######## design 1 ########
Figure 1. Routing congestion (design 1).
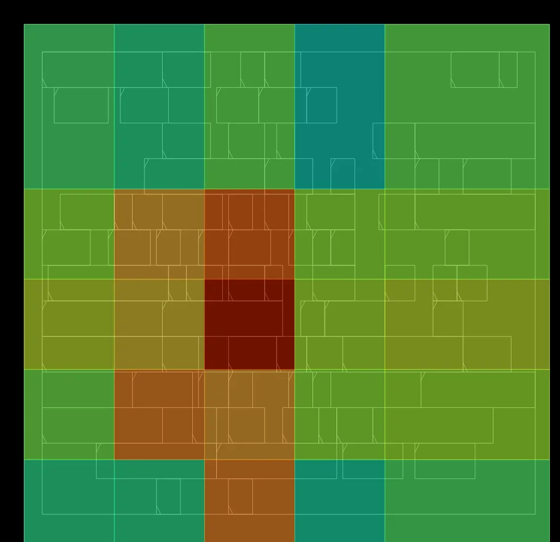

[config.mk]
export PLATFORM = sky130hd
export DESIGN_NAME = clock_switch_sequencer_flat
export DESIGN_NICKNAME = d
export VERILOG_FILES = /design/src/rtl/clock_switch_sequencer_pkg.sv /design/src/rtl/clock_switch_sequencer_if.sv /design/src/rtl/countdown_timer.sv /design/src/rtl/clock_switch_sequencer.sv /design/src/flat_wrapper.sv
export SDC_FILE = /design/constraint.sdc
export NUM_CORES = 1
export LEC_CHECK = 0
export CAP_MARGIN = 10
export CORE_UTILIZATION = 50
export DETAILED_ROUTE_END_ITERATION = 12
export PLACE_DENSITY = 0.73
export SLEW_MARGIN = 20
export SYNTH_ARGS = -nofsm -noshare
export SYNTH_HDL_FRONTEND = slang
export SYNTH_SLANG_ARGS = --single-unit
[constraint.sdc]
create_clock -name clock -period 4.7 [get_ports clock]
set_clock_uncertainty 0.2 [all_clocks]
set_input_delay 0.705 -clock clock [delete_from_list [all_inputs] [get_ports clock]]
set_output_delay 0.705 -clock clock [all_outputs]
set_load 0.1 [all_outputs]
[src/rtl/clock_switch_sequencer_pkg.sv]
// Shared types and helpers for the clock switch sequencer.
//   state_e : controller FSM states
//   max     : larger of two unsigned values, used to size the shared countdown timer
package clock_switch_sequencer_pkg;

    typedef enum logic [1:0] {
        StIdle     = 2'd0,
        StSettling = 2'd1,
        StDwell    = 2'd2
    } state_e;

    function automatic int unsigned max(input int unsigned a, input int unsigned b);
        return (a > b) ? a : b;
    endfunction

endpackage

[src/rtl/clock_switch_sequencer_if.sv]
// Request handshake and status bundle of the clock switch sequencer.
//   request_valid / request_select / request_ready : switch request handshake
//   select          : registered mux select
//   switching       : high while the mux synchronizers settle
//   switch_done     : one-cycle completion pulse
//   current_select  : last fully settled selection
// master: requester side; slave: the sequencer.
interface clock_switch_sequencer_if;

    logic request_valid;
    logic request_select;
    logic request_ready;
    logic select;
    logic switching;
    logic switch_done;
    logic current_select;

    modport master (
        output request_valid,
        output request_select,
        input  request_ready,
        input  select,
        input  switching,
        input  switch_done,
        input  current_select
    );

    modport slave (
        input  request_valid,
        input  request_select,
        output request_ready,
        output select,
        output switching,
        output switch_done,
        output current_select
    );

endinterface

[src/rtl/countdown_timer.sv]
// Loadable down-counter with a zero flag, shared by the settle and dwell phases.
//   clk_i        : clock
//   rst_i        : asynchronous active-high reset (counter clears to 0)
//   load_i       : load load_value_i this cycle (takes priority over counting)
//   load_value_i : value to load
//   zero_o       : counter currently reads 0
// The counter stops at 0 rather than wrapping; it is always reloaded before use.
module countdown_timer #(
    parameter int unsigned Width = 4
) (
    input  logic             clk_i,
    input  logic             rst_i,
    input  logic             load_i,
    input  logic [Width-1:0] load_value_i,
    output logic             zero_o
);

    logic [Width-1:0] count_q, count_d;

    always_comb begin
        count_d = count_q;
        if (load_i) begin
            count_d = load_value_i;
        end else if (count_q != '0) begin
            count_d = count_q - Width'(1);
        end
    end

    always_ff @(posedge clk_i or posedge rst_i) begin
        if (rst_i) begin
            count_q <= '0;
        end else begin
            count_q <= count_d;
        end
    end

    assign zero_o = (count_q == '0);

endmodule

[src/rtl/clock_switch_sequencer.sv]
// Drives the select input of a glitch-free clock mux from an always-on reference clock.
// A request that changes the selection toggles select, then holds the request channel
// closed for a settle window (covering the mux synchronizer latency) followed by a
// minimum dwell window. Completion is reported with a one-cycle switch_done pulse.
//   clock   : reference clock, rising edge
//   reset   : asynchronous active-high reset
//   ctrl_io : request handshake and status (slave side)
module clock_switch_sequencer
    import clock_switch_sequencer_pkg::*;
#(
    parameter int unsigned SETTLE_CYCLES    = 16,
    parameter int unsigned MIN_DWELL_CYCLES = 64,
    parameter bit          INITIAL_SELECT   = 1'b0
) (
    input logic                      clock,
    input logic                      reset,
    clock_switch_sequencer_if.slave  ctrl_io
);

    localparam int unsigned CntW = $clog2(max(SETTLE_CYCLES, MIN_DWELL_CYCLES) + 1);
    localparam int unsigned SettleLoadInt = SETTLE_CYCLES - 1;
    localparam int unsigned DwellLoadInt  = (MIN_DWELL_CYCLES == 0) ? 0 : MIN_DWELL_CYCLES - 1;
    localparam logic [CntW-1:0] SettleLoad = CntW'(SettleLoadInt);
    localparam logic [CntW-1:0] DwellLoad  = CntW'(DwellLoadInt);
    localparam bit SkipDwell = (MIN_DWELL_CYCLES == 0);

    state_e          state_q, state_d;
    logic            select_q, select_d;
    logic            current_q, current_d;
    logic            done_q, done_d;
    logic            switching_q, switching_d;
    logic            timer_load;
    logic [CntW-1:0] timer_value;
    logic            timer_zero;

    countdown_timer #(
        .Width (CntW)
    ) u_timer (
        .clk_i        (clock),
        .rst_i        (reset),
        .load_i       (timer_load),
        .load_value_i (timer_value),
        .zero_o       (timer_zero)
    );

    always_comb begin
        state_d     = state_q;
        select_d    = select_q;
        current_d   = current_q;
        done_d      = 1'b0;
        timer_load  = 1'b0;
        timer_value = '0;

        unique case (state_q)
            StIdle: begin
                if (ctrl_io.request_valid) begin
                    if (ctrl_io.request_select != select_q) begin
                        select_d    = ctrl_io.request_select;
                        timer_load  = 1'b1;
                        timer_value = SettleLoad;
                        state_d     = StSettling;
                    end else begin
                        // Already on the requested clock: acknowledge without settling.
                        done_d = 1'b1;
                    end
                end
            end
            StSettling: begin
                if (timer_zero) begin
                    current_d = select_q;
                    done_d    = 1'b1;
                    if (SkipDwell) begin
                        state_d = StIdle;
                    end else begin
                        timer_load  = 1'b1;
                        timer_value = DwellLoad;
                        state_d     = StDwell;
                    end
                end
            end
            StDwell: begin
                if (timer_zero) begin
                    state_d = StIdle;
                end
            end
            default: begin
                state_d = StIdle;
            end
        endcase

        // Registered so switching covers exactly the cycles spent in SETTLING.
        switching_d = (state_d == StSettling);
    end

    always_ff @(posedge clock or posedge reset) begin
        if (reset) begin
            state_q     <= StIdle;
            select_q    <= INITIAL_SELECT;
            current_q   <= INITIAL_SELECT;
            done_q      <= 1'b0;
            switching_q <= 1'b0;
        end else begin
            state_q     <= state_d;
            select_q    <= select_d;
            current_q   <= current_d;
            done_q      <= done_d;
            switching_q <= switching_d;
        end
    end

    assign ctrl_io.request_ready  = (state_q == StIdle);
    assign ctrl_io.select         = select_q;
    assign ctrl_io.switching      = switching_q;
    assign ctrl_io.switch_done    = done_q;
    assign ctrl_io.current_select = current_q;

endmodule

[src/flat_wrapper.sv]
// flat-port wrapper written by rule: the top's interface ports become plain ports
module clock_switch_sequencer_flat import clock_switch_sequencer_pkg::*;
#(
    parameter int unsigned SETTLE_CYCLES    = 16,
    parameter int unsigned MIN_DWELL_CYCLES = 64,
    parameter bit          INITIAL_SELECT   = 1'b0
)
  (clock, reset, ctrl_io_request_valid, ctrl_io_request_select, ctrl_io_request_ready, ctrl_io_select, ctrl_io_switching, ctrl_io_switch_done, ctrl_io_current_select);
  clock_switch_sequencer_if ctrl_io_i ();
  input logic clock;
  input logic reset;
  input wire logic [$bits(ctrl_io_i.request_valid)-1:0] ctrl_io_request_valid;
  input wire logic [$bits(ctrl_io_i.request_select)-1:0] ctrl_io_request_select;
  output wire logic [$bits(ctrl_io_i.request_ready)-1:0] ctrl_io_request_ready;
  output wire logic [$bits(ctrl_io_i.select)-1:0] ctrl_io_select;
  output wire logic [$bits(ctrl_io_i.switching)-1:0] ctrl_io_switching;
  output wire logic [$bits(ctrl_io_i.switch_done)-1:0] ctrl_io_switch_done;
  output wire logic [$bits(ctrl_io_i.current_select)-1:0] ctrl_io_current_select;
  assign ctrl_io_i.request_valid = ctrl_io_request_valid;
  assign ctrl_io_i.request_select = ctrl_io_request_select;
  assign ctrl_io_request_ready = ctrl_io_i.request_ready;
  assign ctrl_io_select = ctrl_io_i.select;
  assign ctrl_io_switching = ctrl_io_i.switching;
  assign ctrl_io_switch_done = ctrl_io_i.switch_done;
  assign ctrl_io_current_select = ctrl_io_i.current_select;
  clock_switch_sequencer #(.SETTLE_CYCLES(SETTLE_CYCLES), .MIN_DWELL_CYCLES(MIN_DWELL_CYCLES), .INITIAL_SELECT(INITIAL_SELECT)) u_core (.clock(clock), .reset(reset), .ctrl_io(ctrl_io_i));
endmodule
######## design 2 ########
### src/rtl/wb_pkg.sv
// Shared types and defaults for the writeback producer and its load buffer.
package wb_pkg;

    localparam int DATA_W_DEF     = 16;
    localparam int ADR_W_DEF      = 3;
    localparam int FIFO_DEPTH_DEF = 2;
    localparam int NUM_REGS       = 8;

    // One register-file write command.
    typedef struct packed {
        logic                  ena;
        logic [ADR_W_DEF-1:0]  adr;
        logic [DATA_W_DEF-1:0] data;
    } wr_reg_t;

    // Flag-register write commands: compare flags and address-equality flag.
    typedef struct packed {
        logic ena;
        logic ravno;
        logic bolshe;
        logic menshe;
        logic ena_ra;
        logic rav_adr;
    } flag_wr_t;

    // Buffered load result; live drops when a younger ALU write hits the same register.
    typedef struct packed {
        logic                  live;
        logic [ADR_W_DEF-1:0]  adr;
        logic [DATA_W_DEF-1:0] data;
    } wb_entry_t;

endpackage

### src/rtl/wb_fifo.sv
// Small circular buffer of load results with per-entry kill by destination address
// and a mask of registers that still have a live buffered write.
module wb_fifo
    import wb_pkg::*;
#(
    parameter int DEPTH = FIFO_DEPTH_DEF
) (
    input  logic                       clk_i,
    input  logic                       rst_n,
    input  logic                       push_i,
    input  wb_entry_t                  push_entry_i,
    input  logic                       pop_i,
    input  logic                       kill_ena_i,
    input  logic [ADR_W_DEF-1:0]       kill_adr_i,
    output wb_entry_t                  head_o,
    output logic [$clog2(DEPTH+1)-1:0] count_o,
    output logic [NUM_REGS-1:0]        live_mask_o
);

    localparam int PTR_W = $clog2(DEPTH);
    localparam int CNT_W = $clog2(DEPTH + 1);

    wb_entry_t        entries [DEPTH];
    logic [PTR_W-1:0] wr_ptr;
    logic [PTR_W-1:0] rd_ptr;
    logic [CNT_W-1:0] count;

    // Storage and pointers; popped slots lose their live bit so the mask only sees occupied entries.
    always_ff @(posedge clk_i or negedge rst_n) begin
        if (!rst_n) begin
            for (int i = 0; i < DEPTH; i++) begin
                entries[i] <= '0;
            end
            wr_ptr <= '0;
            rd_ptr <= '0;
            count  <= '0;
        end else begin
            for (int i = 0; i < DEPTH; i++) begin
                if (kill_ena_i && entries[i].adr == kill_adr_i) begin
                    entries[i].live <= 1'b0;
                end
            end
            if (pop_i) begin
                entries[rd_ptr].live <= 1'b0;
                rd_ptr               <= rd_ptr + PTR_W'(1);
            end
            if (push_i) begin
                entries[wr_ptr] <= push_entry_i;
                wr_ptr          <= wr_ptr + PTR_W'(1);
            end
            case ({push_i, pop_i})
                2'b10:   count <= count + CNT_W'(1);
                2'b01:   count <= count - CNT_W'(1);
                default: count <= count;
            endcase
        end
    end

    // Decode which registers still have a live buffered load.
    always_comb begin
        live_mask_o = '0;
        for (int i = 0; i < DEPTH; i++) begin
            if (entries[i].live) begin
                live_mask_o[entries[i].adr] = 1'b1;
            end
        end
    end

    assign head_o  = entries[rd_ptr];
    assign count_o = count;

endmodule

### src/rtl/wb_writer.sv
// Writeback producer: arbitrates ALU and load results onto the register write port,
// buffers loads that lose arbitration, and produces compare flag writes.
module wb_writer
    import wb_pkg::*;
#(
    parameter int DATA_W     = DATA_W_DEF,
    parameter int ADR_W      = ADR_W_DEF,
    parameter int FIFO_DEPTH = FIFO_DEPTH_DEF
) (
    input  logic                clk_i,
    input  logic                rst_n,
    input  logic                alu_valid_i,
    input  logic [ADR_W-1:0]    alu_adr_i,
    input  logic [DATA_W-1:0]   alu_data_i,
    input  logic                mem_valid_i,
    output logic                mem_ready_o,
    input  logic [ADR_W-1:0]    mem_adr_i,
    input  logic [DATA_W-1:0]   mem_data_i,
    input  logic                cmp_valid_i,
    input  logic [DATA_W-1:0]   cmp_a_i,
    input  logic [DATA_W-1:0]   cmp_b_i,
    input  logic                cmpa_valid_i,
    input  logic [DATA_W-1:0]   cmpa_adr_i,
    input  logic [DATA_W-1:0]   cmpa_ref_i,
    output logic                wr_ena_o,
    output logic [ADR_W-1:0]    wr_adr_o,
    output logic [DATA_W-1:0]   wr_data_o,
    output logic                flag_ena_o,
    output logic                flag_ravno_o,
    output logic                flag_bolshe_o,
    output logic                flag_menshe_o,
    output logic                flag_ena_ra_o,
    output logic                flag_rav_adr_o,
    output logic [NUM_REGS-1:0] pending_o
);

    localparam int CNT_W = $clog2(FIFO_DEPTH + 1);

    wb_entry_t          fifo_head;
    wb_entry_t          push_entry;
    logic [CNT_W-1:0]   fifo_count;
    logic [NUM_REGS-1:0] fifo_mask;
    logic               fifo_push;
    logic               fifo_pop;
    logic               fifo_empty;
    logic               load_accept;
    logic               load_bypass;
    logic               run_q;
    wr_reg_t            wr_q;
    wr_reg_t            wr_d;
    flag_wr_t           flag_q;
    flag_wr_t           flag_d;

    wb_fifo #(
        .DEPTH (FIFO_DEPTH)
    ) u_fifo (
        .clk_i        (clk_i),
        .rst_n        (rst_n),
        .push_i       (fifo_push),
        .push_entry_i (push_entry),
        .pop_i        (fifo_pop),
        .kill_ena_i   (alu_valid_i),
        .kill_adr_i   (alu_adr_i),
        .head_o       (fifo_head),
        .count_o      (fifo_count),
        .live_mask_o  (fifo_mask)
    );

    // Ready is held low during reset and for the first edge after, then follows FIFO space.
    assign mem_ready_o = run_q && (fifo_count < CNT_W'(FIFO_DEPTH));
    assign load_accept = mem_valid_i && mem_ready_o;
    assign fifo_empty  = (fifo_count == '0);

    // A load that collides with an ALU write to the same register is older, so it enters already dead.
    assign push_entry = '{live: !(alu_valid_i && alu_adr_i == mem_adr_i),
                          adr:  mem_adr_i,
                          data: mem_data_i};
    assign fifo_push  = load_accept && !load_bypass;

    // Write-port arbitration: ALU first, then buffered loads, then a direct load bypass.
    always_comb begin
        wr_d        = '{ena: 1'b0, adr: wr_q.adr, data: wr_q.data};
        fifo_pop    = 1'b0;
        load_bypass = 1'b0;
        if (alu_valid_i) begin
            wr_d = '{ena: 1'b1, adr: alu_adr_i, data: alu_data_i};
        end else if (!fifo_empty) begin
            fifo_pop = 1'b1;
            wr_d     = '{ena: fifo_head.live, adr: fifo_head.adr, data: fifo_head.data};
        end else if (load_accept) begin
            load_bypass = 1'b1;
            wr_d        = '{ena: 1'b1, adr: mem_adr_i, data: mem_data_i};
        end
    end

    // Flag results; values hold between requests, only the enables drop.
    always_comb begin
        flag_d        = flag_q;
        flag_d.ena    = 1'b0;
        flag_d.ena_ra = 1'b0;
        if (cmp_valid_i) begin
            flag_d.ena    = 1'b1;
            flag_d.ravno  = (cmp_a_i == cmp_b_i);
            flag_d.bolshe = (cmp_a_i > cmp_b_i);
            flag_d.menshe = (cmp_a_i < cmp_b_i);
        end
        if (cmpa_valid_i) begin
            flag_d.ena_ra  = 1'b1;
            flag_d.rav_adr = (cmpa_adr_i == cmpa_ref_i);
        end
    end

    // Output registers and the post-reset run flag.
    always_ff @(posedge clk_i or negedge rst_n) begin
        if (!rst_n) begin
            run_q  <= 1'b0;
            wr_q   <= '0;
            flag_q <= '0;
        end else begin
            run_q  <= 1'b1;
            wr_q   <= wr_d;
            flag_q <= flag_d;
        end
    end

    assign wr_ena_o       = wr_q.ena;
    assign wr_adr_o       = wr_q.adr;
    assign wr_data_o      = wr_q.data;
    assign flag_ena_o     = flag_q.ena;
    assign flag_ravno_o   = flag_q.ravno;
    assign flag_bolshe_o  = flag_q.bolshe;
    assign flag_menshe_o  = flag_q.menshe;
    assign flag_ena_ra_o  = flag_q.ena_ra;
    assign flag_rav_adr_o = flag_q.rav_adr;
    assign pending_o      = fifo_mask;

endmodule

### config.mk
export PLATFORM = sky130hd
export DESIGN_NAME = wb_writer
export DESIGN_NICKNAME = d
export VERILOG_FILES = /design/src/rtl/wb_pkg.sv /design/src/rtl/wb_fifo.sv /design/src/rtl/wb_writer.sv
export SDC_FILE = /design/constraint.sdc
export NUM_CORES = 1
export LEC_CHECK = 0
export ABC_AREA = 1
export CAP_MARGIN = 20
export CORE_AREA = 3 3 114 116
export CTS_BUF_LIST = sky130_fd_sc_hd__clkbuf_16
export DETAILED_ROUTE_END_ITERATION = 12
export DIE_AREA = 0 0 117 119
export SETUP_SLACK_MARGIN = 0.02
export SYNTH_ARGS = -nofsm -noshare
export SYNTH_HDL_FRONTEND = slang
export SYNTH_HIERARCHICAL = 1
export SYNTH_SLANG_ARGS = --single-unit
### constraint.sdc
create_clock -name clk_i -period 4.1 [get_ports clk_i]
set_clock_uncertainty 0.05 [all_clocks]
set_input_delay 0.615 -clock clk_i [delete_from_list [all_inputs] [get_ports clk_i]]
set_output_delay 0.615 -clock clk_i [all_outputs]
set_load 0.02 [all_outputs]
######## design 3 ########
$ cat src/rtl/inst_fetch.sv
// Instruction fetch stage: issues one imem read per PC, buffers {inst, pc} in a
// small FIFO toward decode, and holds the PC until each fetch is granted.
module inst_fetch #(
  parameter int unsigned DEPTH = 2
) (
  input  logic        clk,
  input  logic        rst_n,
  input  logic [31:0] pc,
  input  logic        redirect,
  output logic        pc_hold,
  output logic        imem_req,
  output logic [31:0] imem_addr,
  input  logic        imem_gnt,
  input  logic        imem_rvalid,
  input  logic [31:0] imem_rdata,
  output logic        id_valid,
  output logic [31:0] id_inst,
  output logic [31:0] id_pc,
  input  logic        id_ready
);

  localparam int unsigned PTR_W = (DEPTH > 1) ? $clog2(DEPTH) : 1;
  localparam int unsigned CNT_W = PTR_W + 1;

  localparam logic [1:0] ST_REQ  = 2'd0;
  localparam logic [1:0] ST_WAIT = 2'd1;
  localparam logic [1:0] ST_DROP = 2'd2;

  logic [1:0]       state;
  logic [1:0]       state_nxt;
  logic [31:0]      req_pc;
  logic [31:0]      inst_q [DEPTH];
  logic [31:0]      pc_q   [DEPTH];
  logic [PTR_W-1:0] rd_ptr;
  logic [PTR_W-1:0] wr_ptr;
  logic [CNT_W-1:0] count;
  logic             fire;
  logic             push;
  logic             pop;

  // Next-state and request/handshake decode; request is suppressed while in reset.
  always_comb begin
    state_nxt = state;
    imem_req  = 1'b0;
    push      = 1'b0;
    case (state)
      ST_REQ: begin
        imem_req = rst_n & (count < CNT_W'(DEPTH)) & ~redirect;
        if (imem_req && imem_gnt) state_nxt = ST_WAIT;
      end
      ST_WAIT: begin
        if (imem_rvalid) begin
          push      = ~redirect;
          state_nxt = ST_REQ;
        end else if (redirect) begin
          state_nxt = ST_DROP;
        end
      end
      ST_DROP: begin
        if (imem_rvalid) state_nxt = ST_REQ;
      end
      default: state_nxt = ST_REQ;
    endcase
  end

  always_comb begin
    fire      = imem_req & imem_gnt;
    pc_hold   = ~fire;
    imem_addr = pc;
    id_valid  = (count != '0);
    pop       = id_valid & id_ready;
    id_inst   = id_valid ? inst_q[rd_ptr] : 32'h0;
    id_pc     = id_valid ? pc_q[rd_ptr]   : 32'h0;
  end

  always_ff @(posedge clk or negedge rst_n) begin
    if (!rst_n) begin
      state  <= ST_REQ;
      req_pc <= 32'h0;
    end else begin
      state <= state_nxt;
      if (fire) req_pc <= pc;
    end
  end

  // Redirect flushes the buffer regardless of any same-cycle push or pop.
  always_ff @(posedge clk or negedge rst_n) begin
    if (!rst_n) begin
      count  <= '0;
      rd_ptr <= '0;
      wr_ptr <= '0;
    end else if (redirect) begin
      count  <= '0;
      rd_ptr <= '0;
      wr_ptr <= '0;
    end else begin
      if (push) wr_ptr <= wr_ptr + PTR_W'(1);
      if (pop)  rd_ptr <= rd_ptr + PTR_W'(1);
      case ({push, pop})
        2'b10:   count <= count + CNT_W'(1);
        2'b01:   count <= count - CNT_W'(1);
        default: count <= count;
      endcase
    end
  end

  always_ff @(posedge clk) begin
    if (push) begin
      inst_q[wr_ptr] <= imem_rdata;
      pc_q[wr_ptr]   <= req_pc;
    end
  end

endmodule
$ cat config.mk
export PLATFORM = sky130hd
export DESIGN_NAME = inst_fetch
export DESIGN_NICKNAME = d
export VERILOG_FILES = /design/src/rtl/inst_fetch.sv
export SDC_FILE = /design/constraint.sdc
export NUM_CORES = 1
export LEC_CHECK = 0
export CAP_MARGIN = 5
export CELL_PAD_IN_SITES_DETAIL_PLACEMENT = 0
export CELL_PAD_IN_SITES_GLOBAL_PLACEMENT = 1
export CORE_ASPECT_RATIO = 0.9
export CORE_MARGIN = 1
export CORE_UTILIZATION = 43
export CTS_BUF_LIST = sky130_fd_sc_hd__clkbuf_4 sky130_fd_sc_hd__clkbuf_8 sky130_fd_sc_hd__clkbuf_16
export CTS_CLUSTER_SIZE = 10
export DETAILED_ROUTE_END_ITERATION = 7
export GPL_ROUTABILITY_DRIVEN = 0
export HOLD_SLACK_MARGIN = 0.15
export PLACE_DENSITY_LB_ADDON = 0.1
export SLEW_MARGIN = 20
export SYNTH_ARGS = -nofsm -noshare
export SYNTH_HDL_FRONTEND = slang
export SYNTH_SLANG_ARGS = --single-unit
$ cat constraint.sdc
create_clock -name clk -period 8.7 [get_ports clk]
set_clock_uncertainty 0.05 [all_clocks]
set_input_delay 1.305 -clock clk [delete_from_list [all_inputs] [get_ports clk]]
set_output_delay 1.305 -clock clk [all_outputs]
set_load 0.05 [all_outputs]
######## design 4 ########
$ cat src/rtl/rev_pkg.sv
// Shared definitions for the reversible serial subtractor.
// Holds the controller state enumeration and the default operand width.
package rev_pkg;

    localparam int unsigned DEFAULT_WIDTH = 4;

    typedef enum logic [1:0] {
        ST_IDLE  = 2'd0,
        ST_SHIFT = 2'd1,
        ST_DONE  = 2'd2
    } state_t;

endpackage

$ cat src/rtl/rev_full_subtractor.sv
// Reversible full-subtractor cell, purely combinational.
// Built from a CNOT (p = a ^ b) followed by a second CNOT for the difference
// and a Toffoli-style borrow term. The garbage outputs {a, a^b} are what the
// reversible gate network carries alongside the useful results, so the
// inputs stay recoverable from the outputs.
// Ports:
//   a, b        operand bits
//   borrow_in   incoming borrow
//   diff        a ^ b ^ borrow_in
//   borrow_out  (~a & b) | (~(a ^ b) & borrow_in)
//   garbage     {a, a ^ b}
module rev_full_subtractor (
    input  logic       a,
    input  logic       b,
    input  logic       borrow_in,
    output logic       diff,
    output logic       borrow_out,
    output logic [1:0] garbage
);

    logic p;

    assign p          = a ^ b;
    assign diff       = p ^ borrow_in;
    assign borrow_out = (~a & b) | (~p & borrow_in);
    assign garbage    = {a, p};

endmodule

$ cat src/rtl/rev_serial_subtractor.sv
// Bit-serial unsigned subtractor using one reversible full-subtractor cell.
// Accepts an operand pair in IDLE, processes one bit per SHIFT cycle LSB
// first, then presents diff/borrow_out in DONE until the consumer accepts.
// Ports:
//   clk, rst      clock; synchronous active-high reset
//   in_valid      operand pair offered        in_ready   high only in IDLE
//   a, b          minuend / subtrahend
//   out_valid     high only in DONE           out_ready  consumer accepts
//   diff          (a - b) mod 2^WIDTH         borrow_out 1 when a < b
// Parameter WIDTH: 2..16.
// Build option REV_SUB_SATURATE_EN: when defined, a final borrow forces diff
// to 0 in DONE (borrow_out still 1).
module rev_serial_subtractor
    import rev_pkg::*;
#(
    parameter int unsigned WIDTH = DEFAULT_WIDTH
) (
    input  logic             clk,
    input  logic             rst,
    input  logic             in_valid,
    output logic             in_ready,
    input  logic [WIDTH-1:0] a,
    input  logic [WIDTH-1:0] b,
    output logic             out_valid,
    input  logic             out_ready,
    output logic [WIDTH-1:0] diff,
    output logic             borrow_out
);

    localparam int unsigned CNT_W = (WIDTH > 1) ? $clog2(WIDTH) : 1;
    localparam logic [CNT_W-1:0] CNT_LAST = CNT_W'(WIDTH - 1);

`ifdef REV_SUB_SATURATE_EN
    localparam bit SATURATE = 1'b1;
`else
    localparam bit SATURATE = 1'b0;
`endif

    state_t            state;
    state_t            state_nxt;
    logic [WIDTH-1:0]  a_sr;
    logic [WIDTH-1:0]  b_sr;
    logic [CNT_W-1:0]  cnt;
    logic              br;
    logic              load;
    logic              shift_en;
    logic              last;
    logic              cell_d;
    logic              cell_br;
    logic [1:0]        unused_garbage;

    // Single cell reused every SHIFT cycle on the current LSBs.
    rev_full_subtractor u_cell (
        .a          (a_sr[0]),
        .b          (b_sr[0]),
        .borrow_in  (br),
        .diff       (cell_d),
        .borrow_out (cell_br),
        .garbage    (unused_garbage)
    );

    assign borrow_out = br;

    // Next-state and datapath control.
    always_comb begin
        state_nxt = state;
        load      = 1'b0;
        shift_en  = 1'b0;
        last      = 1'b0;
        unique case (state)
            ST_IDLE: begin
                if (in_valid) begin
                    load      = 1'b1;
                    state_nxt = ST_SHIFT;
                end
            end
            ST_SHIFT: begin
                shift_en = 1'b1;
                if (cnt == CNT_LAST) begin
                    last      = 1'b1;
                    state_nxt = ST_DONE;
                end
            end
            ST_DONE: begin
                if (out_ready) begin
                    state_nxt = ST_IDLE;
                end
            end
            default: state_nxt = ST_IDLE;
        endcase
    end

    // State register, registered handshakes and serial datapath.
    always_ff @(posedge clk) begin
        if (rst) begin
            state     <= ST_IDLE;
            in_ready  <= 1'b1;
            out_valid <= 1'b0;
            a_sr      <= '0;
            b_sr      <= '0;
            cnt       <= '0;
            br        <= 1'b0;
            diff      <= '0;
        end else begin
            state     <= state_nxt;
            in_ready  <= (state_nxt == ST_IDLE);
            out_valid <= (state_nxt == ST_DONE);
            if (load) begin
                a_sr <= a;
                b_sr <= b;
                cnt  <= '0;
                br   <= 1'b0;
            end else if (shift_en) begin
                a_sr <= a_sr >> 1;
                b_sr <= b_sr >> 1;
                cnt  <= cnt + CNT_W'(1);
                br   <= cell_br;
                // Result bits enter at the MSB so diff is aligned after WIDTH shifts.
                if (SATURATE && last && cell_br) begin
                    diff <= '0;
                end else begin
                    diff <= {cell_d, diff[WIDTH-1:1]};
                end
            end
        end
    end

endmodule

$ cat config.mk
export PLATFORM = sky130hd
export DESIGN_NAME = rev_serial_subtractor
export DESIGN_NICKNAME = d
export VERILOG_FILES = /design/src/rtl/rev_pkg.sv /design/src/rtl/rev_full_subtractor.sv /design/src/rtl/rev_serial_subtractor.sv
export SDC_FILE = /design/constraint.sdc
export NUM_CORES = 1
export LEC_CHECK = 0
export ABC_AREA = 1
export ABC_CLOCK_PERIOD_IN_PS = 1200
export CORE_MARGIN = 3
export CORE_UTILIZATION = 48
export CTS_BUF_LIST = sky130_fd_sc_hd__clkbuf_16
export DETAILED_ROUTE_END_ITERATION = 16
export GPL_ROUTABILITY_DRIVEN = 0
export GPL_TIMING_DRIVEN = 0
export PLACE_DENSITY = 0.87
export SLEW_MARGIN = 15
export SYNTH_ARGS = -nofsm -noshare
export SYNTH_HDL_FRONTEND = slang
export SYNTH_SLANG_ARGS = --single-unit
$ cat constraint.sdc
create_clock -name clk -period 1.2 [get_ports clk]
set_clock_uncertainty 0.05 [all_clocks]
set_input_delay 0.12 -clock clk [delete_from_list [all_inputs] [get_ports clk]]
set_output_delay 0.12 -clock clk [all_outputs]
set_load 0.05 [all_outputs]
Figure 2. Clock wires, drivers and flops (design 3).
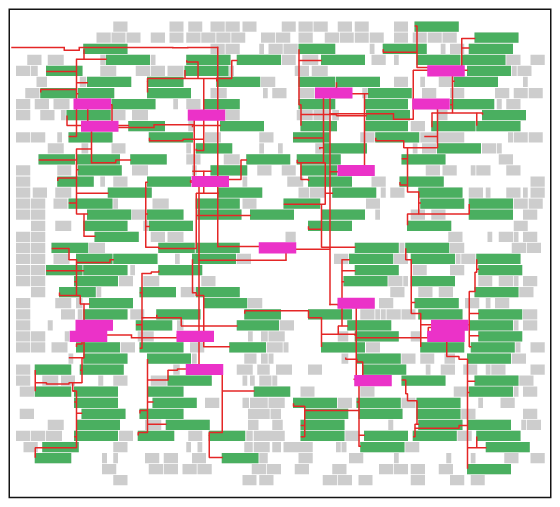
[flip-flops] green | count: 166
[clock wires] red | length: 1640 um
[clock drivers] magenta | count: 17
flops lie: spread over the die

==> flow_summary_export.csv, design 3 <==
group,metric,value,unit
route,detailroute.via_count,3658,
clock_network,hold_buffers,0,
route,via_per_inst,4.82,
final_layout,area_share_nonclk_buffers,19.5,%
status,result_of_the_run,"finished clean",
logic_synthesis,post_synth_mux_area_share,15.6,%
final_layout,layout.cell_area.non_filler,8780,sq um
logic_synthesis,post_synth_top_cells,"edfxtp_1, nor2_1, mux2i_1",
final_layout,largestRegisters,"inst_q x64, pc_q x64, req_pc x32",
clock_network,cts.sinks,166,
clock_network,cts-buffers-inserted,17,
setup_path,rrSetupSlack,6.03,ns
clock_network,worst_setup_hold_path_clk_slew,0.06,ns
logic_synthesis,syn_area,6620,sq um
power,clock_power_share,37.3,%
final_layout,finalCoreUtilization,59.1,%
route,met1_wl,5390,um
final_layout,nNonClkInverters,3,
logic_synthesis,synth.area.top_cells,"edfxtp_1, dfrtp_1, mux2i_1",
clock_network,clk_root_buf,"clkbuf_16",
logic_synthesis,synthAoiAreaFrac,0.700,%
setup_path,critical-path-top-cell-by-count,"buf_4",
placed_design,place_area,8250,sq um
[design 3: layout by cell type (no fill, tap or decap), types with 2 or more instances in the layout]
| cell type | instances |
|---|---|
| clkbuf_16 | 17 |
| dfrtp_1 | 37 |
| mux2i_1 | 65 |
| edfxtp_1 | 128 |
| mux2_2 | 32 |
| clkdlybuf4s50_1 | 167 |
| clkinv_1 | 2 |
| clkinv_2 | 9 |
| nand2b_1 | 2 |
| buf_4 | 5 |
| o21ai_0 | 2 |
| nand3b_1 | 2 |
| clkbuf_4 | 2 |
| nor2_4 | 2 |
| nor2_1 | 67 |
| inv_1 | 3 |
| mux2_1 | 2 |
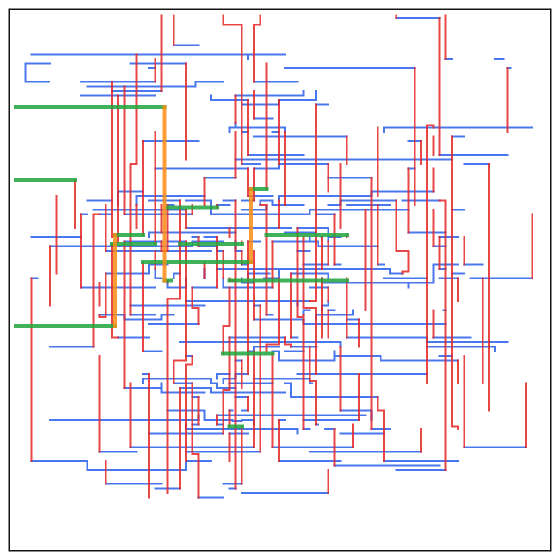
Figure 3: design 1, signal wires by layer.
[metal 2] red | wire length: 739 um
[metal 4] orange | wire length: 25.2 um
[metal 1] blue | wire length: 713 um
[metal 3] green | wire length: 65.1 um
Total Routing Usage GR: 22.9%
vias post-DR: 595
WL per Instance: 16.4 um

Figure 4. Floorplan with the power grid (design 1).
Bar = 10 um. Pins as bars on the die edge. Tap cells in grey.
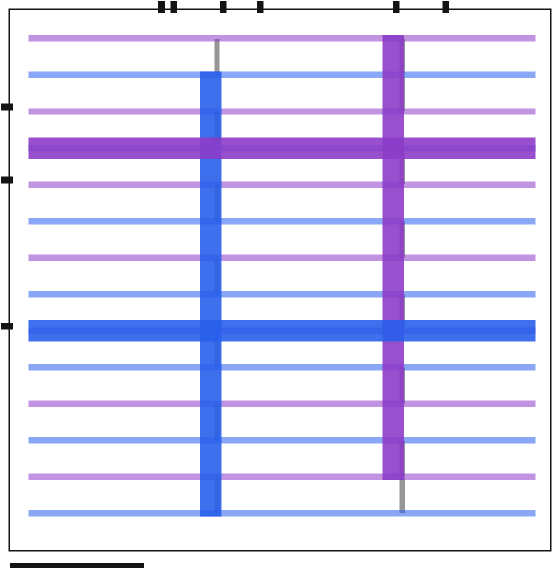
[VSS] blue
[VDD] purple
met1 rails: 14
met5 straps: 2
signal pins: 9
met4 straps: 2
tap cells: 15
vertical die dimension: 40.2 um
overall die width: 40.2 um
core footprint: 1330 sq um

## Picture notes: Figure 1
most heavily used metal layer in global routing: met2
met1 Resource Use GR: 30.0%
final core utilization: 63.1%

==> flow_summary_export.csv, design 1 <==
group,metric,value,unit
grt,antenna_violations_before_repair,0,
final_layout,comb.multi_input.count,50,
logic_synthesis,ys_types,34,
logic_synthesis,synthesized_area_fraction_occupied_by_and_or_nand_nor_cells,24.0,%
setup_path,cpPeakStageDelay,1.14,ns
route,met1_wl,713,um
final_layout,layout.cell_area.non_filler,842,sq um
power,power.leakage,0.313,nW
final_layout,fillCellCount,112,
run,max_cap_viol_count,0,
status,result_of_the_run,"finished clean",
logic_synthesis,post_synth_mux_area_share,3.09,%
final_layout,largestRegisters,"u_core.u_timer.count_q x7, u_core.state_q x2",
setup_path,required,3.80,ns
placed_design,port_buffers,8,
logic_synthesis,synth.avg_cell_area,10.4,sq um
setup_path,critical_path.cell_chain,"nor2_1 > clkdlybuf4s50_1",
## design 1: worst paths after layout
check | start | endpoint | slack [ns] | cells after the start
max | u_core.state_q[0] | ctrl_io_request_ready | 1.82 | 2
min | u_core.ctrl_io.current_select | u_core.ctrl_io.current_select | 0.32 | 1
max reg2reg | u_core.u_timer.count_q[0] | u_core.u_timer.count_q[1] | 2.59 | 5
min reg2reg | u_core.ctrl_io.current_select | u_core.ctrl_io.current_select | 0.32 | 1
max in group asynchronous | reset | u_core.state_q[0] | 3.42 | 2
min in group asynchronous | reset | u_core.u_timer.count_q[4] | 0.55 | 2
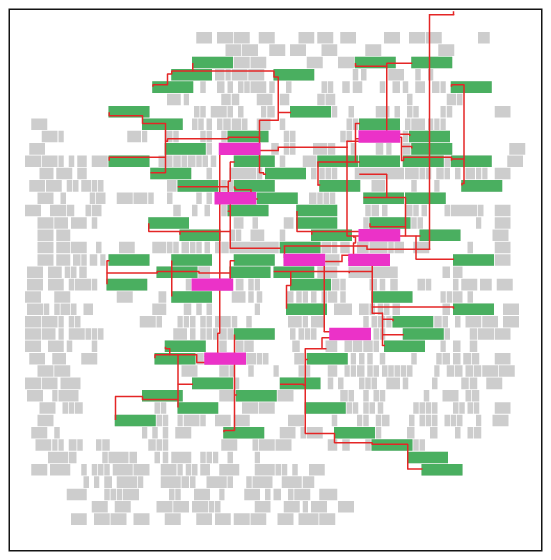
Figure 5: design 2, clock wires, drivers and flops.
[flip-flops] green | count: 71
[clock drivers] magenta | count: 9
[clock wires] red | length: 921 um
routed clock nets: 10

==> flow_summary_export.csv, design 2 <==
group,metric,value,unit
status,result_of_the_run,"finished clean",
final_layout,ff_count,71,
final_layout,finalCoreUtilization,50.4,%
route,met2WireLength,5840,um
logic_synthesis,yosys_area,4230,sq um
placed_design,dp_worst_setup_slack,1.20,ns
final_layout,largest_register,"u_fifo/entries",
timing,final_max_slew_viol_count,0,
logic_synthesis,synthAoiAreaFrac,14.5,%
grt,grt.met1_usage,20.1,%
clock_network,tritoncts,"built",
hold_path,min_path_type,"in -> async",
power,total_power,3.54,mW
power,sequentialPower,1.26,mW
final_layout,nNonClkInverters,68,
logic_synthesis,ys_types,33,
setup_path,timing.critical_path.from,"alu_valid_i",
final_layout,nClkBuffers,9,
==> design 2: placed cells by master, fill, tap and decap left out, types with 3 or more instances in the layout <==
cell             Yosys  final
nand2_1            203    203
clkdlybuf4s50_1      0    141
dfrtp_1             71     71
inv_1               66     66
o21ai_0             52     52
nor2_1              48     47
a31oi_1             17     17
ha_1                17     17
o21ai_2             16     16
nand3_1             10     10
clkbuf_16            0      9
a21oi_1              8      8
xor2_1               6      6
xnor2_1              6      6
or2_2                5      5
nand4_1              5      5
nor2_2               2      3
nand2_2              3      3
bufinv_16            0      3
buf_4                2      3
Figure 6. Floorplan with the power grid (design 4).
Bar = 10 um. Pins as bars on the die edge. Tap cells in grey.
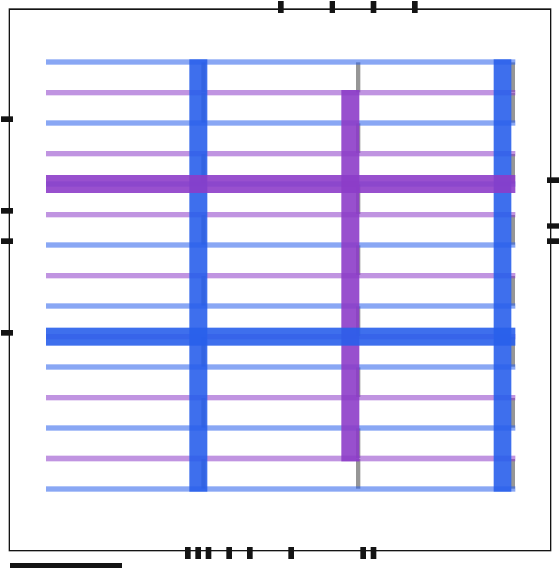
[VDD] purple
[VSS] blue
tap cells: 24
met4 straps: 3
met1 rails: 15
met5 straps: 2

==> flow_summary_export.csv, design 4 <==
group,metric,value,unit
status,result_of_the_run,"finished clean",
power,pwr.group.clock,0.690,mW
clock_network,cts-buffers-inserted,3,
final_layout,register_cell_area_after_layout,383,sq um
setup_path,worstSetupPathType,"reg -> out",
power,power.internal,1.25,mW
die,floorplan.initialDensity,53.5,%
power,total_power,1.71,mW
final_layout,fillCellCount,112,
final_layout,area_share_nonclk_buffers,19.2,%
setup_path,cp_max_fo,3,
setup_path,timing.critical_path.from,"diff[2]",
setup_path,worst_setup_path_start_kind,"flop",
setup_path,r2r.worst_path.cells,5,
timing,slew_headroom,67.9,%
setup_path,rrSetupSlack,0.04,ns
logic_synthesis,synthesis.yosys.warnings,0,
final_layout,nClkBuffers,3,
placed_design,place_area,1050,sq um
grt,grt_use_met2,35.9,%
-- design 4: final timing paths --
check	end
max	diff[2]
min	a_sr[1]
max reg2reg	diff[1]
min reg2reg	a_sr[1]
-- design 4: cells in the mapped netlist (2+ instances only) --
cell,count
a21oi_1,9
dfxtp_1,19
inv_1,13
nand2_1,27
nand2_4,2
nand3_1,10
nor2_1,14
nor2_4,2
o21ai_0,4
o21ai_1,2
-- design 4: sequential cells by signal (all words and copies together) (netlist names) --
register    flops
a_sr            4
b_sr            4
borrow_out      1
cnt             2
diff            4
in_ready        1
out_valid       1
state           2

######## design 5 ########
### src/rtl/mem_bus_arbiter_pkg.sv
// Shared encodings for the external memory bus arbiter: FSM states and grant ids.
// Imported by mem_bus_arbiter and its testbench.
package mem_bus_arbiter_pkg;

    typedef enum logic [1:0] {
        ARB_IDLE    = 2'd0,
        ARB_GRANT_I = 2'd1,
        ARB_GRANT_D = 2'd2,
        ARB_RELEASE = 2'd3
    } arb_state_e;

    localparam logic GNT_I = 1'b0;
    localparam logic GNT_D = 1'b1;

    localparam int WDOG_W = 8;

    // Winner of a simultaneous request: alternate away from the last owner,
    // or let the D-side win unconditionally when alternation is disabled.
    function automatic logic tie_pick(input logic rr_en, input logic last_grant);
        return rr_en ? ~last_grant : GNT_D;
    endfunction

endpackage

### src/rtl/mem_bus_arbiter.sv
// Two-requester (I-cache / D-cache) arbiter for the external memory port with a grant watchdog.
// Optional macro ARB_ROUND_ROBIN_EN: alternate owners on ties instead of fixed D priority.
//
// state       | meaning
// ------------+----------------------------------------------------------
// ARB_IDLE    | bus idle, all outputs 0, sampling requests
// ARB_GRANT_I | I-side owns the bus until i_re drops
// ARB_GRANT_D | D-side owns the bus until d_re and d_wr both drop
// ARB_RELEASE | one dead cycle with all strobes low between owners
module mem_bus_arbiter
    import mem_bus_arbiter_pkg::*;
#(
    parameter int WORD_SIZE      = 32,
    parameter int TIMEOUT_CYCLES = 255
) (
    input  logic                 clk,
    input  logic                 rst,
    input  logic [31:0]          i_addr,
    input  logic                 i_re,
    output logic                 i_ack,
    output logic [WORD_SIZE-1:0] i_data_in,
    input  logic [31:0]          d_addr,
    input  logic                 d_re,
    input  logic                 d_wr,
    input  logic [WORD_SIZE-1:0] d_data_out,
    output logic                 d_ack,
    output logic [WORD_SIZE-1:0] d_data_in,
    output logic [31:0]          ext_addr,
    output logic                 ext_re,
    output logic                 ext_wr,
    output logic [WORD_SIZE-1:0] ext_data_out,
    input  logic [WORD_SIZE-1:0] ext_data_in,
    input  logic                 ext_ack,
    output logic                 bus_err
);

`ifdef ARB_ROUND_ROBIN_EN
    localparam logic RR_EN = 1'b1;
`else
    localparam logic RR_EN = 1'b0;
`endif

    localparam logic [WDOG_W-1:0] WDOG_TC = WDOG_W'(TIMEOUT_CYCLES);

    arb_state_e        state_q, state_d;
    logic              last_grant_q, last_grant_d;
    logic [WDOG_W-1:0] wdog_q, wdog_d;
    logic              bus_err_q, bus_err_d;

    logic req_i;
    logic req_d;
    logic granted;
    logic tie_winner;

    assign req_i      = i_re;
    assign req_d      = d_re | d_wr;
    assign granted    = (state_q == ARB_GRANT_I) || (state_q == ARB_GRANT_D);
    assign tie_winner = tie_pick(RR_EN, last_grant_q);

    always_comb begin
        state_d      = state_q;
        last_grant_d = last_grant_q;
        unique case (state_q)
            ARB_IDLE: begin
                if (req_i && req_d) begin
                    state_d      = (tie_winner == GNT_D) ? ARB_GRANT_D : ARB_GRANT_I;
                    last_grant_d = tie_winner;
                end else if (req_d) begin
                    state_d      = ARB_GRANT_D;
                    last_grant_d = GNT_D;
                end else if (req_i) begin
                    state_d      = ARB_GRANT_I;
                    last_grant_d = GNT_I;
                end
            end
            ARB_GRANT_I: if (!req_i) state_d = ARB_RELEASE;
            ARB_GRANT_D: if (!req_d) state_d = ARB_RELEASE;
            ARB_RELEASE: state_d = ARB_IDLE;
            default:     state_d = ARB_IDLE;
        endcase
    end

    // Watchdog saturates at the terminal count so bus_err fires only on arrival.
    always_comb begin
        if (!granted || ext_ack) begin
            wdog_d = '0;
        end else if (wdog_q == WDOG_TC) begin
            wdog_d = wdog_q;
        end else begin
            wdog_d = wdog_q + WDOG_W'(1);
        end
        bus_err_d = (wdog_d == WDOG_TC) && (wdog_q != WDOG_TC);
    end

    always_ff @(posedge clk or posedge rst) begin
        if (rst) begin
            state_q      <= ARB_IDLE;
            last_grant_q <= GNT_I;
            wdog_q       <= '0;
            bus_err_q    <= 1'b0;
        end else begin
            state_q      <= state_d;
            last_grant_q <= last_grant_d;
            wdog_q       <= wdog_d;
            bus_err_q    <= bus_err_d;
        end
    end

    assign bus_err = bus_err_q;

    // Bus mux is combinational from the registered owner so acks see no extra latency.
    always_comb begin
        ext_addr     = '0;
        ext_re       = 1'b0;
        ext_wr       = 1'b0;
        ext_data_out = '0;
        i_ack        = 1'b0;
        d_ack        = 1'b0;
        i_data_in    = '0;
        d_data_in    = '0;
        unique case (state_q)
            ARB_GRANT_I: begin
                ext_addr  = i_addr;
                ext_re    = i_re;
                i_ack     = ext_ack;
                i_data_in = ext_data_in;
            end
            ARB_GRANT_D: begin
                ext_addr     = d_addr;
                ext_re       = d_re;
                ext_wr       = d_wr;
                ext_data_out = d_data_out;
                d_ack        = ext_ack;
                d_data_in    = ext_data_in;
            end
            default: begin
            end
        endcase
    end

endmodule

### config.mk
export PLATFORM = sky130hd
export DESIGN_NAME = mem_bus_arbiter
export DESIGN_NICKNAME = d
export VERILOG_FILES = /design/src/rtl/mem_bus_arbiter_pkg.sv /design/src/rtl/mem_bus_arbiter.sv
export SDC_FILE = /design/constraint.sdc
export NUM_CORES = 1
export LEC_CHECK = 0
export ABC_CLOCK_PERIOD_IN_PS = 2400
export CAP_MARGIN = 20
export CORE_AREA = 2 2 105 107
export DETAILED_ROUTE_END_ITERATION = 8
export DIE_AREA = 0 0 107 109
export PLACE_DENSITY_LB_ADDON = 0.08
export SYNTH_ARGS = -nofsm -noshare
export SYNTH_HDL_FRONTEND = slang
export SYNTH_SLANG_ARGS = --single-unit
### constraint.sdc
create_clock -name clk -period 2.4 [get_ports clk]
set_input_delay 0.72 -clock clk [delete_from_list [all_inputs] [get_ports clk]]
set_output_delay 0.72 -clock clk [all_outputs]
set_load 0.1 [all_outputs]
######## design 6 ########
--- src/rtl/multicycle_controller_pkg.sv ---
// Shared definitions for the multicycle RV32I control unit:
//   - FSM state encoding (also exported on the debug 'state' port)
//   - instruction class used by the FSM to choose its path
//   - alu_op encoding and datapath mux select codes
//   - major opcode constants
//   - alu_from_f3(): funct3/alt-bit to ALU operation mapping
package multicycle_controller_pkg;

    typedef enum logic [2:0] {
        ST_FETCH  = 3'd0,
        ST_DECODE = 3'd1,
        ST_EXEC   = 3'd2,
        ST_MEM    = 3'd3,
        ST_WB     = 3'd4,
        ST_TRAP   = 3'd5
    } state_t;

    typedef enum logic [2:0] {
        CLS_ALU    = 3'd0,
        CLS_LOAD   = 3'd1,
        CLS_STORE  = 3'd2,
        CLS_BRANCH = 3'd3,
        CLS_JUMP   = 3'd4
    } iclass_t;

    typedef enum logic [3:0] {
        ALU_ADD  = 4'd0,
        ALU_SUB  = 4'd1,
        ALU_SLL  = 4'd2,
        ALU_SLT  = 4'd3,
        ALU_SLTU = 4'd4,
        ALU_XOR  = 4'd5,
        ALU_SRL  = 4'd6,
        ALU_SRA  = 4'd7,
        ALU_OR   = 4'd8,
        ALU_AND  = 4'd9
    } alu_op_t;

    localparam logic [6:0] OPC_OP     = 7'b0110011;
    localparam logic [6:0] OPC_OP_IMM = 7'b0010011;
    localparam logic [6:0] OPC_LOAD   = 7'b0000011;
    localparam logic [6:0] OPC_STORE  = 7'b0100011;
    localparam logic [6:0] OPC_BRANCH = 7'b1100011;
    localparam logic [6:0] OPC_LUI    = 7'b0110111;
    localparam logic [6:0] OPC_AUIPC  = 7'b0010111;
    localparam logic [6:0] OPC_JAL    = 7'b1101111;
    localparam logic [6:0] OPC_JALR   = 7'b1100111;

    localparam logic       PC_SRC_PLUS4 = 1'b0;
    localparam logic       PC_SRC_ALU   = 1'b1;

    localparam logic [1:0] SRC_A_RS1    = 2'd0;
    localparam logic [1:0] SRC_A_OLDPC  = 2'd1;
    localparam logic [1:0] SRC_A_ZERO   = 2'd2;

    localparam logic [1:0] SRC_B_RS2    = 2'd0;
    localparam logic [1:0] SRC_B_IMM    = 2'd1;
    localparam logic [1:0] SRC_B_FOUR   = 2'd2;

    localparam logic [1:0] WB_ALU       = 2'd0;
    localparam logic [1:0] WB_LOAD      = 2'd1;
    localparam logic [1:0] WB_LINK      = 2'd2;

    // i_alt selects SUB over ADD (funct3 000) and SRA over SRL (funct3 101)
    function automatic alu_op_t alu_from_f3(input logic [2:0] i_f3, input logic i_alt);
        alu_op_t w_op;
        case (i_f3)
            3'b000:  w_op = i_alt ? ALU_SUB : ALU_ADD;
            3'b001:  w_op = ALU_SLL;
            3'b010:  w_op = ALU_SLT;
            3'b011:  w_op = ALU_SLTU;
            3'b100:  w_op = ALU_XOR;
            3'b101:  w_op = i_alt ? ALU_SRA : ALU_SRL;
            3'b110:  w_op = ALU_OR;
            default: w_op = ALU_AND;
        endcase
        return w_op;
    endfunction

endpackage

--- src/rtl/multicycle_controller_op_decoder.sv ---
// op_decoder: purely combinational instruction classification.
// Ports:
//   i_opcode/i_funct3/i_funct7 - instruction fields from the IR
//   o_legal                    - instruction is a supported RV32I encoding
//   o_iclass                   - path the FSM takes (ALU/LOAD/STORE/BRANCH/JUMP)
//   o_alu_op                   - ALU operation
//   o_alu_src_a/o_alu_src_b    - ALU operand selects
//   o_wb_sel                   - register write-back source
module op_decoder
    import multicycle_controller_pkg::*;
(
    input  logic [6:0] i_opcode,
    input  logic [2:0] i_funct3,
    input  logic [6:0] i_funct7,
    output logic       o_legal,
    output iclass_t    o_iclass,
    output logic [3:0] o_alu_op,
    output logic [1:0] o_alu_src_a,
    output logic [1:0] o_alu_src_b,
    output logic [1:0] o_wb_sel
);

    logic w_f7_zero;
    logic w_f7_alt;

    assign w_f7_zero = (i_funct7 == 7'b0000000);
    assign w_f7_alt  = (i_funct7 == 7'b0100000);

    always_comb begin
        o_legal     = 1'b0;
        o_iclass    = CLS_ALU;
        o_alu_op    = ALU_ADD;
        o_alu_src_a = SRC_A_RS1;
        o_alu_src_b = SRC_B_RS2;
        o_wb_sel    = WB_ALU;

        case (i_opcode)
            OPC_OP: begin
                o_legal  = w_f7_zero ||
                           (w_f7_alt && (i_funct3 == 3'b000 || i_funct3 == 3'b101));
                o_alu_op = alu_from_f3(i_funct3, i_funct7[5]);
            end
            OPC_OP_IMM: begin
                // funct7 is immediate data except for the shift-immediate forms
                case (i_funct3)
                    3'b001:  o_legal = w_f7_zero;
                    3'b101:  o_legal = w_f7_zero || w_f7_alt;
                    default: o_legal = 1'b1;
                endcase
                o_alu_op    = alu_from_f3(i_funct3, (i_funct3 == 3'b101) && i_funct7[5]);
                o_alu_src_b = SRC_B_IMM;
            end
            OPC_LOAD: begin
                o_legal     = !(i_funct3 == 3'b011 || i_funct3 == 3'b110 || i_funct3 == 3'b111);
                o_iclass    = CLS_LOAD;
                o_alu_src_b = SRC_B_IMM;
                o_wb_sel    = WB_LOAD;
            end
            OPC_STORE: begin
                o_legal     = (i_funct3 <= 3'b010);
                o_iclass    = CLS_STORE;
                o_alu_src_b = SRC_B_IMM;
            end
            OPC_BRANCH: begin
                o_legal     = !(i_funct3 == 3'b010 || i_funct3 == 3'b011);
                o_iclass    = CLS_BRANCH;
                o_alu_src_a = SRC_A_OLDPC;
                o_alu_src_b = SRC_B_IMM;
            end
            OPC_LUI: begin
                o_legal     = 1'b1;
                o_alu_src_a = SRC_A_ZERO;
                o_alu_src_b = SRC_B_IMM;
            end
            OPC_AUIPC: begin
                o_legal     = 1'b1;
                o_alu_src_a = SRC_A_OLDPC;
                o_alu_src_b = SRC_B_IMM;
            end
            OPC_JAL: begin
                o_legal     = 1'b1;
                o_iclass    = CLS_JUMP;
                o_alu_src_a = SRC_A_OLDPC;
                o_alu_src_b = SRC_B_IMM;
                o_wb_sel    = WB_LINK;
            end
            OPC_JALR: begin
                o_legal     = (i_funct3 == 3'b000);
                o_iclass    = CLS_JUMP;
                o_alu_src_b = SRC_B_IMM;
                o_wb_sel    = WB_LINK;
            end
            default: o_legal = 1'b0;
        endcase
    end

endmodule

--- src/rtl/multicycle_controller.sv ---
// multicycle_controller: FETCH/DECODE/EXEC/MEM/WB control FSM for a
// multicycle RV32I datapath, with a sticky illegal-instruction TRAP state.
// Ports:
//   clk, rst_n                 - clock (rising edge), async active-low reset
//   opcode/funct3/funct7       - IR fields
//   cmp_eq/cmp_lt/cmp_ltu      - rs1 vs rs2 comparator flags
//   imem_ready/dmem_ready      - memory completion strobes
//   imem_req/dmem_req/dmem_we  - memory requests, store enable
//   ir_write/pc_write/reg_write- datapath register enables
//   pc_src, alu_src_a/b, alu_op, wb_sel - datapath mux/ALU controls
//   trap                       - illegal instruction seen (held until reset)
//   instret                    - retired instruction count
//   state                      - current FSM state (debug)
module multicycle_controller
    import multicycle_controller_pkg::*;
(
    input  logic        clk,
    input  logic        rst_n,
    input  logic [6:0]  opcode,
    input  logic [2:0]  funct3,
    input  logic [6:0]  funct7,
    input  logic        cmp_eq,
    input  logic        cmp_lt,
    input  logic        cmp_ltu,
    input  logic        imem_ready,
    input  logic        dmem_ready,
    output logic        imem_req,
    output logic        dmem_req,
    output logic        dmem_we,
    output logic        ir_write,
    output logic        pc_write,
    output logic        reg_write,
    output logic        pc_src,
    output logic [1:0]  alu_src_a,
    output logic [1:0]  alu_src_b,
    output logic [3:0]  alu_op,
    output logic [1:0]  wb_sel,
    output logic        trap,
    output logic [31:0] instret,
    output logic [2:0]  state
);

    state_t      r_state;
    state_t      w_next;
    logic [31:0] r_instret;

    logic        w_legal;
    iclass_t     w_iclass;
    logic [3:0]  w_dec_alu_op;
    logic [1:0]  w_dec_src_a;
    logic [1:0]  w_dec_src_b;
    logic [1:0]  w_dec_wb_sel;

    logic        w_taken;
    logic        w_retire;
    logic        w_imem_req;
    logic        w_dmem_req;
    logic        w_dmem_we;
    logic        w_ir_write;
    logic        w_pc_write;
    logic        w_reg_write;

    op_decoder u_op_decoder (
        .i_opcode    (opcode),
        .i_funct3    (funct3),
        .i_funct7    (funct7),
        .o_legal     (w_legal),
        .o_iclass    (w_iclass),
        .o_alu_op    (w_dec_alu_op),
        .o_alu_src_a (w_dec_src_a),
        .o_alu_src_b (w_dec_src_b),
        .o_wb_sel    (w_dec_wb_sel)
    );

    always_comb begin
        case (funct3)
            3'b000:  w_taken =  cmp_eq;
            3'b001:  w_taken = !cmp_eq;
            3'b100:  w_taken =  cmp_lt;
            3'b101:  w_taken = !cmp_lt;
            3'b110:  w_taken =  cmp_ltu;
            3'b111:  w_taken = !cmp_ltu;
            default: w_taken = 1'b0;
        endcase
    end

    always_ff @(posedge clk or negedge rst_n) begin
        if (!rst_n) begin
            r_state <= ST_FETCH;
        end else begin
            r_state <= w_next;
        end
    end

    always_ff @(posedge clk or negedge rst_n) begin
        if (!rst_n) begin
            r_instret <= '0;
        end else if (w_retire) begin
            r_instret <= r_instret + 32'd1;
        end
    end

    always_comb begin
        w_next      = r_state;
        w_retire    = 1'b0;
        w_imem_req  = 1'b0;
        w_dmem_req  = 1'b0;
        w_dmem_we   = 1'b0;
        w_ir_write  = 1'b0;
        w_pc_write  = 1'b0;
        w_reg_write = 1'b0;
        pc_src      = PC_SRC_PLUS4;
        alu_src_a   = SRC_A_RS1;
        alu_src_b   = SRC_B_RS2;
        alu_op      = ALU_ADD;
        wb_sel      = WB_ALU;

        // Operand selects stay valid from EXEC through WB so the ALU result
        // is still the jump target when WB writes the PC.
        if (r_state == ST_EXEC || r_state == ST_MEM || r_state == ST_WB) begin
            alu_src_a = w_dec_src_a;
            alu_src_b = w_dec_src_b;
            alu_op    = w_dec_alu_op;
        end

        case (r_state)
            ST_FETCH: begin
                w_imem_req = 1'b1;
                if (imem_ready) begin
                    w_ir_write = 1'b1;
                    w_pc_write = 1'b1;
                    w_next     = ST_DECODE;
                end
            end
            ST_DECODE: begin
                w_next = w_legal ? ST_EXEC : ST_TRAP;
            end
            ST_EXEC: begin
                case (w_iclass)
                    CLS_LOAD, CLS_STORE: w_next = ST_MEM;
                    CLS_BRANCH: begin
                        if (w_taken) begin
                            w_pc_write = 1'b1;
                            pc_src     = PC_SRC_ALU;
                        end
                        w_next   = ST_FETCH;
                        w_retire = 1'b1;
                    end
                    default: w_next = ST_WB;
                endcase
            end
            ST_MEM: begin
                w_dmem_req = 1'b1;
                w_dmem_we  = (w_iclass == CLS_STORE);
                if (dmem_ready) begin
                    if (w_iclass == CLS_STORE) begin
                        w_next   = ST_FETCH;
                        w_retire = 1'b1;
                    end else begin
                        w_next = ST_WB;
                    end
                end
            end
            ST_WB: begin
                w_reg_write = 1'b1;
                wb_sel      = w_dec_wb_sel;
                if (w_iclass == CLS_JUMP) begin
                    w_pc_write = 1'b1;
                    pc_src     = PC_SRC_ALU;
                end
                w_next   = ST_FETCH;
                w_retire = 1'b1;
            end
            ST_TRAP: w_next = ST_TRAP;
            default: w_next = ST_FETCH;
        endcase
    end

    // rst_n gating makes requests/enables drop immediately on reset assertion,
    // aborting any in-flight memory access without waiting for a clock edge.
    assign imem_req  = w_imem_req  & rst_n;
    assign dmem_req  = w_dmem_req  & rst_n;
    assign dmem_we   = w_dmem_we   & rst_n;
    assign ir_write  = w_ir_write  & rst_n;
    assign pc_write  = w_pc_write  & rst_n;
    assign reg_write = w_reg_write & rst_n;

    assign trap    = (r_state == ST_TRAP);
    assign instret = r_instret;
    assign state   = r_state;

endmodule

--- config.mk ---
export PLATFORM = sky130hd
export DESIGN_NAME = multicycle_controller
export DESIGN_NICKNAME = d
export VERILOG_FILES = /design/src/rtl/multicycle_controller_pkg.sv /design/src/rtl/multicycle_controller_op_decoder.sv /design/src/rtl/multicycle_controller.sv
export SDC_FILE = /design/constraint.sdc
export NUM_CORES = 1
export LEC_CHECK = 0
export CAP_MARGIN = 20
export CORE_AREA = 2 2 81 103
export CTS_CLUSTER_SIZE = 24
export DETAILED_ROUTE_END_ITERATION = 10
export DIE_AREA = 0 0 83 105
export MAX_ROUTING_LAYER = met4
export PLACE_DENSITY = 0.65
export SLEW_MARGIN = 20
export SYNTH_ARGS = -nofsm -noshare
export SYNTH_HDL_FRONTEND = slang
export SYNTH_HIERARCHICAL = 1
export SYNTH_SLANG_ARGS = --single-unit
export TNS_END_PERCENT = 5
--- constraint.sdc ---
create_clock -name clk -period 4.2 [get_ports clk]
set_input_delay 1.26 -clock clk [delete_from_list [all_inputs] [get_ports clk]]
set_output_delay 1.26 -clock clk [all_outputs]
set_load 0.005 [all_outputs]
######## design 7 ########
$ cat config.mk
export PLATFORM = sky130hd
export DESIGN_NAME = sample_stim_check_flat
export DESIGN_NICKNAME = d
export VERILOG_FILES = /design/src/rtl/sample_stim_check_if.sv /design/src/rtl/sample_stim_check.sv /design/src/flat_wrapper.sv
export SDC_FILE = /design/constraint.sdc
export NUM_CORES = 1
export LEC_CHECK = 0
export ABC_AREA = 1
export CELL_PAD_IN_SITES_DETAIL_PLACEMENT = 1
export CELL_PAD_IN_SITES_GLOBAL_PLACEMENT = 1
export CORE_MARGIN = 2
export CORE_UTILIZATION = 38
export CTS_CLUSTER_DIAMETER = 60
export DETAILED_ROUTE_END_ITERATION = 10
export PLACE_DENSITY = 0.78
export SYNTH_ARGS = -nofsm -noshare
export SYNTH_HDL_FRONTEND = slang
export SYNTH_SLANG_ARGS = --single-unit
$ cat constraint.sdc
create_clock -name clk -period 2.23 [get_ports clk]
set_clock_uncertainty 0.05 [all_clocks]
set_input_delay 0.446 -clock clk [delete_from_list [all_inputs] [get_ports clk]]
set_output_delay 0.446 -clock clk [all_outputs]
set_load 0.02 [all_outputs]
$ cat src/rtl/sample_stim_check_if.sv
// Bundle of the run-control, stimulus, response and result signals of sample_stim_check.
// Latency: none (wires only).
// Backpressure: none; every signal is a plain level, sampled on core clock edges.
//
// slave  : the checker side (drives stimulus and results, receives start and responses).
// master : the controller/netlist side (drives start and responses, receives the rest).
interface sample_stim_check_if #(
    parameter int unsigned ERR_CNT_W = 16
) ();
    logic                 start;
    logic                 drive_a;
    logic                 drive_b;
    logic                 obs_a_inv1;
    logic                 obs_a_inv2;
    logic                 obs_b_inv1;
    logic                 busy;
    logic                 done;
    logic                 pass;
    logic [ERR_CNT_W-1:0] err_count;
    logic [15:0]          first_err_idx;
    logic [2:0]           first_err_vec;

    modport slave (
        input  start, obs_a_inv1, obs_a_inv2, obs_b_inv1,
        output drive_a, drive_b, busy, done, pass, err_count, first_err_idx, first_err_vec
    );

    modport master (
        output start, obs_a_inv1, obs_a_inv2, obs_b_inv1,
        input  drive_a, drive_b, busy, done, pass, err_count, first_err_idx, first_err_vec
    );
endinterface

$ cat src/rtl/sample_stim_check.sv
// LFSR stimulus generator and one-cycle-delayed golden checker for the two-flop sample netlist.
// Latency: start-to-done is NUM_VECTORS+2 cycles; each vector is checked the cycle after it is driven.
// Backpressure: none; start is ignored while busy, results hold in DONE until start or rst.
//
// Ports:
//   clk  - single clock, rising edge
//   rst  - synchronous active-high reset, priority over start
//   bus  - sample_stim_check_if.slave: start / obs_* in; drive_a/b, busy, done, pass,
//          err_count, first_err_idx, first_err_vec out (all registered)
// Optional: define SAMPLE_CHK_FIRST_FAIL_EN to capture index and mismatch mask of the
// first failing vector; otherwise first_err_idx/first_err_vec are tied to 0.
module sample_stim_check #(
    parameter int unsigned NUM_VECTORS = 1024,
    parameter logic [15:0] SEED        = 16'hACE1,
    parameter logic [15:0] TAPS        = 16'hB400,
    parameter int unsigned ERR_CNT_W   = 16
) (
    input  logic               clk,
    input  logic               rst,
    sample_stim_check_if.slave bus
);

    typedef enum logic [1:0] {
        S_IDLE  = 2'd0,
        S_RUN   = 2'd1,
        S_DRAIN = 2'd2,
        S_DONE  = 2'd3
    } state_t;

    // An all-zero LFSR would lock up, so a zero seed is promoted to 1.
    localparam logic [15:0]          LP_SEED    = (SEED == 16'h0000) ? 16'h0001 : SEED;
    localparam logic [15:0]          LP_LAST    = 16'(NUM_VECTORS - 1);
    localparam logic [ERR_CNT_W-1:0] LP_ERR_MAX = {ERR_CNT_W{1'b1}};

    state_t               r_state;
    state_t               w_state_nxt;

    logic [15:0]          r_lfsr;        // holds the vector currently on drive_a/drive_b
    logic [15:0]          r_vec_idx;     // index of the vector currently driven
    logic                 r_drive_a;
    logic                 r_drive_b;
    logic                 r_exp_a;       // golden pipeline: previous cycle's drive
    logic                 r_exp_b;
    logic                 r_chk_vld;     // previous cycle was a RUN cycle
    logic                 r_busy;
    logic                 r_done;
    logic                 r_pass;
    logic [ERR_CNT_W-1:0] r_err_count;

    logic                 w_start_ok;
    logic                 w_last;
    logic [15:0]          w_lfsr_adv;
    logic [2:0]           w_obs_vec;
    logic [2:0]           w_exp_vec;
    logic [2:0]           w_mis_vec;
    logic                 w_mis;
    logic [ERR_CNT_W-1:0] w_err_nxt;

    assign w_start_ok = bus.start && ((r_state == S_IDLE) || (r_state == S_DONE));
    assign w_last     = (r_vec_idx == LP_LAST);
    assign w_lfsr_adv = (r_lfsr >> 1) ^ (r_lfsr[0] ? TAPS : 16'h0000);

    // Mask order {b_inv1, a_inv2, a_inv1}; the expected pattern follows the netlist's
    // one-flop delay with the named inversions.
    assign w_obs_vec  = {bus.obs_b_inv1, bus.obs_a_inv2, bus.obs_a_inv1};
    assign w_exp_vec  = {~r_exp_b, ~r_exp_a, r_exp_a};
    assign w_mis_vec  = w_obs_vec ^ w_exp_vec;
    assign w_mis      = r_chk_vld && (w_mis_vec != 3'b000);

    // ------------------------------------------------------------------
    // FSM
    // ------------------------------------------------------------------
    always_ff @(posedge clk) begin
        if (rst) begin
            r_state <= S_IDLE;
        end else begin
            r_state <= w_state_nxt;
        end
    end

    always_comb begin
        w_state_nxt = r_state;
        case (r_state)
            S_IDLE:  if (bus.start) w_state_nxt = S_RUN;
            S_RUN:   if (w_last)    w_state_nxt = S_DRAIN;
            S_DRAIN:                w_state_nxt = S_DONE;
            S_DONE:  if (bus.start) w_state_nxt = S_RUN;
            default:                w_state_nxt = S_IDLE;
        endcase
    end

    // Saturating error count including this cycle's check.
    always_comb begin
        w_err_nxt = r_err_count;
        if (w_mis && (r_err_count != LP_ERR_MAX)) begin
            w_err_nxt = r_err_count + ERR_CNT_W'(1);
        end
    end

    // ------------------------------------------------------------------
    // Stimulus, golden pipeline and results
    // ------------------------------------------------------------------
    always_ff @(posedge clk) begin
        if (rst) begin
            r_lfsr      <= 16'h0000;
            r_vec_idx   <= 16'h0000;
            r_drive_a   <= 1'b0;
            r_drive_b   <= 1'b0;
            r_exp_a     <= 1'b0;
            r_exp_b     <= 1'b0;
            r_chk_vld   <= 1'b0;
            r_busy      <= 1'b0;
            r_done      <= 1'b0;
            r_pass      <= 1'b0;
            r_err_count <= '0;
        end else begin
            r_exp_a   <= r_drive_a;
            r_exp_b   <= r_drive_b;
            r_chk_vld <= (r_state == S_RUN);
            r_busy    <= (w_state_nxt == S_RUN) || (w_state_nxt == S_DRAIN);
            r_done    <= (w_state_nxt == S_DONE);

            if (w_start_ok) begin
                r_lfsr      <= LP_SEED;
                r_drive_a   <= LP_SEED[0];
                r_drive_b   <= LP_SEED[1];
                r_vec_idx   <= 16'h0000;
                r_err_count <= '0;
                r_pass      <= 1'b0;
            end else begin
                r_err_count <= w_err_nxt;
                case (r_state)
                    S_RUN: begin
                        if (w_last) begin
                            r_drive_a <= 1'b0;
                            r_drive_b <= 1'b0;
                        end else begin
                            r_lfsr    <= w_lfsr_adv;
                            r_drive_a <= w_lfsr_adv[0];
                            r_drive_b <= w_lfsr_adv[1];
                            r_vec_idx <= r_vec_idx + 16'd1;
                        end
                    end
                    // The last vector's check lands in DRAIN, so pass must see it.
                    S_DRAIN: r_pass <= (w_err_nxt == '0);
                    default: ;
                endcase
            end
        end
    end

`ifdef SAMPLE_CHK_FIRST_FAIL_EN
    logic [15:0] r_exp_idx;        // index of the vector under check this cycle
    logic [15:0] r_first_err_idx;
    logic [2:0]  r_first_err_vec;
    logic        r_first_seen;     // freezes the capture for the rest of the run

    always_ff @(posedge clk) begin
        if (rst) begin
            r_exp_idx       <= 16'h0000;
            r_first_err_idx <= 16'h0000;
            r_first_err_vec <= 3'b000;
            r_first_seen    <= 1'b0;
        end else begin
            r_exp_idx <= r_vec_idx;
            if (w_start_ok) begin
                r_first_err_idx <= 16'h0000;
                r_first_err_vec <= 3'b000;
                r_first_seen    <= 1'b0;
            end else if (w_mis && !r_first_seen) begin
                r_first_err_idx <= r_exp_idx;
                r_first_err_vec <= w_mis_vec;
                r_first_seen    <= 1'b1;
            end
        end
    end

    assign bus.first_err_idx = r_first_err_idx;
    assign bus.first_err_vec = r_first_err_vec;
`else
    assign bus.first_err_idx = 16'h0000;
    assign bus.first_err_vec = 3'b000;
`endif

    assign bus.drive_a   = r_drive_a;
    assign bus.drive_b   = r_drive_b;
    assign bus.busy      = r_busy;
    assign bus.done      = r_done;
    assign bus.pass      = r_pass;
    assign bus.err_count = r_err_count;

endmodule

$ cat src/flat_wrapper.sv
// flat-port wrapper written by rule: the top's interface ports become plain ports
module sample_stim_check_flat 
#(
    parameter int unsigned NUM_VECTORS = 1024,
    parameter logic [15:0] SEED        = 16'hACE1,
    parameter logic [15:0] TAPS        = 16'hB400,
    parameter int unsigned ERR_CNT_W   = 16
)
  (clk, rst, bus_start, bus_obs_a_inv1, bus_obs_a_inv2, bus_obs_b_inv1, bus_drive_a, bus_drive_b, bus_busy, bus_done, bus_pass, bus_err_count, bus_first_err_idx, bus_first_err_vec);
  sample_stim_check_if #(.ERR_CNT_W(ERR_CNT_W)) bus_i ();
  input  logic clk;
  input  logic rst;
  input wire logic [$bits(bus_i.start)-1:0] bus_start;
  input wire logic [$bits(bus_i.obs_a_inv1)-1:0] bus_obs_a_inv1;
  input wire logic [$bits(bus_i.obs_a_inv2)-1:0] bus_obs_a_inv2;
  input wire logic [$bits(bus_i.obs_b_inv1)-1:0] bus_obs_b_inv1;
  output wire logic [$bits(bus_i.drive_a)-1:0] bus_drive_a;
  output wire logic [$bits(bus_i.drive_b)-1:0] bus_drive_b;
  output wire logic [$bits(bus_i.busy)-1:0] bus_busy;
  output wire logic [$bits(bus_i.done)-1:0] bus_done;
  output wire logic [$bits(bus_i.pass)-1:0] bus_pass;
  output wire logic [$bits(bus_i.err_count)-1:0] bus_err_count;
  output wire logic [$bits(bus_i.first_err_idx)-1:0] bus_first_err_idx;
  output wire logic [$bits(bus_i.first_err_vec)-1:0] bus_first_err_vec;
  assign bus_i.start = bus_start;
  assign bus_i.obs_a_inv1 = bus_obs_a_inv1;
  assign bus_i.obs_a_inv2 = bus_obs_a_inv2;
  assign bus_i.obs_b_inv1 = bus_obs_b_inv1;
  assign bus_drive_a = bus_i.drive_a;
  assign bus_drive_b = bus_i.drive_b;
  assign bus_busy = bus_i.busy;
  assign bus_done = bus_i.done;
  assign bus_pass = bus_i.pass;
  assign bus_err_count = bus_i.err_count;
  assign bus_first_err_idx = bus_i.first_err_idx;
  assign bus_first_err_vec = bus_i.first_err_vec;
  sample_stim_check #(.NUM_VECTORS(NUM_VECTORS), .SEED(SEED), .TAPS(TAPS), .ERR_CNT_W(ERR_CNT_W)) u_core (.clk(clk), .rst(rst), .bus(bus_i));
endmodule

==> layout pictures side by side <==
Floorplan with the power grid.
Bar = 20 um. Pins as bars on the die edge. Tap cells in grey.
Plate I
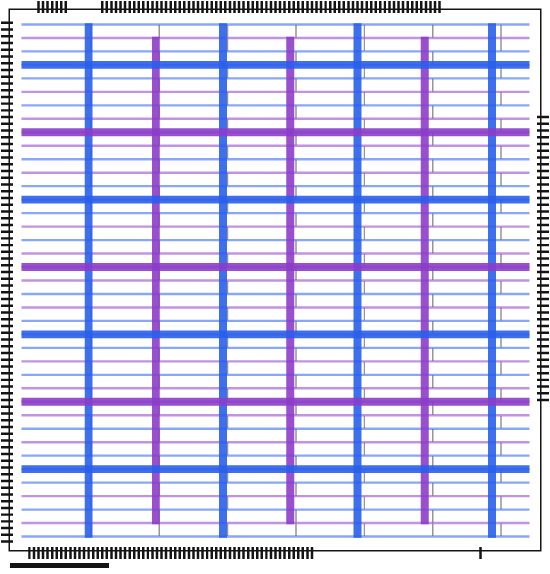
Plate II
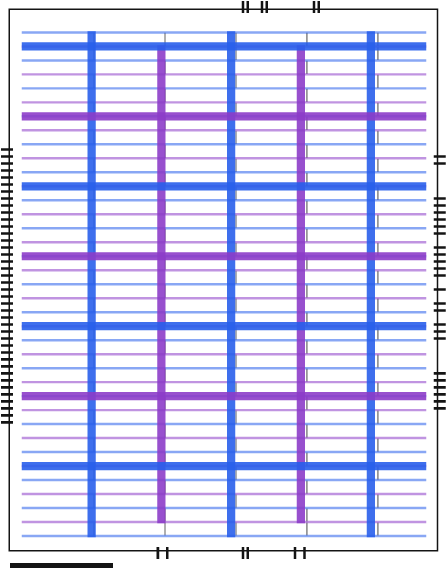
Plate III
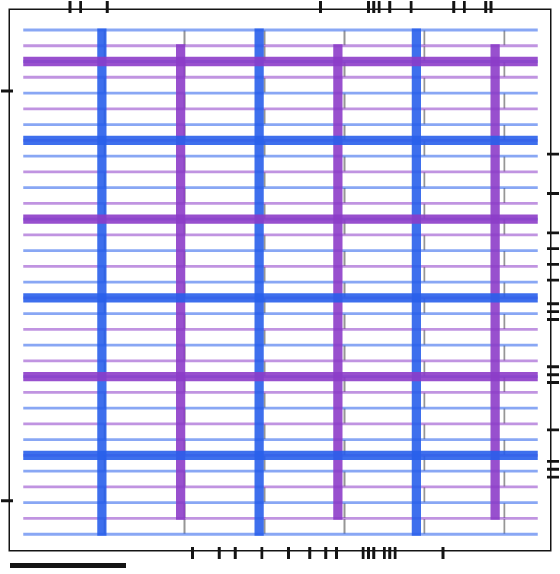
Plate I: design 5
Plate III: design 7
Plate II: design 6
- largest die: Plate I

Figure 7. Signal wires by layer (design 6).
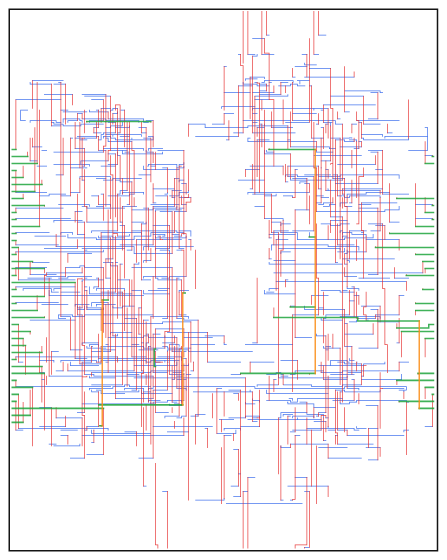
[metal 4] orange | wire length: 107 um
[metal 3] green | wire length: 324 um
[metal 2] red | wire length: 3030 um
[metal 1] blue | wire length: 2800 um
drt total wl: 6250 um
Total Routing Usage GR: 15.0%
vias post-DR: 2192
WL per Instance: 14.1 um

==> flow_summary_export.csv, design 6 <==
group,metric,value,unit
timing,finalWorstSetupSlack,0.0435,ns
final_layout,comb.multi_input.count,192,
clock_network,clk_root_buf,"clkbuf_8",
timing,fmaxAchievable,241,MHz
timing,final.min_clock_period,4.16,ns
logic_synthesis,top_logic_kind,"simple AND/OR/NAND/NOR gates",
logic_synthesis,synthesis.yosys.warnings,6,
hold_path,min-delay-start,"instret[31]",
logic_synthesis,synth-xor-area-share,14.2,%
logic_synthesis,synth.most_common_cell,"dfrtp_1",
final_layout,nNonClkInverters,3,
logic_synthesis,yosys_area,2280,sq um
logic_synthesis,syn_area,2280,sq um
clock_network,worst_setup_hold_path_clk_slew,0.08,ns
status,result_of_the_run,"finished clean",
final_layout,clock_network_contribution_to_total_cell_area,3.23,%
route,ant_nets,0,
final_layout,largest_register_ffs,32,
setup_path,cp_max_fo,4,
route,topRoutingLayerUsed,"met4",
grt,grt_first_pass_wirelength,10600,um
clock_network,cts.sinks,35,
setup_path,crit_path_top_delay_cell,"or3b_2",
timing,final_max_slew_viol_count,0,
final_layout,finish.net_count,372,
logic_synthesis,ff_type,"dfrtp_1",
timing,rsz0062_at_grt,"true",
die,taps,95,
final_layout,ff_count,35,
setup_path,required,2.94,ns
## design 6: per-stage QoR
step | utilization [%] | instances | hold slack (ns)
floorplan | - | 241 | 0.468
global placement | 43.0 | 432 | 0.462
detailed placement | 43.0 | 432 | 0.468
CTS | 45.0 | 443 | 0.480
global route | 45.3 | 443 | 0.491
finish | 45.3 | 443 | 0.474
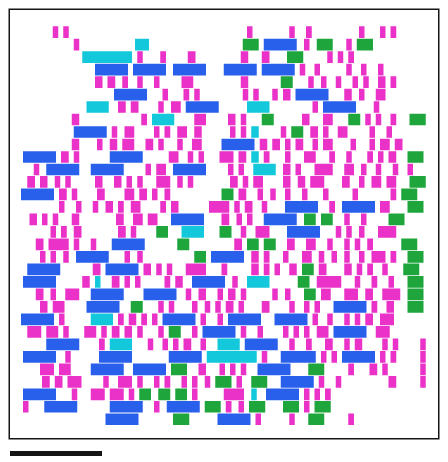
Figure 8: design 7, placement by cell class.
Bar = 20 um.
[flops] blue | cells: 58 | share of their area: 33%
[other buffers and delay cells] green | cells: 47 | share of their area: 12%
[clock drivers and dummy loads] cyan | cells: 16 | share of their area: 6.0%
[combinational and other logic] magenta | cells: 372 | share of their area: 49%
final core utilization: 47.2%
final cell area excluding filler cells: 3650 sq um
core footprint: 7730 sq um

==> flow_summary_export.csv, design 7 <==
group,metric,value,unit
logic_synthesis,synthesized_area_fraction_occupied_by_and_or_nand_nor_cells,29.2,%
logic_synthesis,synth-xor-area-share,2.90,%
final_layout,area_share_nonclk_buffers,11.4,%
clock_network,cts-buffers-inserted,9,
route,met1_wl,3550,um
setup_path,required,2.46,ns
route,drc_violation_count_after_routing,0,
placed_design,place_hpwl,5890,um
final_layout,nNonClkInverters,58,
grt,grt_first_pass_wirelength,13300,um
setup_path,rrSetupSlack,0.12,ns
hold_path,min_path_cells,2,
route,met2WireLength,3960,um
setup_path,critPathCaptureType,"flop",
timing,final.min_clock_period,2.11,ns
final_layout,area.share.sequential,31.8,%
logic_synthesis,post_synth_mux_area_share,0,%
final_layout,comb-cell-share,41.5,%
status,result_of_the_run,"finished clean",
die,placement_rows,32,
logic_synthesis,top_area_share,38.4,%
clock_network,cts_max_path_buffers,2,
logic_synthesis,synth-cells-yosys,443,
logic_synthesis,synth.area.top_cells,"dfxtp_1, nand2_1, nor2_1",
route,ant_nets,0,
route,topRoutingLayerUsed,"met4",
final_layout,ff_count,58,
final_layout,comb.multi_input.count,314,
route,wl,7820,um
logic_synthesis,synthAoiAreaFrac,13.3,%
clock_network,cts.sinks,58,
grt,most_heavily_used_metal_layer_in_global_routing,"met2",
run,max_cap_viol_count,0,
timing,rsz0062_at_grt,"true",
grt,grt_start_max_net_pins,20,
run,warning_total_across_the_stage_logs,28,
timing,finalSetupViolCount,0,
logic_synthesis,syn_area,3020,sq um
logic_synthesis,postSynthRegisterBits,58,
timing,worstMarginPinSlew,0.500,ns
clock_network,tritoncts,"built",
logic_synthesis,top_logic_kind,"simple AND/OR/NAND/NOR gates",
die,floorplan.initialDensity,39.1,%
logic_synthesis,yosys_area,3020,sq um
final_layout,area_growth,20.7,%
design 7: worst max-delay path, cell delays in order (launching register included):
cell and delay, ns:
dfxtp_2 0.37, ha_2 0.21, nand2_1 0.09, nor2_4 0.16
nand2_2 0.11, nor2_4 0.13, nor2_2 0.06, buf_4 0.16
or2_1 0.21, o21ai_0 0.11, nand2_1 0.11, nor2_1 0.11
nand2_1 0.07, a21oi_2 0.10
Figure 9. Signal wires by layer (design 5).
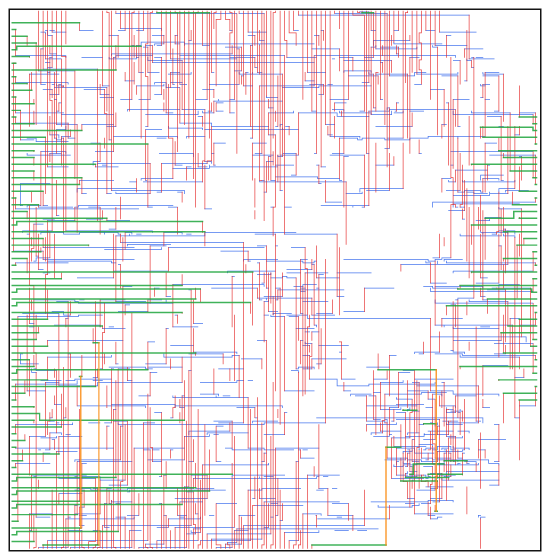
[metal 1] blue | wire length: 4000 um
[metal 3] green | wire length: 1400 um
[metal 4] orange | wire length: 120 um
[metal 2] red | wire length: 6300 um

Figure 10. Placement by cell class (design 5).
Bar = 20 um.
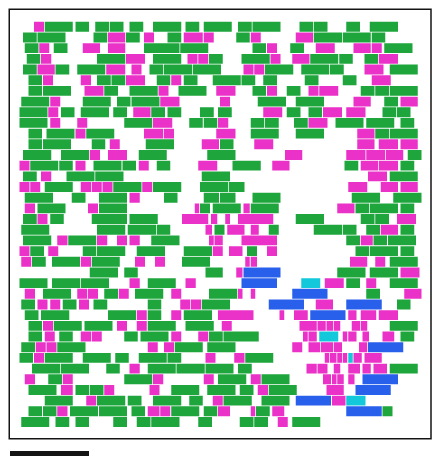
[clock drivers and dummy loads] cyan | cells: 4 | share of their area: 0.69%
[combinational and other logic] magenta | cells: 223 | share of their area: 31%
[flops] blue | cells: 11 | share of their area: 4.2%
[other buffers and delay cells] green | cells: 282 | share of their area: 65%

==> flow_summary_export.csv, design 5 <==
group,metric,value,unit
timing,finalSetupViolCount,1,
die,dieHeight,109,um
run,warning_total_across_the_stage_logs,32,
clock_network,cts.sinks,11,
status,violated_checks,"negative setup slack",
clock_network,clk_root_buf,"clkbuf_8",
logic_synthesis,synthAoiAreaFrac,19.2,%
die,fp.coreArea,10600,sq um
grt,grt_use_met3,9.44,%
hold_path,min_path_cells,2,
logic_synthesis,top_area_share,34.2,%
route,drc_violation_count_after_routing,0,
setup_path,worst_r2r_endpoint,"bus_err",
timing,hold_viol_final,0,
timing,finalClockPeriodUsage,100,%
die,die_x,107,um
timing,finalWorstSetupSlack,-0.00555,ns
logic_synthesis,synth.avg_cell_area,7.11,sq um
status,result_of_the_run,"finished with violations",
route,met3_wirelength,1400,um
-- design 5: cells by family after synthesis --
| kind of cell | after synthesis |
|---|---|
| simple gates | 161 |
| compound gates | 49 |
| buf+inv | 27 |
| flops | 11 |
| fa+ha+maj | 5 |
| xor+xnor | 2 |
| mux | 2 |
-- design 5: layout make-up --
type	instances	area [sq um]	share of cell area [%]
Multi-Input combinational cell	219	1990	29.5
Sequential cell	11	277	4.10
Timing Repair Buffer	282	4240	62.9
Tap cell	140	175	2.60
Clock buffer	4	45.0	0.668
Inverter	4	17.5	0.260

######## design 8 ########
Figure 11. Signal wires by layer (design 8).
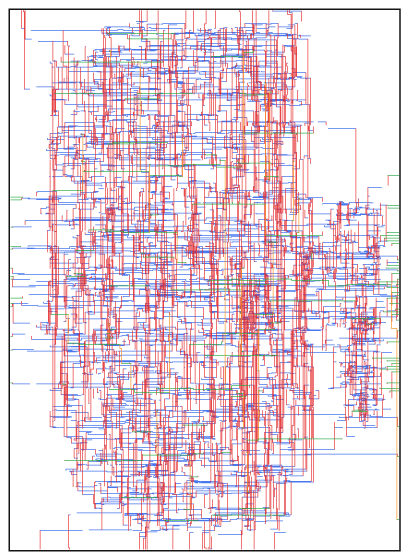

`config.mk`:
```
export PLATFORM = sky130hd
export DESIGN_NAME = dac_sample_tx
export DESIGN_NICKNAME = d
export VERILOG_FILES = /design/src/rtl/dac_tx_pkg.sv /design/src/rtl/dac_tx_fifo.sv /design/src/rtl/dac_sample_tx.sv
export SDC_FILE = /design/constraint.sdc
export NUM_CORES = 1
export LEC_CHECK = 0
export ABC_AREA = 0
export CORE_ASPECT_RATIO = 1.4
export CORE_MARGIN = 3
export CORE_UTILIZATION = 40
export CTS_CLUSTER_DIAMETER = 150
export DETAILED_ROUTE_END_ITERATION = 10
export PLACE_DENSITY = 0.6
export SYNTH_ARGS = -nofsm -noshare
export SYNTH_HDL_FRONTEND = slang
export SYNTH_SLANG_ARGS = --single-unit
```
`constraint.sdc`:
```
create_clock -name sys_clk -period 10.39 [get_ports sys_clk]
set_input_delay 1.5585 -clock sys_clk [delete_from_list [all_inputs] [get_ports sys_clk]]
set_output_delay 1.5585 -clock sys_clk [all_outputs]
set_load 0.02 [all_outputs]
```
`src/rtl/dac_tx_pkg.sv`:
```
// Shared definitions for the DAC transmit path.
//   tx_state_e     : control state (IDLE, PRIME, RUN)
//   DAC_DATA_W     : default bits per channel sample
//   DAC_IDLE_CODE  : offset-binary mid-scale code driven while not running
//   to_offset_bin  : converts a two's complement sample to offset binary when
//                    fmt_twos is set, otherwise passes the sample through
package dac_tx_pkg;

  typedef enum logic [1:0] {
    IDLE  = 2'd0,
    PRIME = 2'd1,
    RUN   = 2'd2
  } tx_state_e;

  localparam int DAC_DATA_W = 14;
  localparam logic [DAC_DATA_W-1:0] DAC_IDLE_CODE = 14'h2000;

  // Two's complement to offset binary is an inversion of the sign bit.
  function automatic logic [DAC_DATA_W-1:0] to_offset_bin(
    input logic [DAC_DATA_W-1:0] d,
    input logic                  fmt_twos
  );
    return fmt_twos ? {~d[DAC_DATA_W-1], d[DAC_DATA_W-2:0]} : d;
  endfunction

endpackage

```
`src/rtl/dac_tx_fifo.sv`:
```
// Synchronous show-ahead FIFO: the head entry is visible on rdata whenever
// empty is low, and pop advances past it at the clock edge.
// Ports:
//   clk, reset        : clock and synchronous active-high reset
//   flush             : synchronous clear of all entries
//   push, wdata       : write request and data (ignored while full)
//   pop               : read request (ignored while empty)
//   rdata             : head entry
//   full, empty       : occupancy flags
//   level             : current number of entries
module dac_tx_fifo #(
  parameter int WIDTH = 28,
  parameter int DEPTH = 16
) (
  input  logic                     clk,
  input  logic                     reset,
  input  logic                     flush,
  input  logic                     push,
  input  logic [WIDTH-1:0]         wdata,
  input  logic                     pop,
  output logic [WIDTH-1:0]         rdata,
  output logic                     full,
  output logic                     empty,
  output logic [$clog2(DEPTH):0]   level
);

  localparam int AW = $clog2(DEPTH);
  localparam int LW = AW + 1;

  logic [WIDTH-1:0] mem [DEPTH];
  logic [AW-1:0]    wr_ptr;
  logic [AW-1:0]    rd_ptr;
  logic [LW-1:0]    count;
  logic             do_push;
  logic             do_pop;

  // A full FIFO refuses a write even when a read frees a slot in the same cycle.
  assign do_push = push && !full;
  assign do_pop  = pop && !empty;

  assign full  = (count == LW'(DEPTH));
  assign empty = (count == '0);
  assign level = count;
  assign rdata = mem[rd_ptr];

  always_ff @(posedge clk) begin
    if (do_push) begin
      mem[wr_ptr] <= wdata;
    end
  end

  // Pointers wrap naturally because DEPTH is a power of two.
  always_ff @(posedge clk) begin
    if (reset || flush) begin
      wr_ptr <= '0;
      rd_ptr <= '0;
      count  <= '0;
    end else begin
      if (do_push) begin
        wr_ptr <= wr_ptr + 1'b1;
      end
      if (do_pop) begin
        rd_ptr <= rd_ptr + 1'b1;
      end
      count <= count + LW'(do_push) - LW'(do_pop);
    end
  end

endmodule

```
`src/rtl/dac_sample_tx.sv`:
```
// DAC sample transmitter: accepts {chB, chA} sample pairs on a valid/ready
// stream, buffers them in a show-ahead FIFO and drives registered codes onto
// the DA/DB DAC buses. A prime/run/underflow controller keeps the DAC output
// continuous: it waits for PRIME_LEVEL entries before streaming, and on
// running dry holds the last sample, counts the event and re-primes.
// Optional feature macro: DAC_TEST_PATTERN_EN adds input pattern_en, which in
// RUN replaces the FIFO stream with a sawtooth on dac_da and its complement
// on dac_db.
// Ports:
//   sys_clk, reset     : clock and synchronous active-high reset
//   s_data, s_valid    : sample pair {chB, chA} and its valid flag
//   s_ready            : sink ready
//   enable             : 1 = stream active, 0 = idle and flush
//   pause              : in RUN, hold outputs and do not consume
//   fmt_twos           : input samples are two's complement
//   pattern_en         : test pattern select (only with DAC_TEST_PATTERN_EN)
//   dac_da, dac_db     : registered DAC codes for channels A and B
//   running            : controller is in RUN
//   fifo_level         : FIFO occupancy
//   underflow_cnt      : saturating count of underflow events
//   fsm_state          : controller state, for observation
//
// Handshake: a sample transfers at the rising edge where s_valid && s_ready.
// s_valid may be raised at any time; s_ready depends only on enable, state
// and FIFO fullness (and pattern mode), never on s_valid.
module dac_sample_tx
  import dac_tx_pkg::*;
#(
  parameter int                DATA_W      = DAC_DATA_W,
  parameter int                FIFO_DEPTH  = 16,
  parameter int                PRIME_LEVEL = 8,
  parameter logic [DATA_W-1:0] IDLE_CODE   = DAC_IDLE_CODE
) (
  input  logic                          sys_clk,
  input  logic                          reset,
  input  logic [2*DATA_W-1:0]           s_data,
  input  logic                          s_valid,
  output logic                          s_ready,
  input  logic                          enable,
  input  logic                          pause,
  input  logic                          fmt_twos,
`ifdef DAC_TEST_PATTERN_EN
  input  logic                          pattern_en,
`endif
  output logic [DATA_W-1:0]             dac_da,
  output logic [DATA_W-1:0]             dac_db,
  output logic                          running,
  output logic [$clog2(FIFO_DEPTH):0]   fifo_level,
  output logic [15:0]                   underflow_cnt,
  output logic [1:0]                    fsm_state
);

  localparam int LW = $clog2(FIFO_DEPTH) + 1;
  localparam logic [LW-1:0] PRIME_LVL = LW'(PRIME_LEVEL);

  tx_state_e           state;
  logic                full;
  logic                empty;
  logic                push;
  logic                pop;
  logic                flush;
  logic                pat_active;
  logic [2*DATA_W-1:0] head;
  logic [LW-1:0]       level_after_write;

`ifdef DAC_TEST_PATTERN_EN
  logic [DATA_W-1:0]   pat_cnt;
  assign pat_active = pattern_en && (state == RUN);
`else
  assign pat_active = 1'b0;
`endif

  assign s_ready = enable && (state != IDLE) && !full && !pat_active;
  assign push    = s_valid && s_ready;
  assign pop     = enable && (state == RUN) && !pause && !empty && !pat_active;
  assign flush   = !enable;

  // PRIME never pops, so the post-write level is the current level plus the push.
  assign level_after_write = fifo_level + LW'(push);

  assign running   = (state == RUN);
  assign fsm_state = state;

  dac_tx_fifo #(
    .WIDTH (2*DATA_W),
    .DEPTH (FIFO_DEPTH)
  ) u_fifo (
    .clk   (sys_clk),
    .reset (reset),
    .flush (flush),
    .push  (push),
    .wdata (s_data),
    .pop   (pop),
    .rdata (head),
    .full  (full),
    .empty (empty),
    .level (fifo_level)
  );

  always_ff @(posedge sys_clk) begin
    if (reset) begin
      state         <= IDLE;
      dac_da        <= IDLE_CODE;
      dac_db        <= IDLE_CODE;
      underflow_cnt <= '0;
    end else if (!enable) begin
      state  <= IDLE;
      dac_da <= IDLE_CODE;
      dac_db <= IDLE_CODE;
    end else begin
      case (state)
        IDLE: begin
          state <= PRIME;
        end
        PRIME: begin
          if (level_after_write >= PRIME_LVL) begin
            state <= RUN;
          end
        end
        RUN: begin
          if (pat_active) begin
`ifdef DAC_TEST_PATTERN_EN
            dac_da <= pat_cnt;
            dac_db <= ~pat_cnt;
`endif
          end else if (!pause) begin
            if (!empty) begin
              dac_da <= to_offset_bin(head[DATA_W-1:0], fmt_twos);
              dac_db <= to_offset_bin(head[2*DATA_W-1:DATA_W], fmt_twos);
            end else begin
              // Ran dry: hold the last sample and re-prime.
              if (underflow_cnt != 16'hFFFF) begin
                underflow_cnt <= underflow_cnt + 16'd1;
              end
              state <= PRIME;
            end
          end
        end
        default: begin
          state <= IDLE;
        end
      endcase
    end
  end

`ifdef DAC_TEST_PATTERN_EN
  // Sawtooth restarts from zero whenever the pattern is deselected.
  always_ff @(posedge sys_clk) begin
    if (reset || !pattern_en) begin
      pat_cnt <= '0;
    end else if (pat_active && enable) begin
      pat_cnt <= pat_cnt + 1'b1;
    end
  end
`endif

endmodule

```
######## design 9 ########
$ cat src/rtl/riscv_mem_pkg.sv
// Shared RV32I load/store encodings, FSM state type and lane helpers for mem_access_unit.
package riscv_mem_pkg;

  localparam logic [2:0] F3_LB  = 3'b000;
  localparam logic [2:0] F3_LH  = 3'b001;
  localparam logic [2:0] F3_LW  = 3'b010;
  localparam logic [2:0] F3_LBU = 3'b100;
  localparam logic [2:0] F3_LHU = 3'b101;
  localparam logic [2:0] F3_SB  = 3'b000;
  localparam logic [2:0] F3_SH  = 3'b001;
  localparam logic [2:0] F3_SW  = 3'b010;

  typedef enum logic [1:0] {
    IDLE   = 2'b00,
    REQ    = 2'b01,
    WAIT_R = 2'b10,
    DONE   = 2'b11
  } mau_state_e;

  function automatic logic f3_illegal(input logic [2:0] f3);
    logic r;
    case (f3)
      3'b011, 3'b110, 3'b111: r = 1'b1;
      default:                r = 1'b0;
    endcase
    return r;
  endfunction

  // funct3[1:0] carries the access size for both loads and stores
  function automatic logic [3:0] byte_enables(input logic [2:0] f3, input logic [1:0] off);
    logic [3:0] be;
    case (f3[1:0])
      2'b00:   be = 4'b0001 << off;
      2'b01:   be = off[1] ? 4'b1100 : 4'b0011;
      default: be = 4'b1111;
    endcase
    return be;
  endfunction

  function automatic logic [31:0] store_lanes(input logic [2:0] f3, input logic [31:0] d);
    logic [31:0] w;
    case (f3[1:0])
      2'b00:   w = {4{d[7:0]}};
      2'b01:   w = {2{d[15:0]}};
      default: w = d;
    endcase
    return w;
  endfunction

  function automatic logic is_misaligned(input logic [2:0] f3, input logic [1:0] off);
    logic m;
    case (f3[1:0])
      2'b01:   m = off[0];
      2'b10:   m = (off != 2'b00);
      default: m = 1'b0;
    endcase
    return m;
  endfunction

endpackage

$ cat src/rtl/load_align.sv
// Combinational lane select and sign/zero extension of a 32-bit bus read word.
module load_align
  import riscv_mem_pkg::*;
(
  input  logic [2:0]  funct3_i,
  input  logic [1:0]  offset_i,
  input  logic [31:0] rdata_i,
  output logic [31:0] data_o
);

  logic [7:0]  byte_s;
  logic [15:0] half_s;

  // pick the addressed byte/halfword lane
  always_comb begin
    byte_s = 8'h00;
    case (offset_i)
      2'b00:   byte_s = rdata_i[7:0];
      2'b01:   byte_s = rdata_i[15:8];
      2'b10:   byte_s = rdata_i[23:16];
      2'b11:   byte_s = rdata_i[31:24];
      default: byte_s = 8'h00;
    endcase
    if (offset_i[1]) begin
      half_s = rdata_i[31:16];
    end else begin
      half_s = rdata_i[15:0];
    end
  end

  // extend according to load type
  always_comb begin
    data_o = 32'h0000_0000;
    case (funct3_i)
      F3_LB:   data_o = {{24{byte_s[7]}}, byte_s};
      F3_LBU:  data_o = {24'h00_0000, byte_s};
      F3_LH:   data_o = {{16{half_s[15]}}, half_s};
      F3_LHU:  data_o = {16'h0000, half_s};
      F3_LW:   data_o = rdata_i;
      default: data_o = 32'h0000_0000;
    endcase
  end

endmodule

$ cat src/rtl/mem_access_unit.sv
// MEM-stage load/store sequencer: stalls the pipeline while one bus access is outstanding.
// Optional feature macro MISALIGN_TRAP_EN: misaligned LH/LHU/SH/LW/SW are trapped instead of issued.
module mem_access_unit
  import riscv_mem_pkg::*;
(
  input  logic        clk,
  input  logic        rst,
  input  logic        mem_readM,
  input  logic        mem_writeM,
  input  logic [2:0]  functM,
  input  logic [31:0] addrM,
  input  logic [31:0] wdataM,
  output logic        stall_mem,
  output logic [31:0] load_data,
  output logic        load_valid,
  output logic        bus_req,
  output logic        bus_we,
  output logic [31:0] bus_addr,
  output logic [31:0] bus_wdata,
  output logic [3:0]  bus_be,
  input  logic        bus_gnt,
  input  logic        bus_rvalid,
  input  logic [31:0] bus_rdata
`ifdef MISALIGN_TRAP_EN
  ,
  output logic        misalign_err
`endif
);

  mau_state_e  state_q, state_d;
  logic [2:0]  funct3_q, funct3_d;
  logic [1:0]  off_q, off_d;
  logic        we_q, we_d;
  logic        bus_req_q, bus_req_d;
  logic        bus_we_q, bus_we_d;
  logic [31:0] bus_addr_q, bus_addr_d;
  logic [31:0] bus_wdata_q, bus_wdata_d;
  logic [3:0]  bus_be_q, bus_be_d;
  logic [31:0] load_data_q, load_data_d;
  logic        load_valid_q, load_valid_d;
  logic        stall_s;
  logic        misal_s;
  logic        skip_s;
  logic [31:0] aligned_s;
`ifdef MISALIGN_TRAP_EN
  logic        misalign_q, misalign_d;
`endif

`ifdef MISALIGN_TRAP_EN
  assign misal_s = is_misaligned(functM, addrM[1:0]);
`else
  assign misal_s = 1'b0;
`endif
  assign skip_s = f3_illegal(functM) | misal_s;

  load_align u_load_align (
    .funct3_i (funct3_q),
    .offset_i (off_q),
    .rdata_i  (bus_rdata),
    .data_o   (aligned_s)
  );

  // next-state and datapath update
  always_comb begin
    state_d      = state_q;
    funct3_d     = funct3_q;
    off_d        = off_q;
    we_d         = we_q;
    bus_req_d    = bus_req_q;
    bus_we_d     = bus_we_q;
    bus_addr_d   = bus_addr_q;
    bus_wdata_d  = bus_wdata_q;
    bus_be_d     = bus_be_q;
    load_data_d  = load_data_q;
    load_valid_d = 1'b0;
    stall_s      = 1'b0;
`ifdef MISALIGN_TRAP_EN
    misalign_d   = 1'b0;
`endif
    case (state_q)
      IDLE: begin
        if (mem_writeM || mem_readM) begin
          stall_s  = 1'b1;
          funct3_d = functM;
          off_d    = addrM[1:0];
          we_d     = mem_writeM;
          if (skip_s) begin
            // trapped/illegal accesses never reach the bus
            state_d      = DONE;
            load_data_d  = 32'h0000_0000;
            load_valid_d = ~mem_writeM;
`ifdef MISALIGN_TRAP_EN
            misalign_d   = misal_s;
`endif
          end else begin
            state_d     = REQ;
            bus_req_d   = 1'b1;
            bus_we_d    = mem_writeM;
            bus_addr_d  = {addrM[31:2], 2'b00};
            bus_be_d    = byte_enables(functM, addrM[1:0]);
            bus_wdata_d = mem_writeM ? store_lanes(functM, wdataM) : 32'h0000_0000;
          end
        end else begin
          state_d = IDLE;
        end
      end
      REQ: begin
        stall_s = 1'b1;
        if (bus_gnt) begin
          bus_req_d = 1'b0;
          if (we_q) begin
            state_d = DONE;
          end else begin
            state_d = WAIT_R;
          end
        end else begin
          state_d = REQ;
        end
      end
      WAIT_R: begin
        stall_s = 1'b1;
        if (bus_rvalid) begin
          state_d      = DONE;
          load_data_d  = aligned_s;
          load_valid_d = 1'b1;
        end else begin
          state_d = WAIT_R;
        end
      end
      DONE: begin
        state_d = IDLE;
      end
      default: begin
        state_d = IDLE;
      end
    endcase
  end

  // state and output registers
  always_ff @(posedge clk) begin
    if (rst) begin
      state_q      <= IDLE;
      funct3_q     <= 3'b000;
      off_q        <= 2'b00;
      we_q         <= 1'b0;
      bus_req_q    <= 1'b0;
      bus_we_q     <= 1'b0;
      bus_addr_q   <= 32'h0000_0000;
      bus_wdata_q  <= 32'h0000_0000;
      bus_be_q     <= 4'b0000;
      load_data_q  <= 32'h0000_0000;
      load_valid_q <= 1'b0;
`ifdef MISALIGN_TRAP_EN
      misalign_q   <= 1'b0;
`endif
    end else begin
      state_q      <= state_d;
      funct3_q     <= funct3_d;
      off_q        <= off_d;
      we_q         <= we_d;
      bus_req_q    <= bus_req_d;
      bus_we_q     <= bus_we_d;
      bus_addr_q   <= bus_addr_d;
      bus_wdata_q  <= bus_wdata_d;
      bus_be_q     <= bus_be_d;
      load_data_q  <= load_data_d;
      load_valid_q <= load_valid_d;
`ifdef MISALIGN_TRAP_EN
      misalign_q   <= misalign_d;
`endif
    end
  end

  // stall must be visible in the request cycle itself, so it stays combinational
  assign stall_mem  = stall_s & ~rst;
  assign load_data  = load_data_q;
  assign load_valid = load_valid_q;
  assign bus_req    = bus_req_q;
  assign bus_we     = bus_we_q;
  assign bus_addr   = bus_addr_q;
  assign bus_wdata  = bus_wdata_q;
  assign bus_be     = bus_be_q;
`ifdef MISALIGN_TRAP_EN
  assign misalign_err = misalign_q;
`endif

endmodule

$ cat config.mk
export PLATFORM = sky130hd
export DESIGN_NAME = mem_access_unit
export DESIGN_NICKNAME = d
export VERILOG_FILES = /design/src/rtl/riscv_mem_pkg.sv /design/src/rtl/load_align.sv /design/src/rtl/mem_access_unit.sv
export SDC_FILE = /design/constraint.sdc
export NUM_CORES = 1
export LEC_CHECK = 0
export ABC_AREA = 0
export CAP_MARGIN = 30
export CELL_PAD_IN_SITES_DETAIL_PLACEMENT = 1
export CELL_PAD_IN_SITES_GLOBAL_PLACEMENT = 2
export CORE_MARGIN = 5
export CORE_UTILIZATION = 21
export CTS_BUF_LIST = sky130_fd_sc_hd__clkbuf_4 sky130_fd_sc_hd__clkbuf_8 sky130_fd_sc_hd__clkbuf_16
export DETAILED_ROUTE_END_ITERATION = 8
export PLACE_DENSITY_LB_ADDON = 0.1
export SYNTH_ARGS = -nofsm -noshare
export SYNTH_HDL_FRONTEND = slang
export SYNTH_SLANG_ARGS = --single-unit
$ cat constraint.sdc
create_clock -name clk -period 2.1 [get_ports clk]
set_input_delay 0.63 -clock clk [delete_from_list [all_inputs] [get_ports clk]]
set_output_delay 0.63 -clock clk [all_outputs]
set_load 0.01 [all_outputs]
######## design 10 ########
$ cat src/rtl/vga_pkg.sv
// Shared types and constants for the VGA pixel output stage.
// Palette entries are RGB332 approximations of the 16 CGA colors.
package vga_pkg;

    typedef logic [7:0] rgb332_t;

    localparam int FG_MSB    = 3;
    localparam int FG_LSB    = 0;
    localparam int BG_MSB    = 6;
    localparam int BG_LSB    = 4;
    localparam int BLINK_BIT = 7;

    // Packed so that the entry for index 15 comes first and index 0 comes last.
    localparam logic [15:0][7:0] PALETTE = {
        8'hFF, 8'hFD, 8'hEB, 8'hE9, 8'h5F, 8'h5D, 8'h4B, 8'h49,
        8'hB6, 8'h88, 8'h82, 8'h80, 8'h12, 8'h10, 8'h02, 8'h00
    };

endpackage

$ cat src/rtl/vga_blink_timer.sv
// Counts vsync rising edges and toggles blink_phase
// once every BLINK_FRAMES frames.
module vga_blink_timer #(
    parameter int BLINK_FRAMES = 16
) (
    input  logic clock,
    input  logic _reset,
    input  logic vsync,
    output logic blink_phase
);

    logic       vsync_q;
    logic [7:0] frame_cnt;
    logic       vsync_rise;

    assign vsync_rise = vsync & ~vsync_q;

    always_ff @(posedge clock or negedge _reset) begin
        if (!_reset) begin
            vsync_q     <= 1'b0;
            frame_cnt   <= 8'h00;
            blink_phase <= 1'b0;
        end else begin
            vsync_q <= vsync;
            if (vsync_rise) begin
                if (frame_cnt == 8'(BLINK_FRAMES - 1)) begin
                    frame_cnt   <= 8'h00;
                    blink_phase <= ~blink_phase;
                end else begin
                    frame_cnt <= frame_cnt + 8'h01;
                end
            end
        end
    end

endmodule

$ cat src/rtl/vga_pixel_out.sv
// Glyph serializer and color resolver. It drives charpixel and the RGB332 DAC value
// once per pixel step.
module vga_pixel_out
    import vga_pkg::*;
#(
    parameter int BLINK_FRAMES = 16
) (
    input  logic       clock,
    input  logic       _reset,
    input  logic       px_clk,
    input  logic       _pe_chpx,
    input  logic [7:0] chr_data,
    input  logic [7:0] col_data,
    input  logic       _charmode,
    input  logic       blank,
    input  logic       vsync,
    output logic       charpixel,
    output rgb332_t    rgb
);

    logic       px_q;
    logic       px_step;
    logic [7:0] shreg;
    logic [7:0] attr;
    logic       blink_phase;
    logic [3:0] color_idx;
    rgb332_t    rgb_next;

    vga_blink_timer #(.BLINK_FRAMES(BLINK_FRAMES)) u_blink (
        .clock       (clock),
        ._reset      (_reset),
        .vsync       (vsync),
        .blink_phase (blink_phase)
    );

    assign px_step   = px_clk & ~px_q;
    assign charpixel = shreg[7];

    // Color uses the bit currently on charpixel, so rgb trails it by one pixel.
    always_comb begin
        color_idx = {1'b0, attr[BG_MSB:BG_LSB]};
        if (charpixel && !(attr[BLINK_BIT] && blink_phase))
            color_idx = attr[FG_MSB:FG_LSB];
        rgb_next = PALETTE[color_idx];
        if (_charmode)
            rgb_next = col_data;
        if (blank)
            rgb_next = 8'h00;
    end

    always_ff @(posedge clock or negedge _reset) begin
        if (!_reset) begin
            px_q  <= 1'b0;
            shreg <= 8'h00;
            attr  <= 8'h00;
            rgb   <= 8'h00;
        end else begin
            px_q <= px_clk;
            if (px_step) begin
                if (!_pe_chpx) begin
                    shreg <= chr_data;
                    attr  <= col_data;
                end else begin
                    shreg <= {shreg[6:0], 1'b0};
                end
                rgb <= rgb_next;
            end
        end
    end

endmodule

$ cat config.mk
export PLATFORM = sky130hd
export DESIGN_NAME = vga_pixel_out
export DESIGN_NICKNAME = d
export VERILOG_FILES = /design/src/rtl/vga_pkg.sv /design/src/rtl/vga_blink_timer.sv /design/src/rtl/vga_pixel_out.sv
export SDC_FILE = /design/constraint.sdc
export NUM_CORES = 1
export LEC_CHECK = 0
export ABC_AREA = 1
export CORE_MARGIN = 5
export CORE_UTILIZATION = 48
export CTS_BUF_LIST = sky130_fd_sc_hd__clkbuf_8
export DETAILED_ROUTE_END_ITERATION = 6
export PLACE_DENSITY_LB_ADDON = 0.3
export RECOVER_POWER = 100
export SETUP_SLACK_MARGIN = 0.1
export SLEW_MARGIN = 20
export SYNTH_ARGS = -nofsm -noshare
export SYNTH_HDL_FRONTEND = slang
export SYNTH_HIERARCHICAL = 1
export SYNTH_SLANG_ARGS = --single-unit
$ cat constraint.sdc
create_clock -name clock -period 1.2 [get_ports clock]
set_clock_uncertainty 0.15 [all_clocks]
set_input_delay 0.12 -clock clock [delete_from_list [all_inputs] [get_ports clock]]
set_output_delay 0.12 -clock clock [all_outputs]
set_load 0.02 [all_outputs]
Figure 12. Clock wires, drivers and flops (design 8).
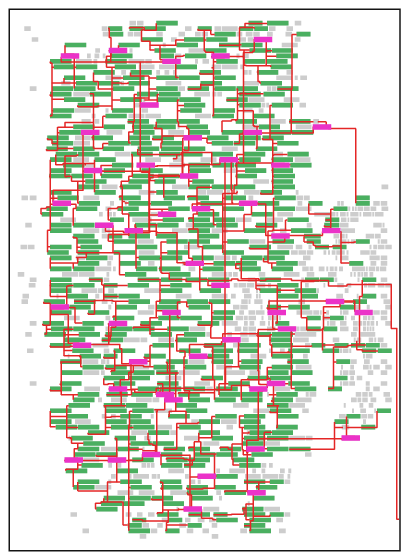
[clock wires] red | length: 5760 um
[clock drivers] magenta | count: 49
[flip-flops] green | count: 511
routed clock nets: 50

Figure 13. Routing congestion (design 8).
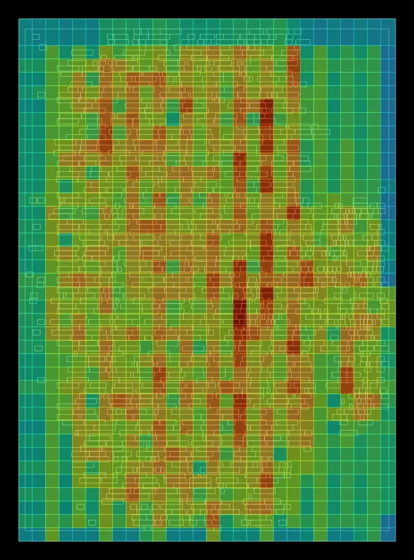
WL per Instance: 23.2 um
routing usage on met3: 2.14%
met1 Resource Use GR: 20.4%

## Picture notes: Figure 11
[metal 3] green | wire length: 1550 um
[metal 2] red | wire length: 21.2 mm
[metal 4] orange | wire length: 929 um
[metal 1] blue | wire length: 17200 um
drt total wl: 40800 um
Total Routing Usage GR: 15.7%
vias post-DR: 9583

==> flow_summary_export.csv, design 8 <==
group,metric,value,unit
timing,setup_tns,0,ns
final_layout,lay_top_cells,"edfxtp_1, mux4_2, clkdlybuf4s50_1",
clock_network,clk_root_buf,"clkbuf_16",
logic_synthesis,post_synth_top_cells,"edfxtp_1, mux4_2, dfxtp_1",
clock_network,worst_skew_pair.late_latency,0.57,ns
placed_design,dp_worst_setup_slack,5.38,ns
setup_path,crit_path_top_delay_cell,"clkdlybuf4s50_1",
die,fp.coreArea,48400,sq um
setup_path,rrSetupSlack,7.10,ns
route,met3_wirelength,1550,um
route,drc_violation_count_after_routing,0,
placed_design,gp_routability_congestion,0.729,
grt,grt_start_max_net_pins,69,
logic_synthesis,synthesis.yosys.warnings,0,
setup_path,worstSetupPathType,"in -> out",
die,placement_rows,95,
final_layout,fin_cells,1763,
setup_path,cpPeakStageDelay,0.62,ns
grt,grt_use_met2,28.1,%
final_layout,layout_top_cell,"edfxtp_1",
hold_path,min_path_type,"reg -> reg",
final_layout,nNonClkInverters,12,
timing,hold_viol_final,0,
logic_synthesis,synth.avg_cell_area,19.8,sq um
status,result_of_the_run,"finished clean",
timing,worst_hold_slack,0.479,ns
run,warning_total_across_the_stage_logs,34,
logic_synthesis,synth_cells,997,
final_layout,comb-cell-share,21.1,%
setup_path,worst_r2r_endpoint,"u_fifo.mem[15][9]",
clock_network,post_cts_resize_count,0,
final_layout,mi_logic_area,4870,sq um
logic_synthesis,edf_count,448,
setup_path,cp_max_fo,7,
setup_path,cp.depth,4,
setup_path,critPathCaptureType,"primary output",
run,max_cap_viol_count,0,
die,taps,630,
power,power_per_cell_area,178,nW/um^2
route,met2WireLength,21200,um
logic_synthesis,syn_area,19800,sq um
timing,slew_headroom,22.2,%
logic_synthesis,top_logic_kind,"multiplexers",
timing,final_max_slew_viol_count,0,
setup_path,worstReg2RegStart,"u_fifo.level[3]",
## design 8: flip-flops by register name (all words and copies together), names as in the netlist, named ones only
register       count
u_fifo.wr_ptr      4
fsm_state          2
u_fifo.rd_ptr      4
dac_db            14
u_fifo.level       5
u_fifo.mem       448
dac_da            14
underflow_cnt     16
## design 8: power by group
group | total, mW | switching (mW) | internal [mW]
Sequential | 2.23 | 0.000889 | 2.23
Combinational | 0.0545 | 0.0377 | 0.0168
Clock | 1.81 | 0.752 | 1.05
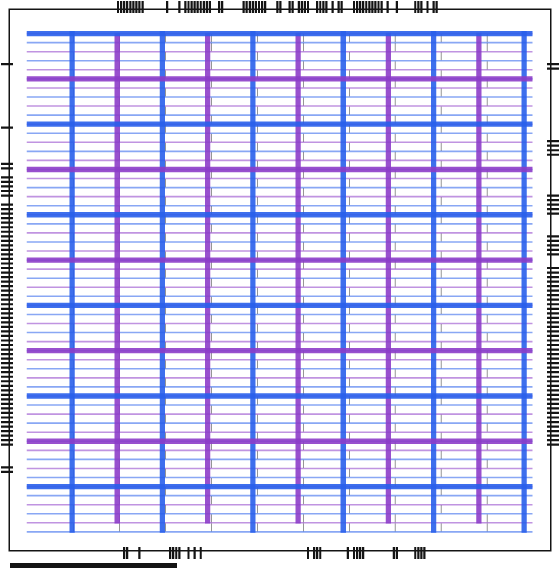
Figure 14: design 9, floorplan with the power grid.
Bar = 50 um. Pins as bars on the die edge. Tap cells in grey.
[VDD] purple
[VSS] blue
met5 straps: 11
tap cells: 285
met4 straps: 11
rows: 55

Figure 15. Clock wires, drivers and flops (design 9).
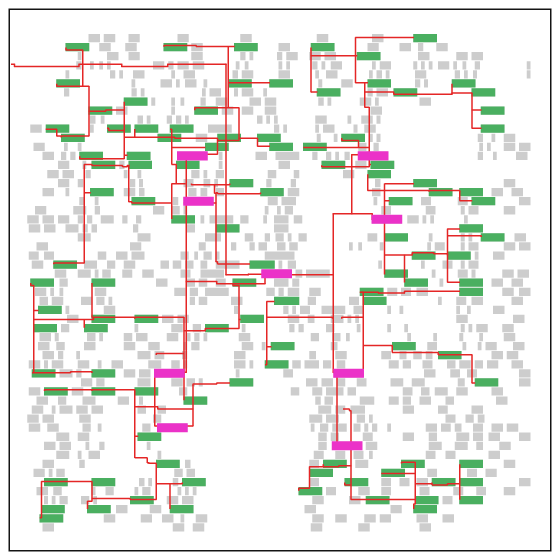
[clock drivers] magenta | count: 9
[clock wires] red | length: 1780 um
[flip-flops] green | count: 109
routed clock nets: 10
flops lie: spread over the die
Clk network pwr share: 28.8%
worst skew pair latency: 0.36 ns

==> flow_summary_export.csv, design 9 <==
group,metric,value,unit
logic_synthesis,synthesis.yosys.warnings,0,
final_layout,clock_network_contribution_to_total_cell_area,3.63,%
die,floorplan.initialDensity,21.4,%
placed_design,post-place-cells,1052,
final_layout,lay_top_cells,"clkdlybuf4s50_1, nand2_1, dfxtp_1",
setup_path,crit_path_top_delay_cell,"dlygate4sd2_1",
logic_synthesis,edf_count,0,
clock_network,worst_setup_hold_path_clk_slew,0.08,ns
power,pwr.group.clock,1.71,mW
route,topRoutingLayerUsed,"met5",
timing,fmaxAchievable,486,MHz
route,met3_wirelength,1560,um
timing,final_max_slew_viol_count,0,
timing,finalClockPeriodUsage,97.9,%
grt,grt_first_pass_wirelength,30300,um
final_layout,mi_logic_area,2460,sq um
clock_network,tritoncts,"built",
setup_path,worst-endpoint-arrival,1.43,ns
final_layout,nNonClkInverters,6,
logic_synthesis,synth.most_common_cell,"nand2_1",
logic_synthesis,syn_area,4860,sq um
status,result_of_the_run,"finished clean",
grt,antenna_violations_before_repair,1,
route,drc_violation_count_after_routing,0,
setup_path,cp.depth,4,
-- design 9: how the worst min path moves through the flow --
stage | end | cells after the start
finish | bus_addr[20] | 2
detailed placement | bus_addr[31] | 2
CTS | bus_addr[31] | 2
global route | bus_addr[23] | 2
floorplan | we_q | 2
global placement | bus_addr[7] | 2
-- design 9: logic make-up (layout without fill, tap and decap cells) --
group | Yosys count | after routing | synth area share (%)
buf+inv | 56 | 281 | 5.28
other cells | 1 | 2 | 0.0772
mux | 48 | 48 | 10.7
compound gates | 154 | 154 | 22.0
fa+ha+maj | 4 | 4 | 1.03
simple gates | 186 | 186 | 16.1
flops | 109 | 109 | 44.9
Figure 16. Signal wires by layer (design 10).
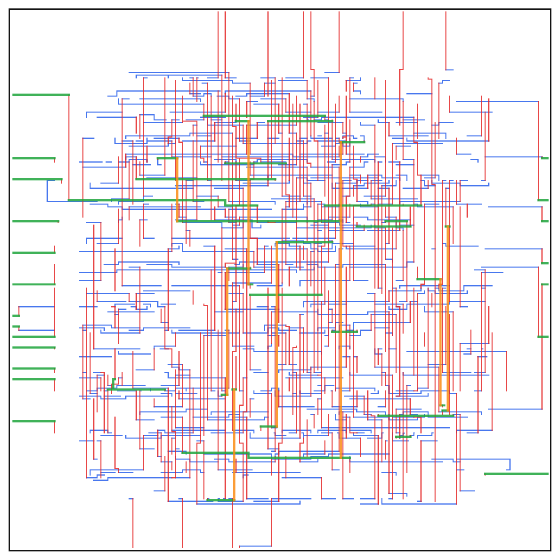
[metal 1] blue | wire length: 2060 um
[metal 2] red | wire length: 2540 um
[metal 4] orange | wire length: 165 um
[metal 3] green | wire length: 277 um
WL per Instance: 15.0 um
vias post-DR: 1723
Total Routing Usage GR: 18.3%

Figure 17. Placement by cell class (design 10).
Bar = 20 um.
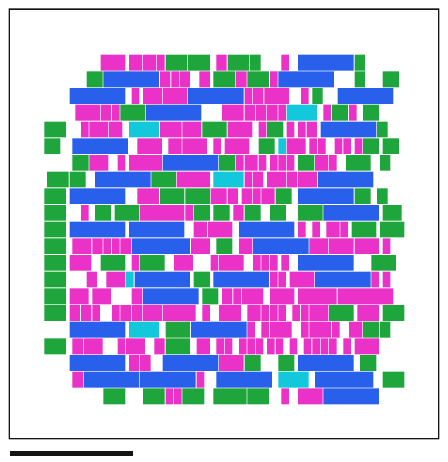
[clock drivers and dummy loads] cyan | cells: 7 | share of their area: 2.8%
[combinational and other logic] magenta | cells: 173 | share of their area: 40%
[flops] blue | cells: 35 | share of their area: 32%
[other buffers and delay cells] green | cells: 75 | share of their area: 25%

==> flow_summary_export.csv, design 10 <==
group,metric,value,unit
logic_synthesis,fraction_of_synthesis_flops_using_an_asynchronous_set_or_reset_pin,100,%
timing,slew_headroom,68.6,%
placed_design,place_area,2250,sq um
final_layout,antenna_cells,0,
status,violated_checks,"negative setup slack",
final_layout,mi_logic_area,965,sq um
timing,finalWorstSetupSlack,-0.226,ns
status,result_of_the_run,"finished with violations",
run,warning_total_across_the_stage_logs,29,
final_layout,comb-cell-share,34.9,%
power,power.leakage,1.36,nW
route,met3_wirelength,277,um
setup_path,timing.critical_path.from,"u_blink/blink_phase",
timing,finalSetupViolCount,27,
die,floorplan.initialDensity,50.6,%
clock_network,clk_root_buf,"clkbuf_8",
-- design 10: power by group --
part           leakage (nW)  internal, mW  switching (mW)  total, mW
Clock                0.0466         0.382           0.411      0.793
Sequential            0.424          1.38           0.199       1.58
Combinational         0.886         0.593           0.630       1.22
Total                  1.36          2.36            1.24       3.60
-- design 10: sequential cells by signal, indices dropped and copies added, names as in the netlist --
| name | cells |
|---|---|
| attr | 8 |
| px_q | 1 |
| rgb | 8 |
| shreg | 8 |
| u_blink/blink_phase | 1 |
| u_blink/frame_cnt | 8 |
| u_blink/vsync_q | 1 |


==> notes/layouts.md <==
Pictures saved along the way, in no particular order.

Clock wires, drivers and flops.
panel A
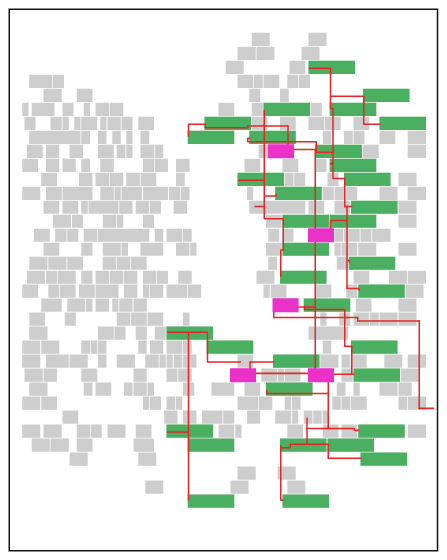
panel B
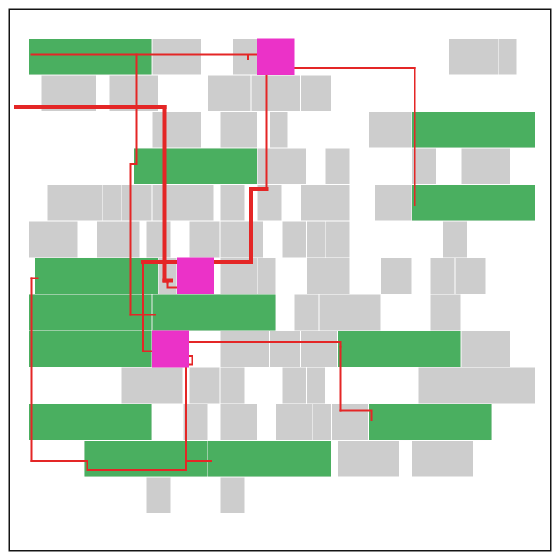
panel C
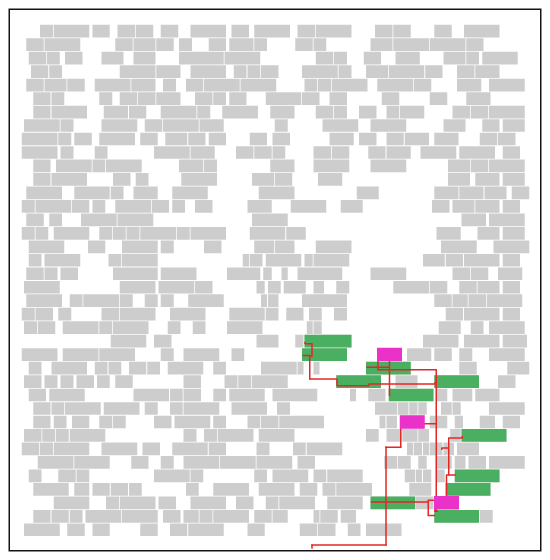
panel D
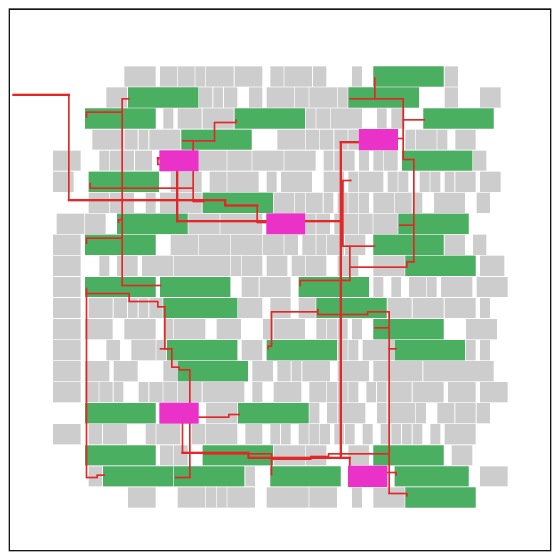
panel E
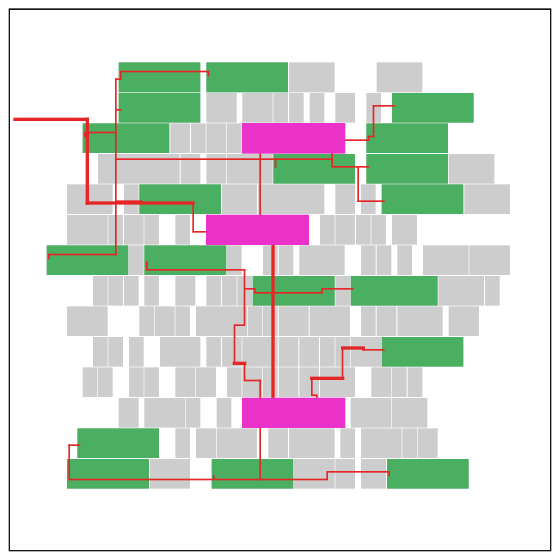
panel F
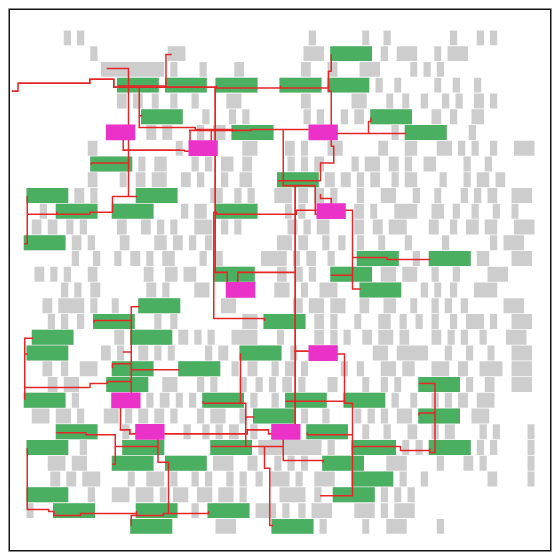
The one with the most sequential cells is panel F.
| from | picture |
|---|---|
| design 5 | panel C |
| design 6 | panel A |
| design 4 | panel E |
| design 7 | panel F |
| design 1 | panel B |
| design 10 | panel D |

Key to panel A:
[clock wires] red | length: 457 um
[clock drivers] magenta | count: 5
[flip-flops] green | count: 35
routed clock nets: 6


## Gallery

Floorplan with the power grid.
shot_01.png
Bar = 20 um. Pins as bars on the die edge. Tap cells in grey.
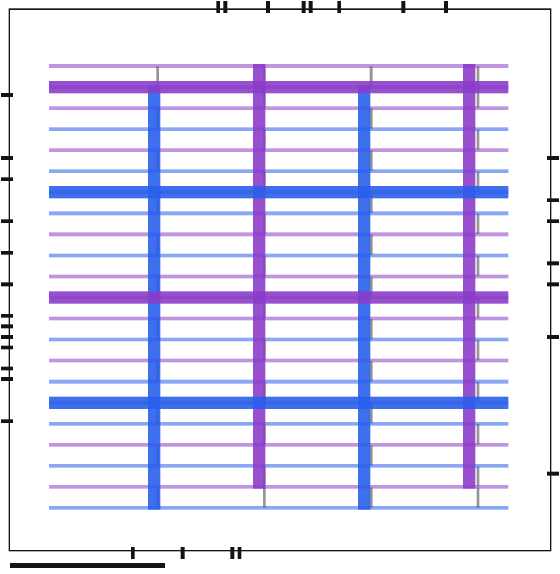
shot_02.png
Bar = 50 um. Pins as bars on the die edge. Tap cells in grey.
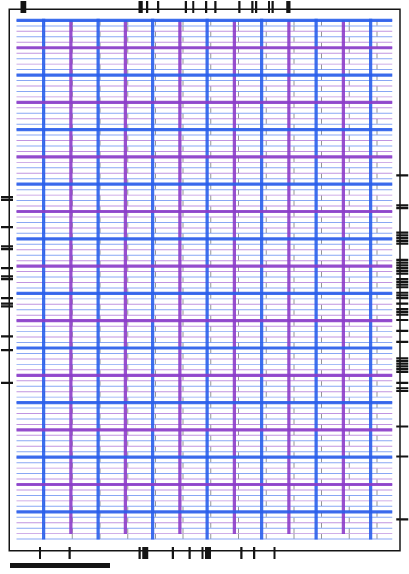
shot_03.png
Bar = 50 um. Pins as bars on the die edge. Tap cells in grey.
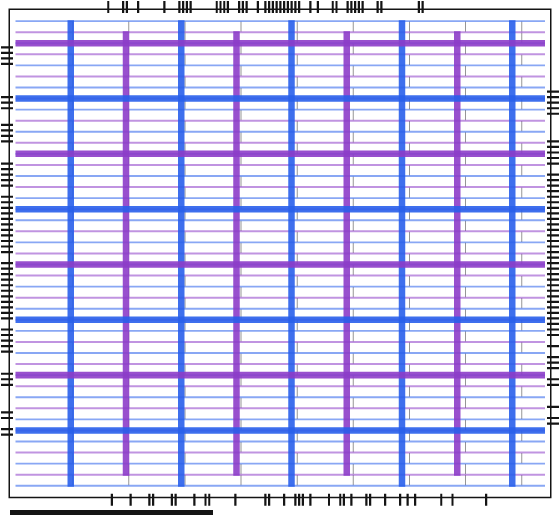
shot_04.png
Bar = 20 um. Pins as bars on the die edge. Tap cells in grey.
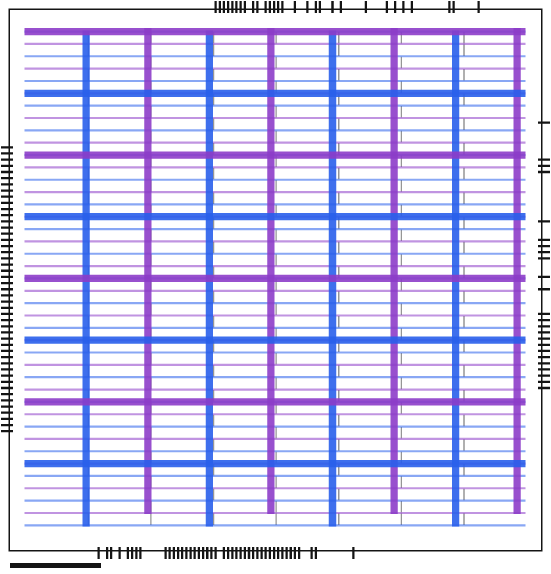
shot_01.png: design 10
shot_03.png: design 3
shot_04.png: design 2
shot_02.png: design 8

Key to shot_03.png:
[VDD] purple
[VSS] blue
met1 rails: 43
tap cells: 198
rows: 42

Power and IR drop assume default switching activity.
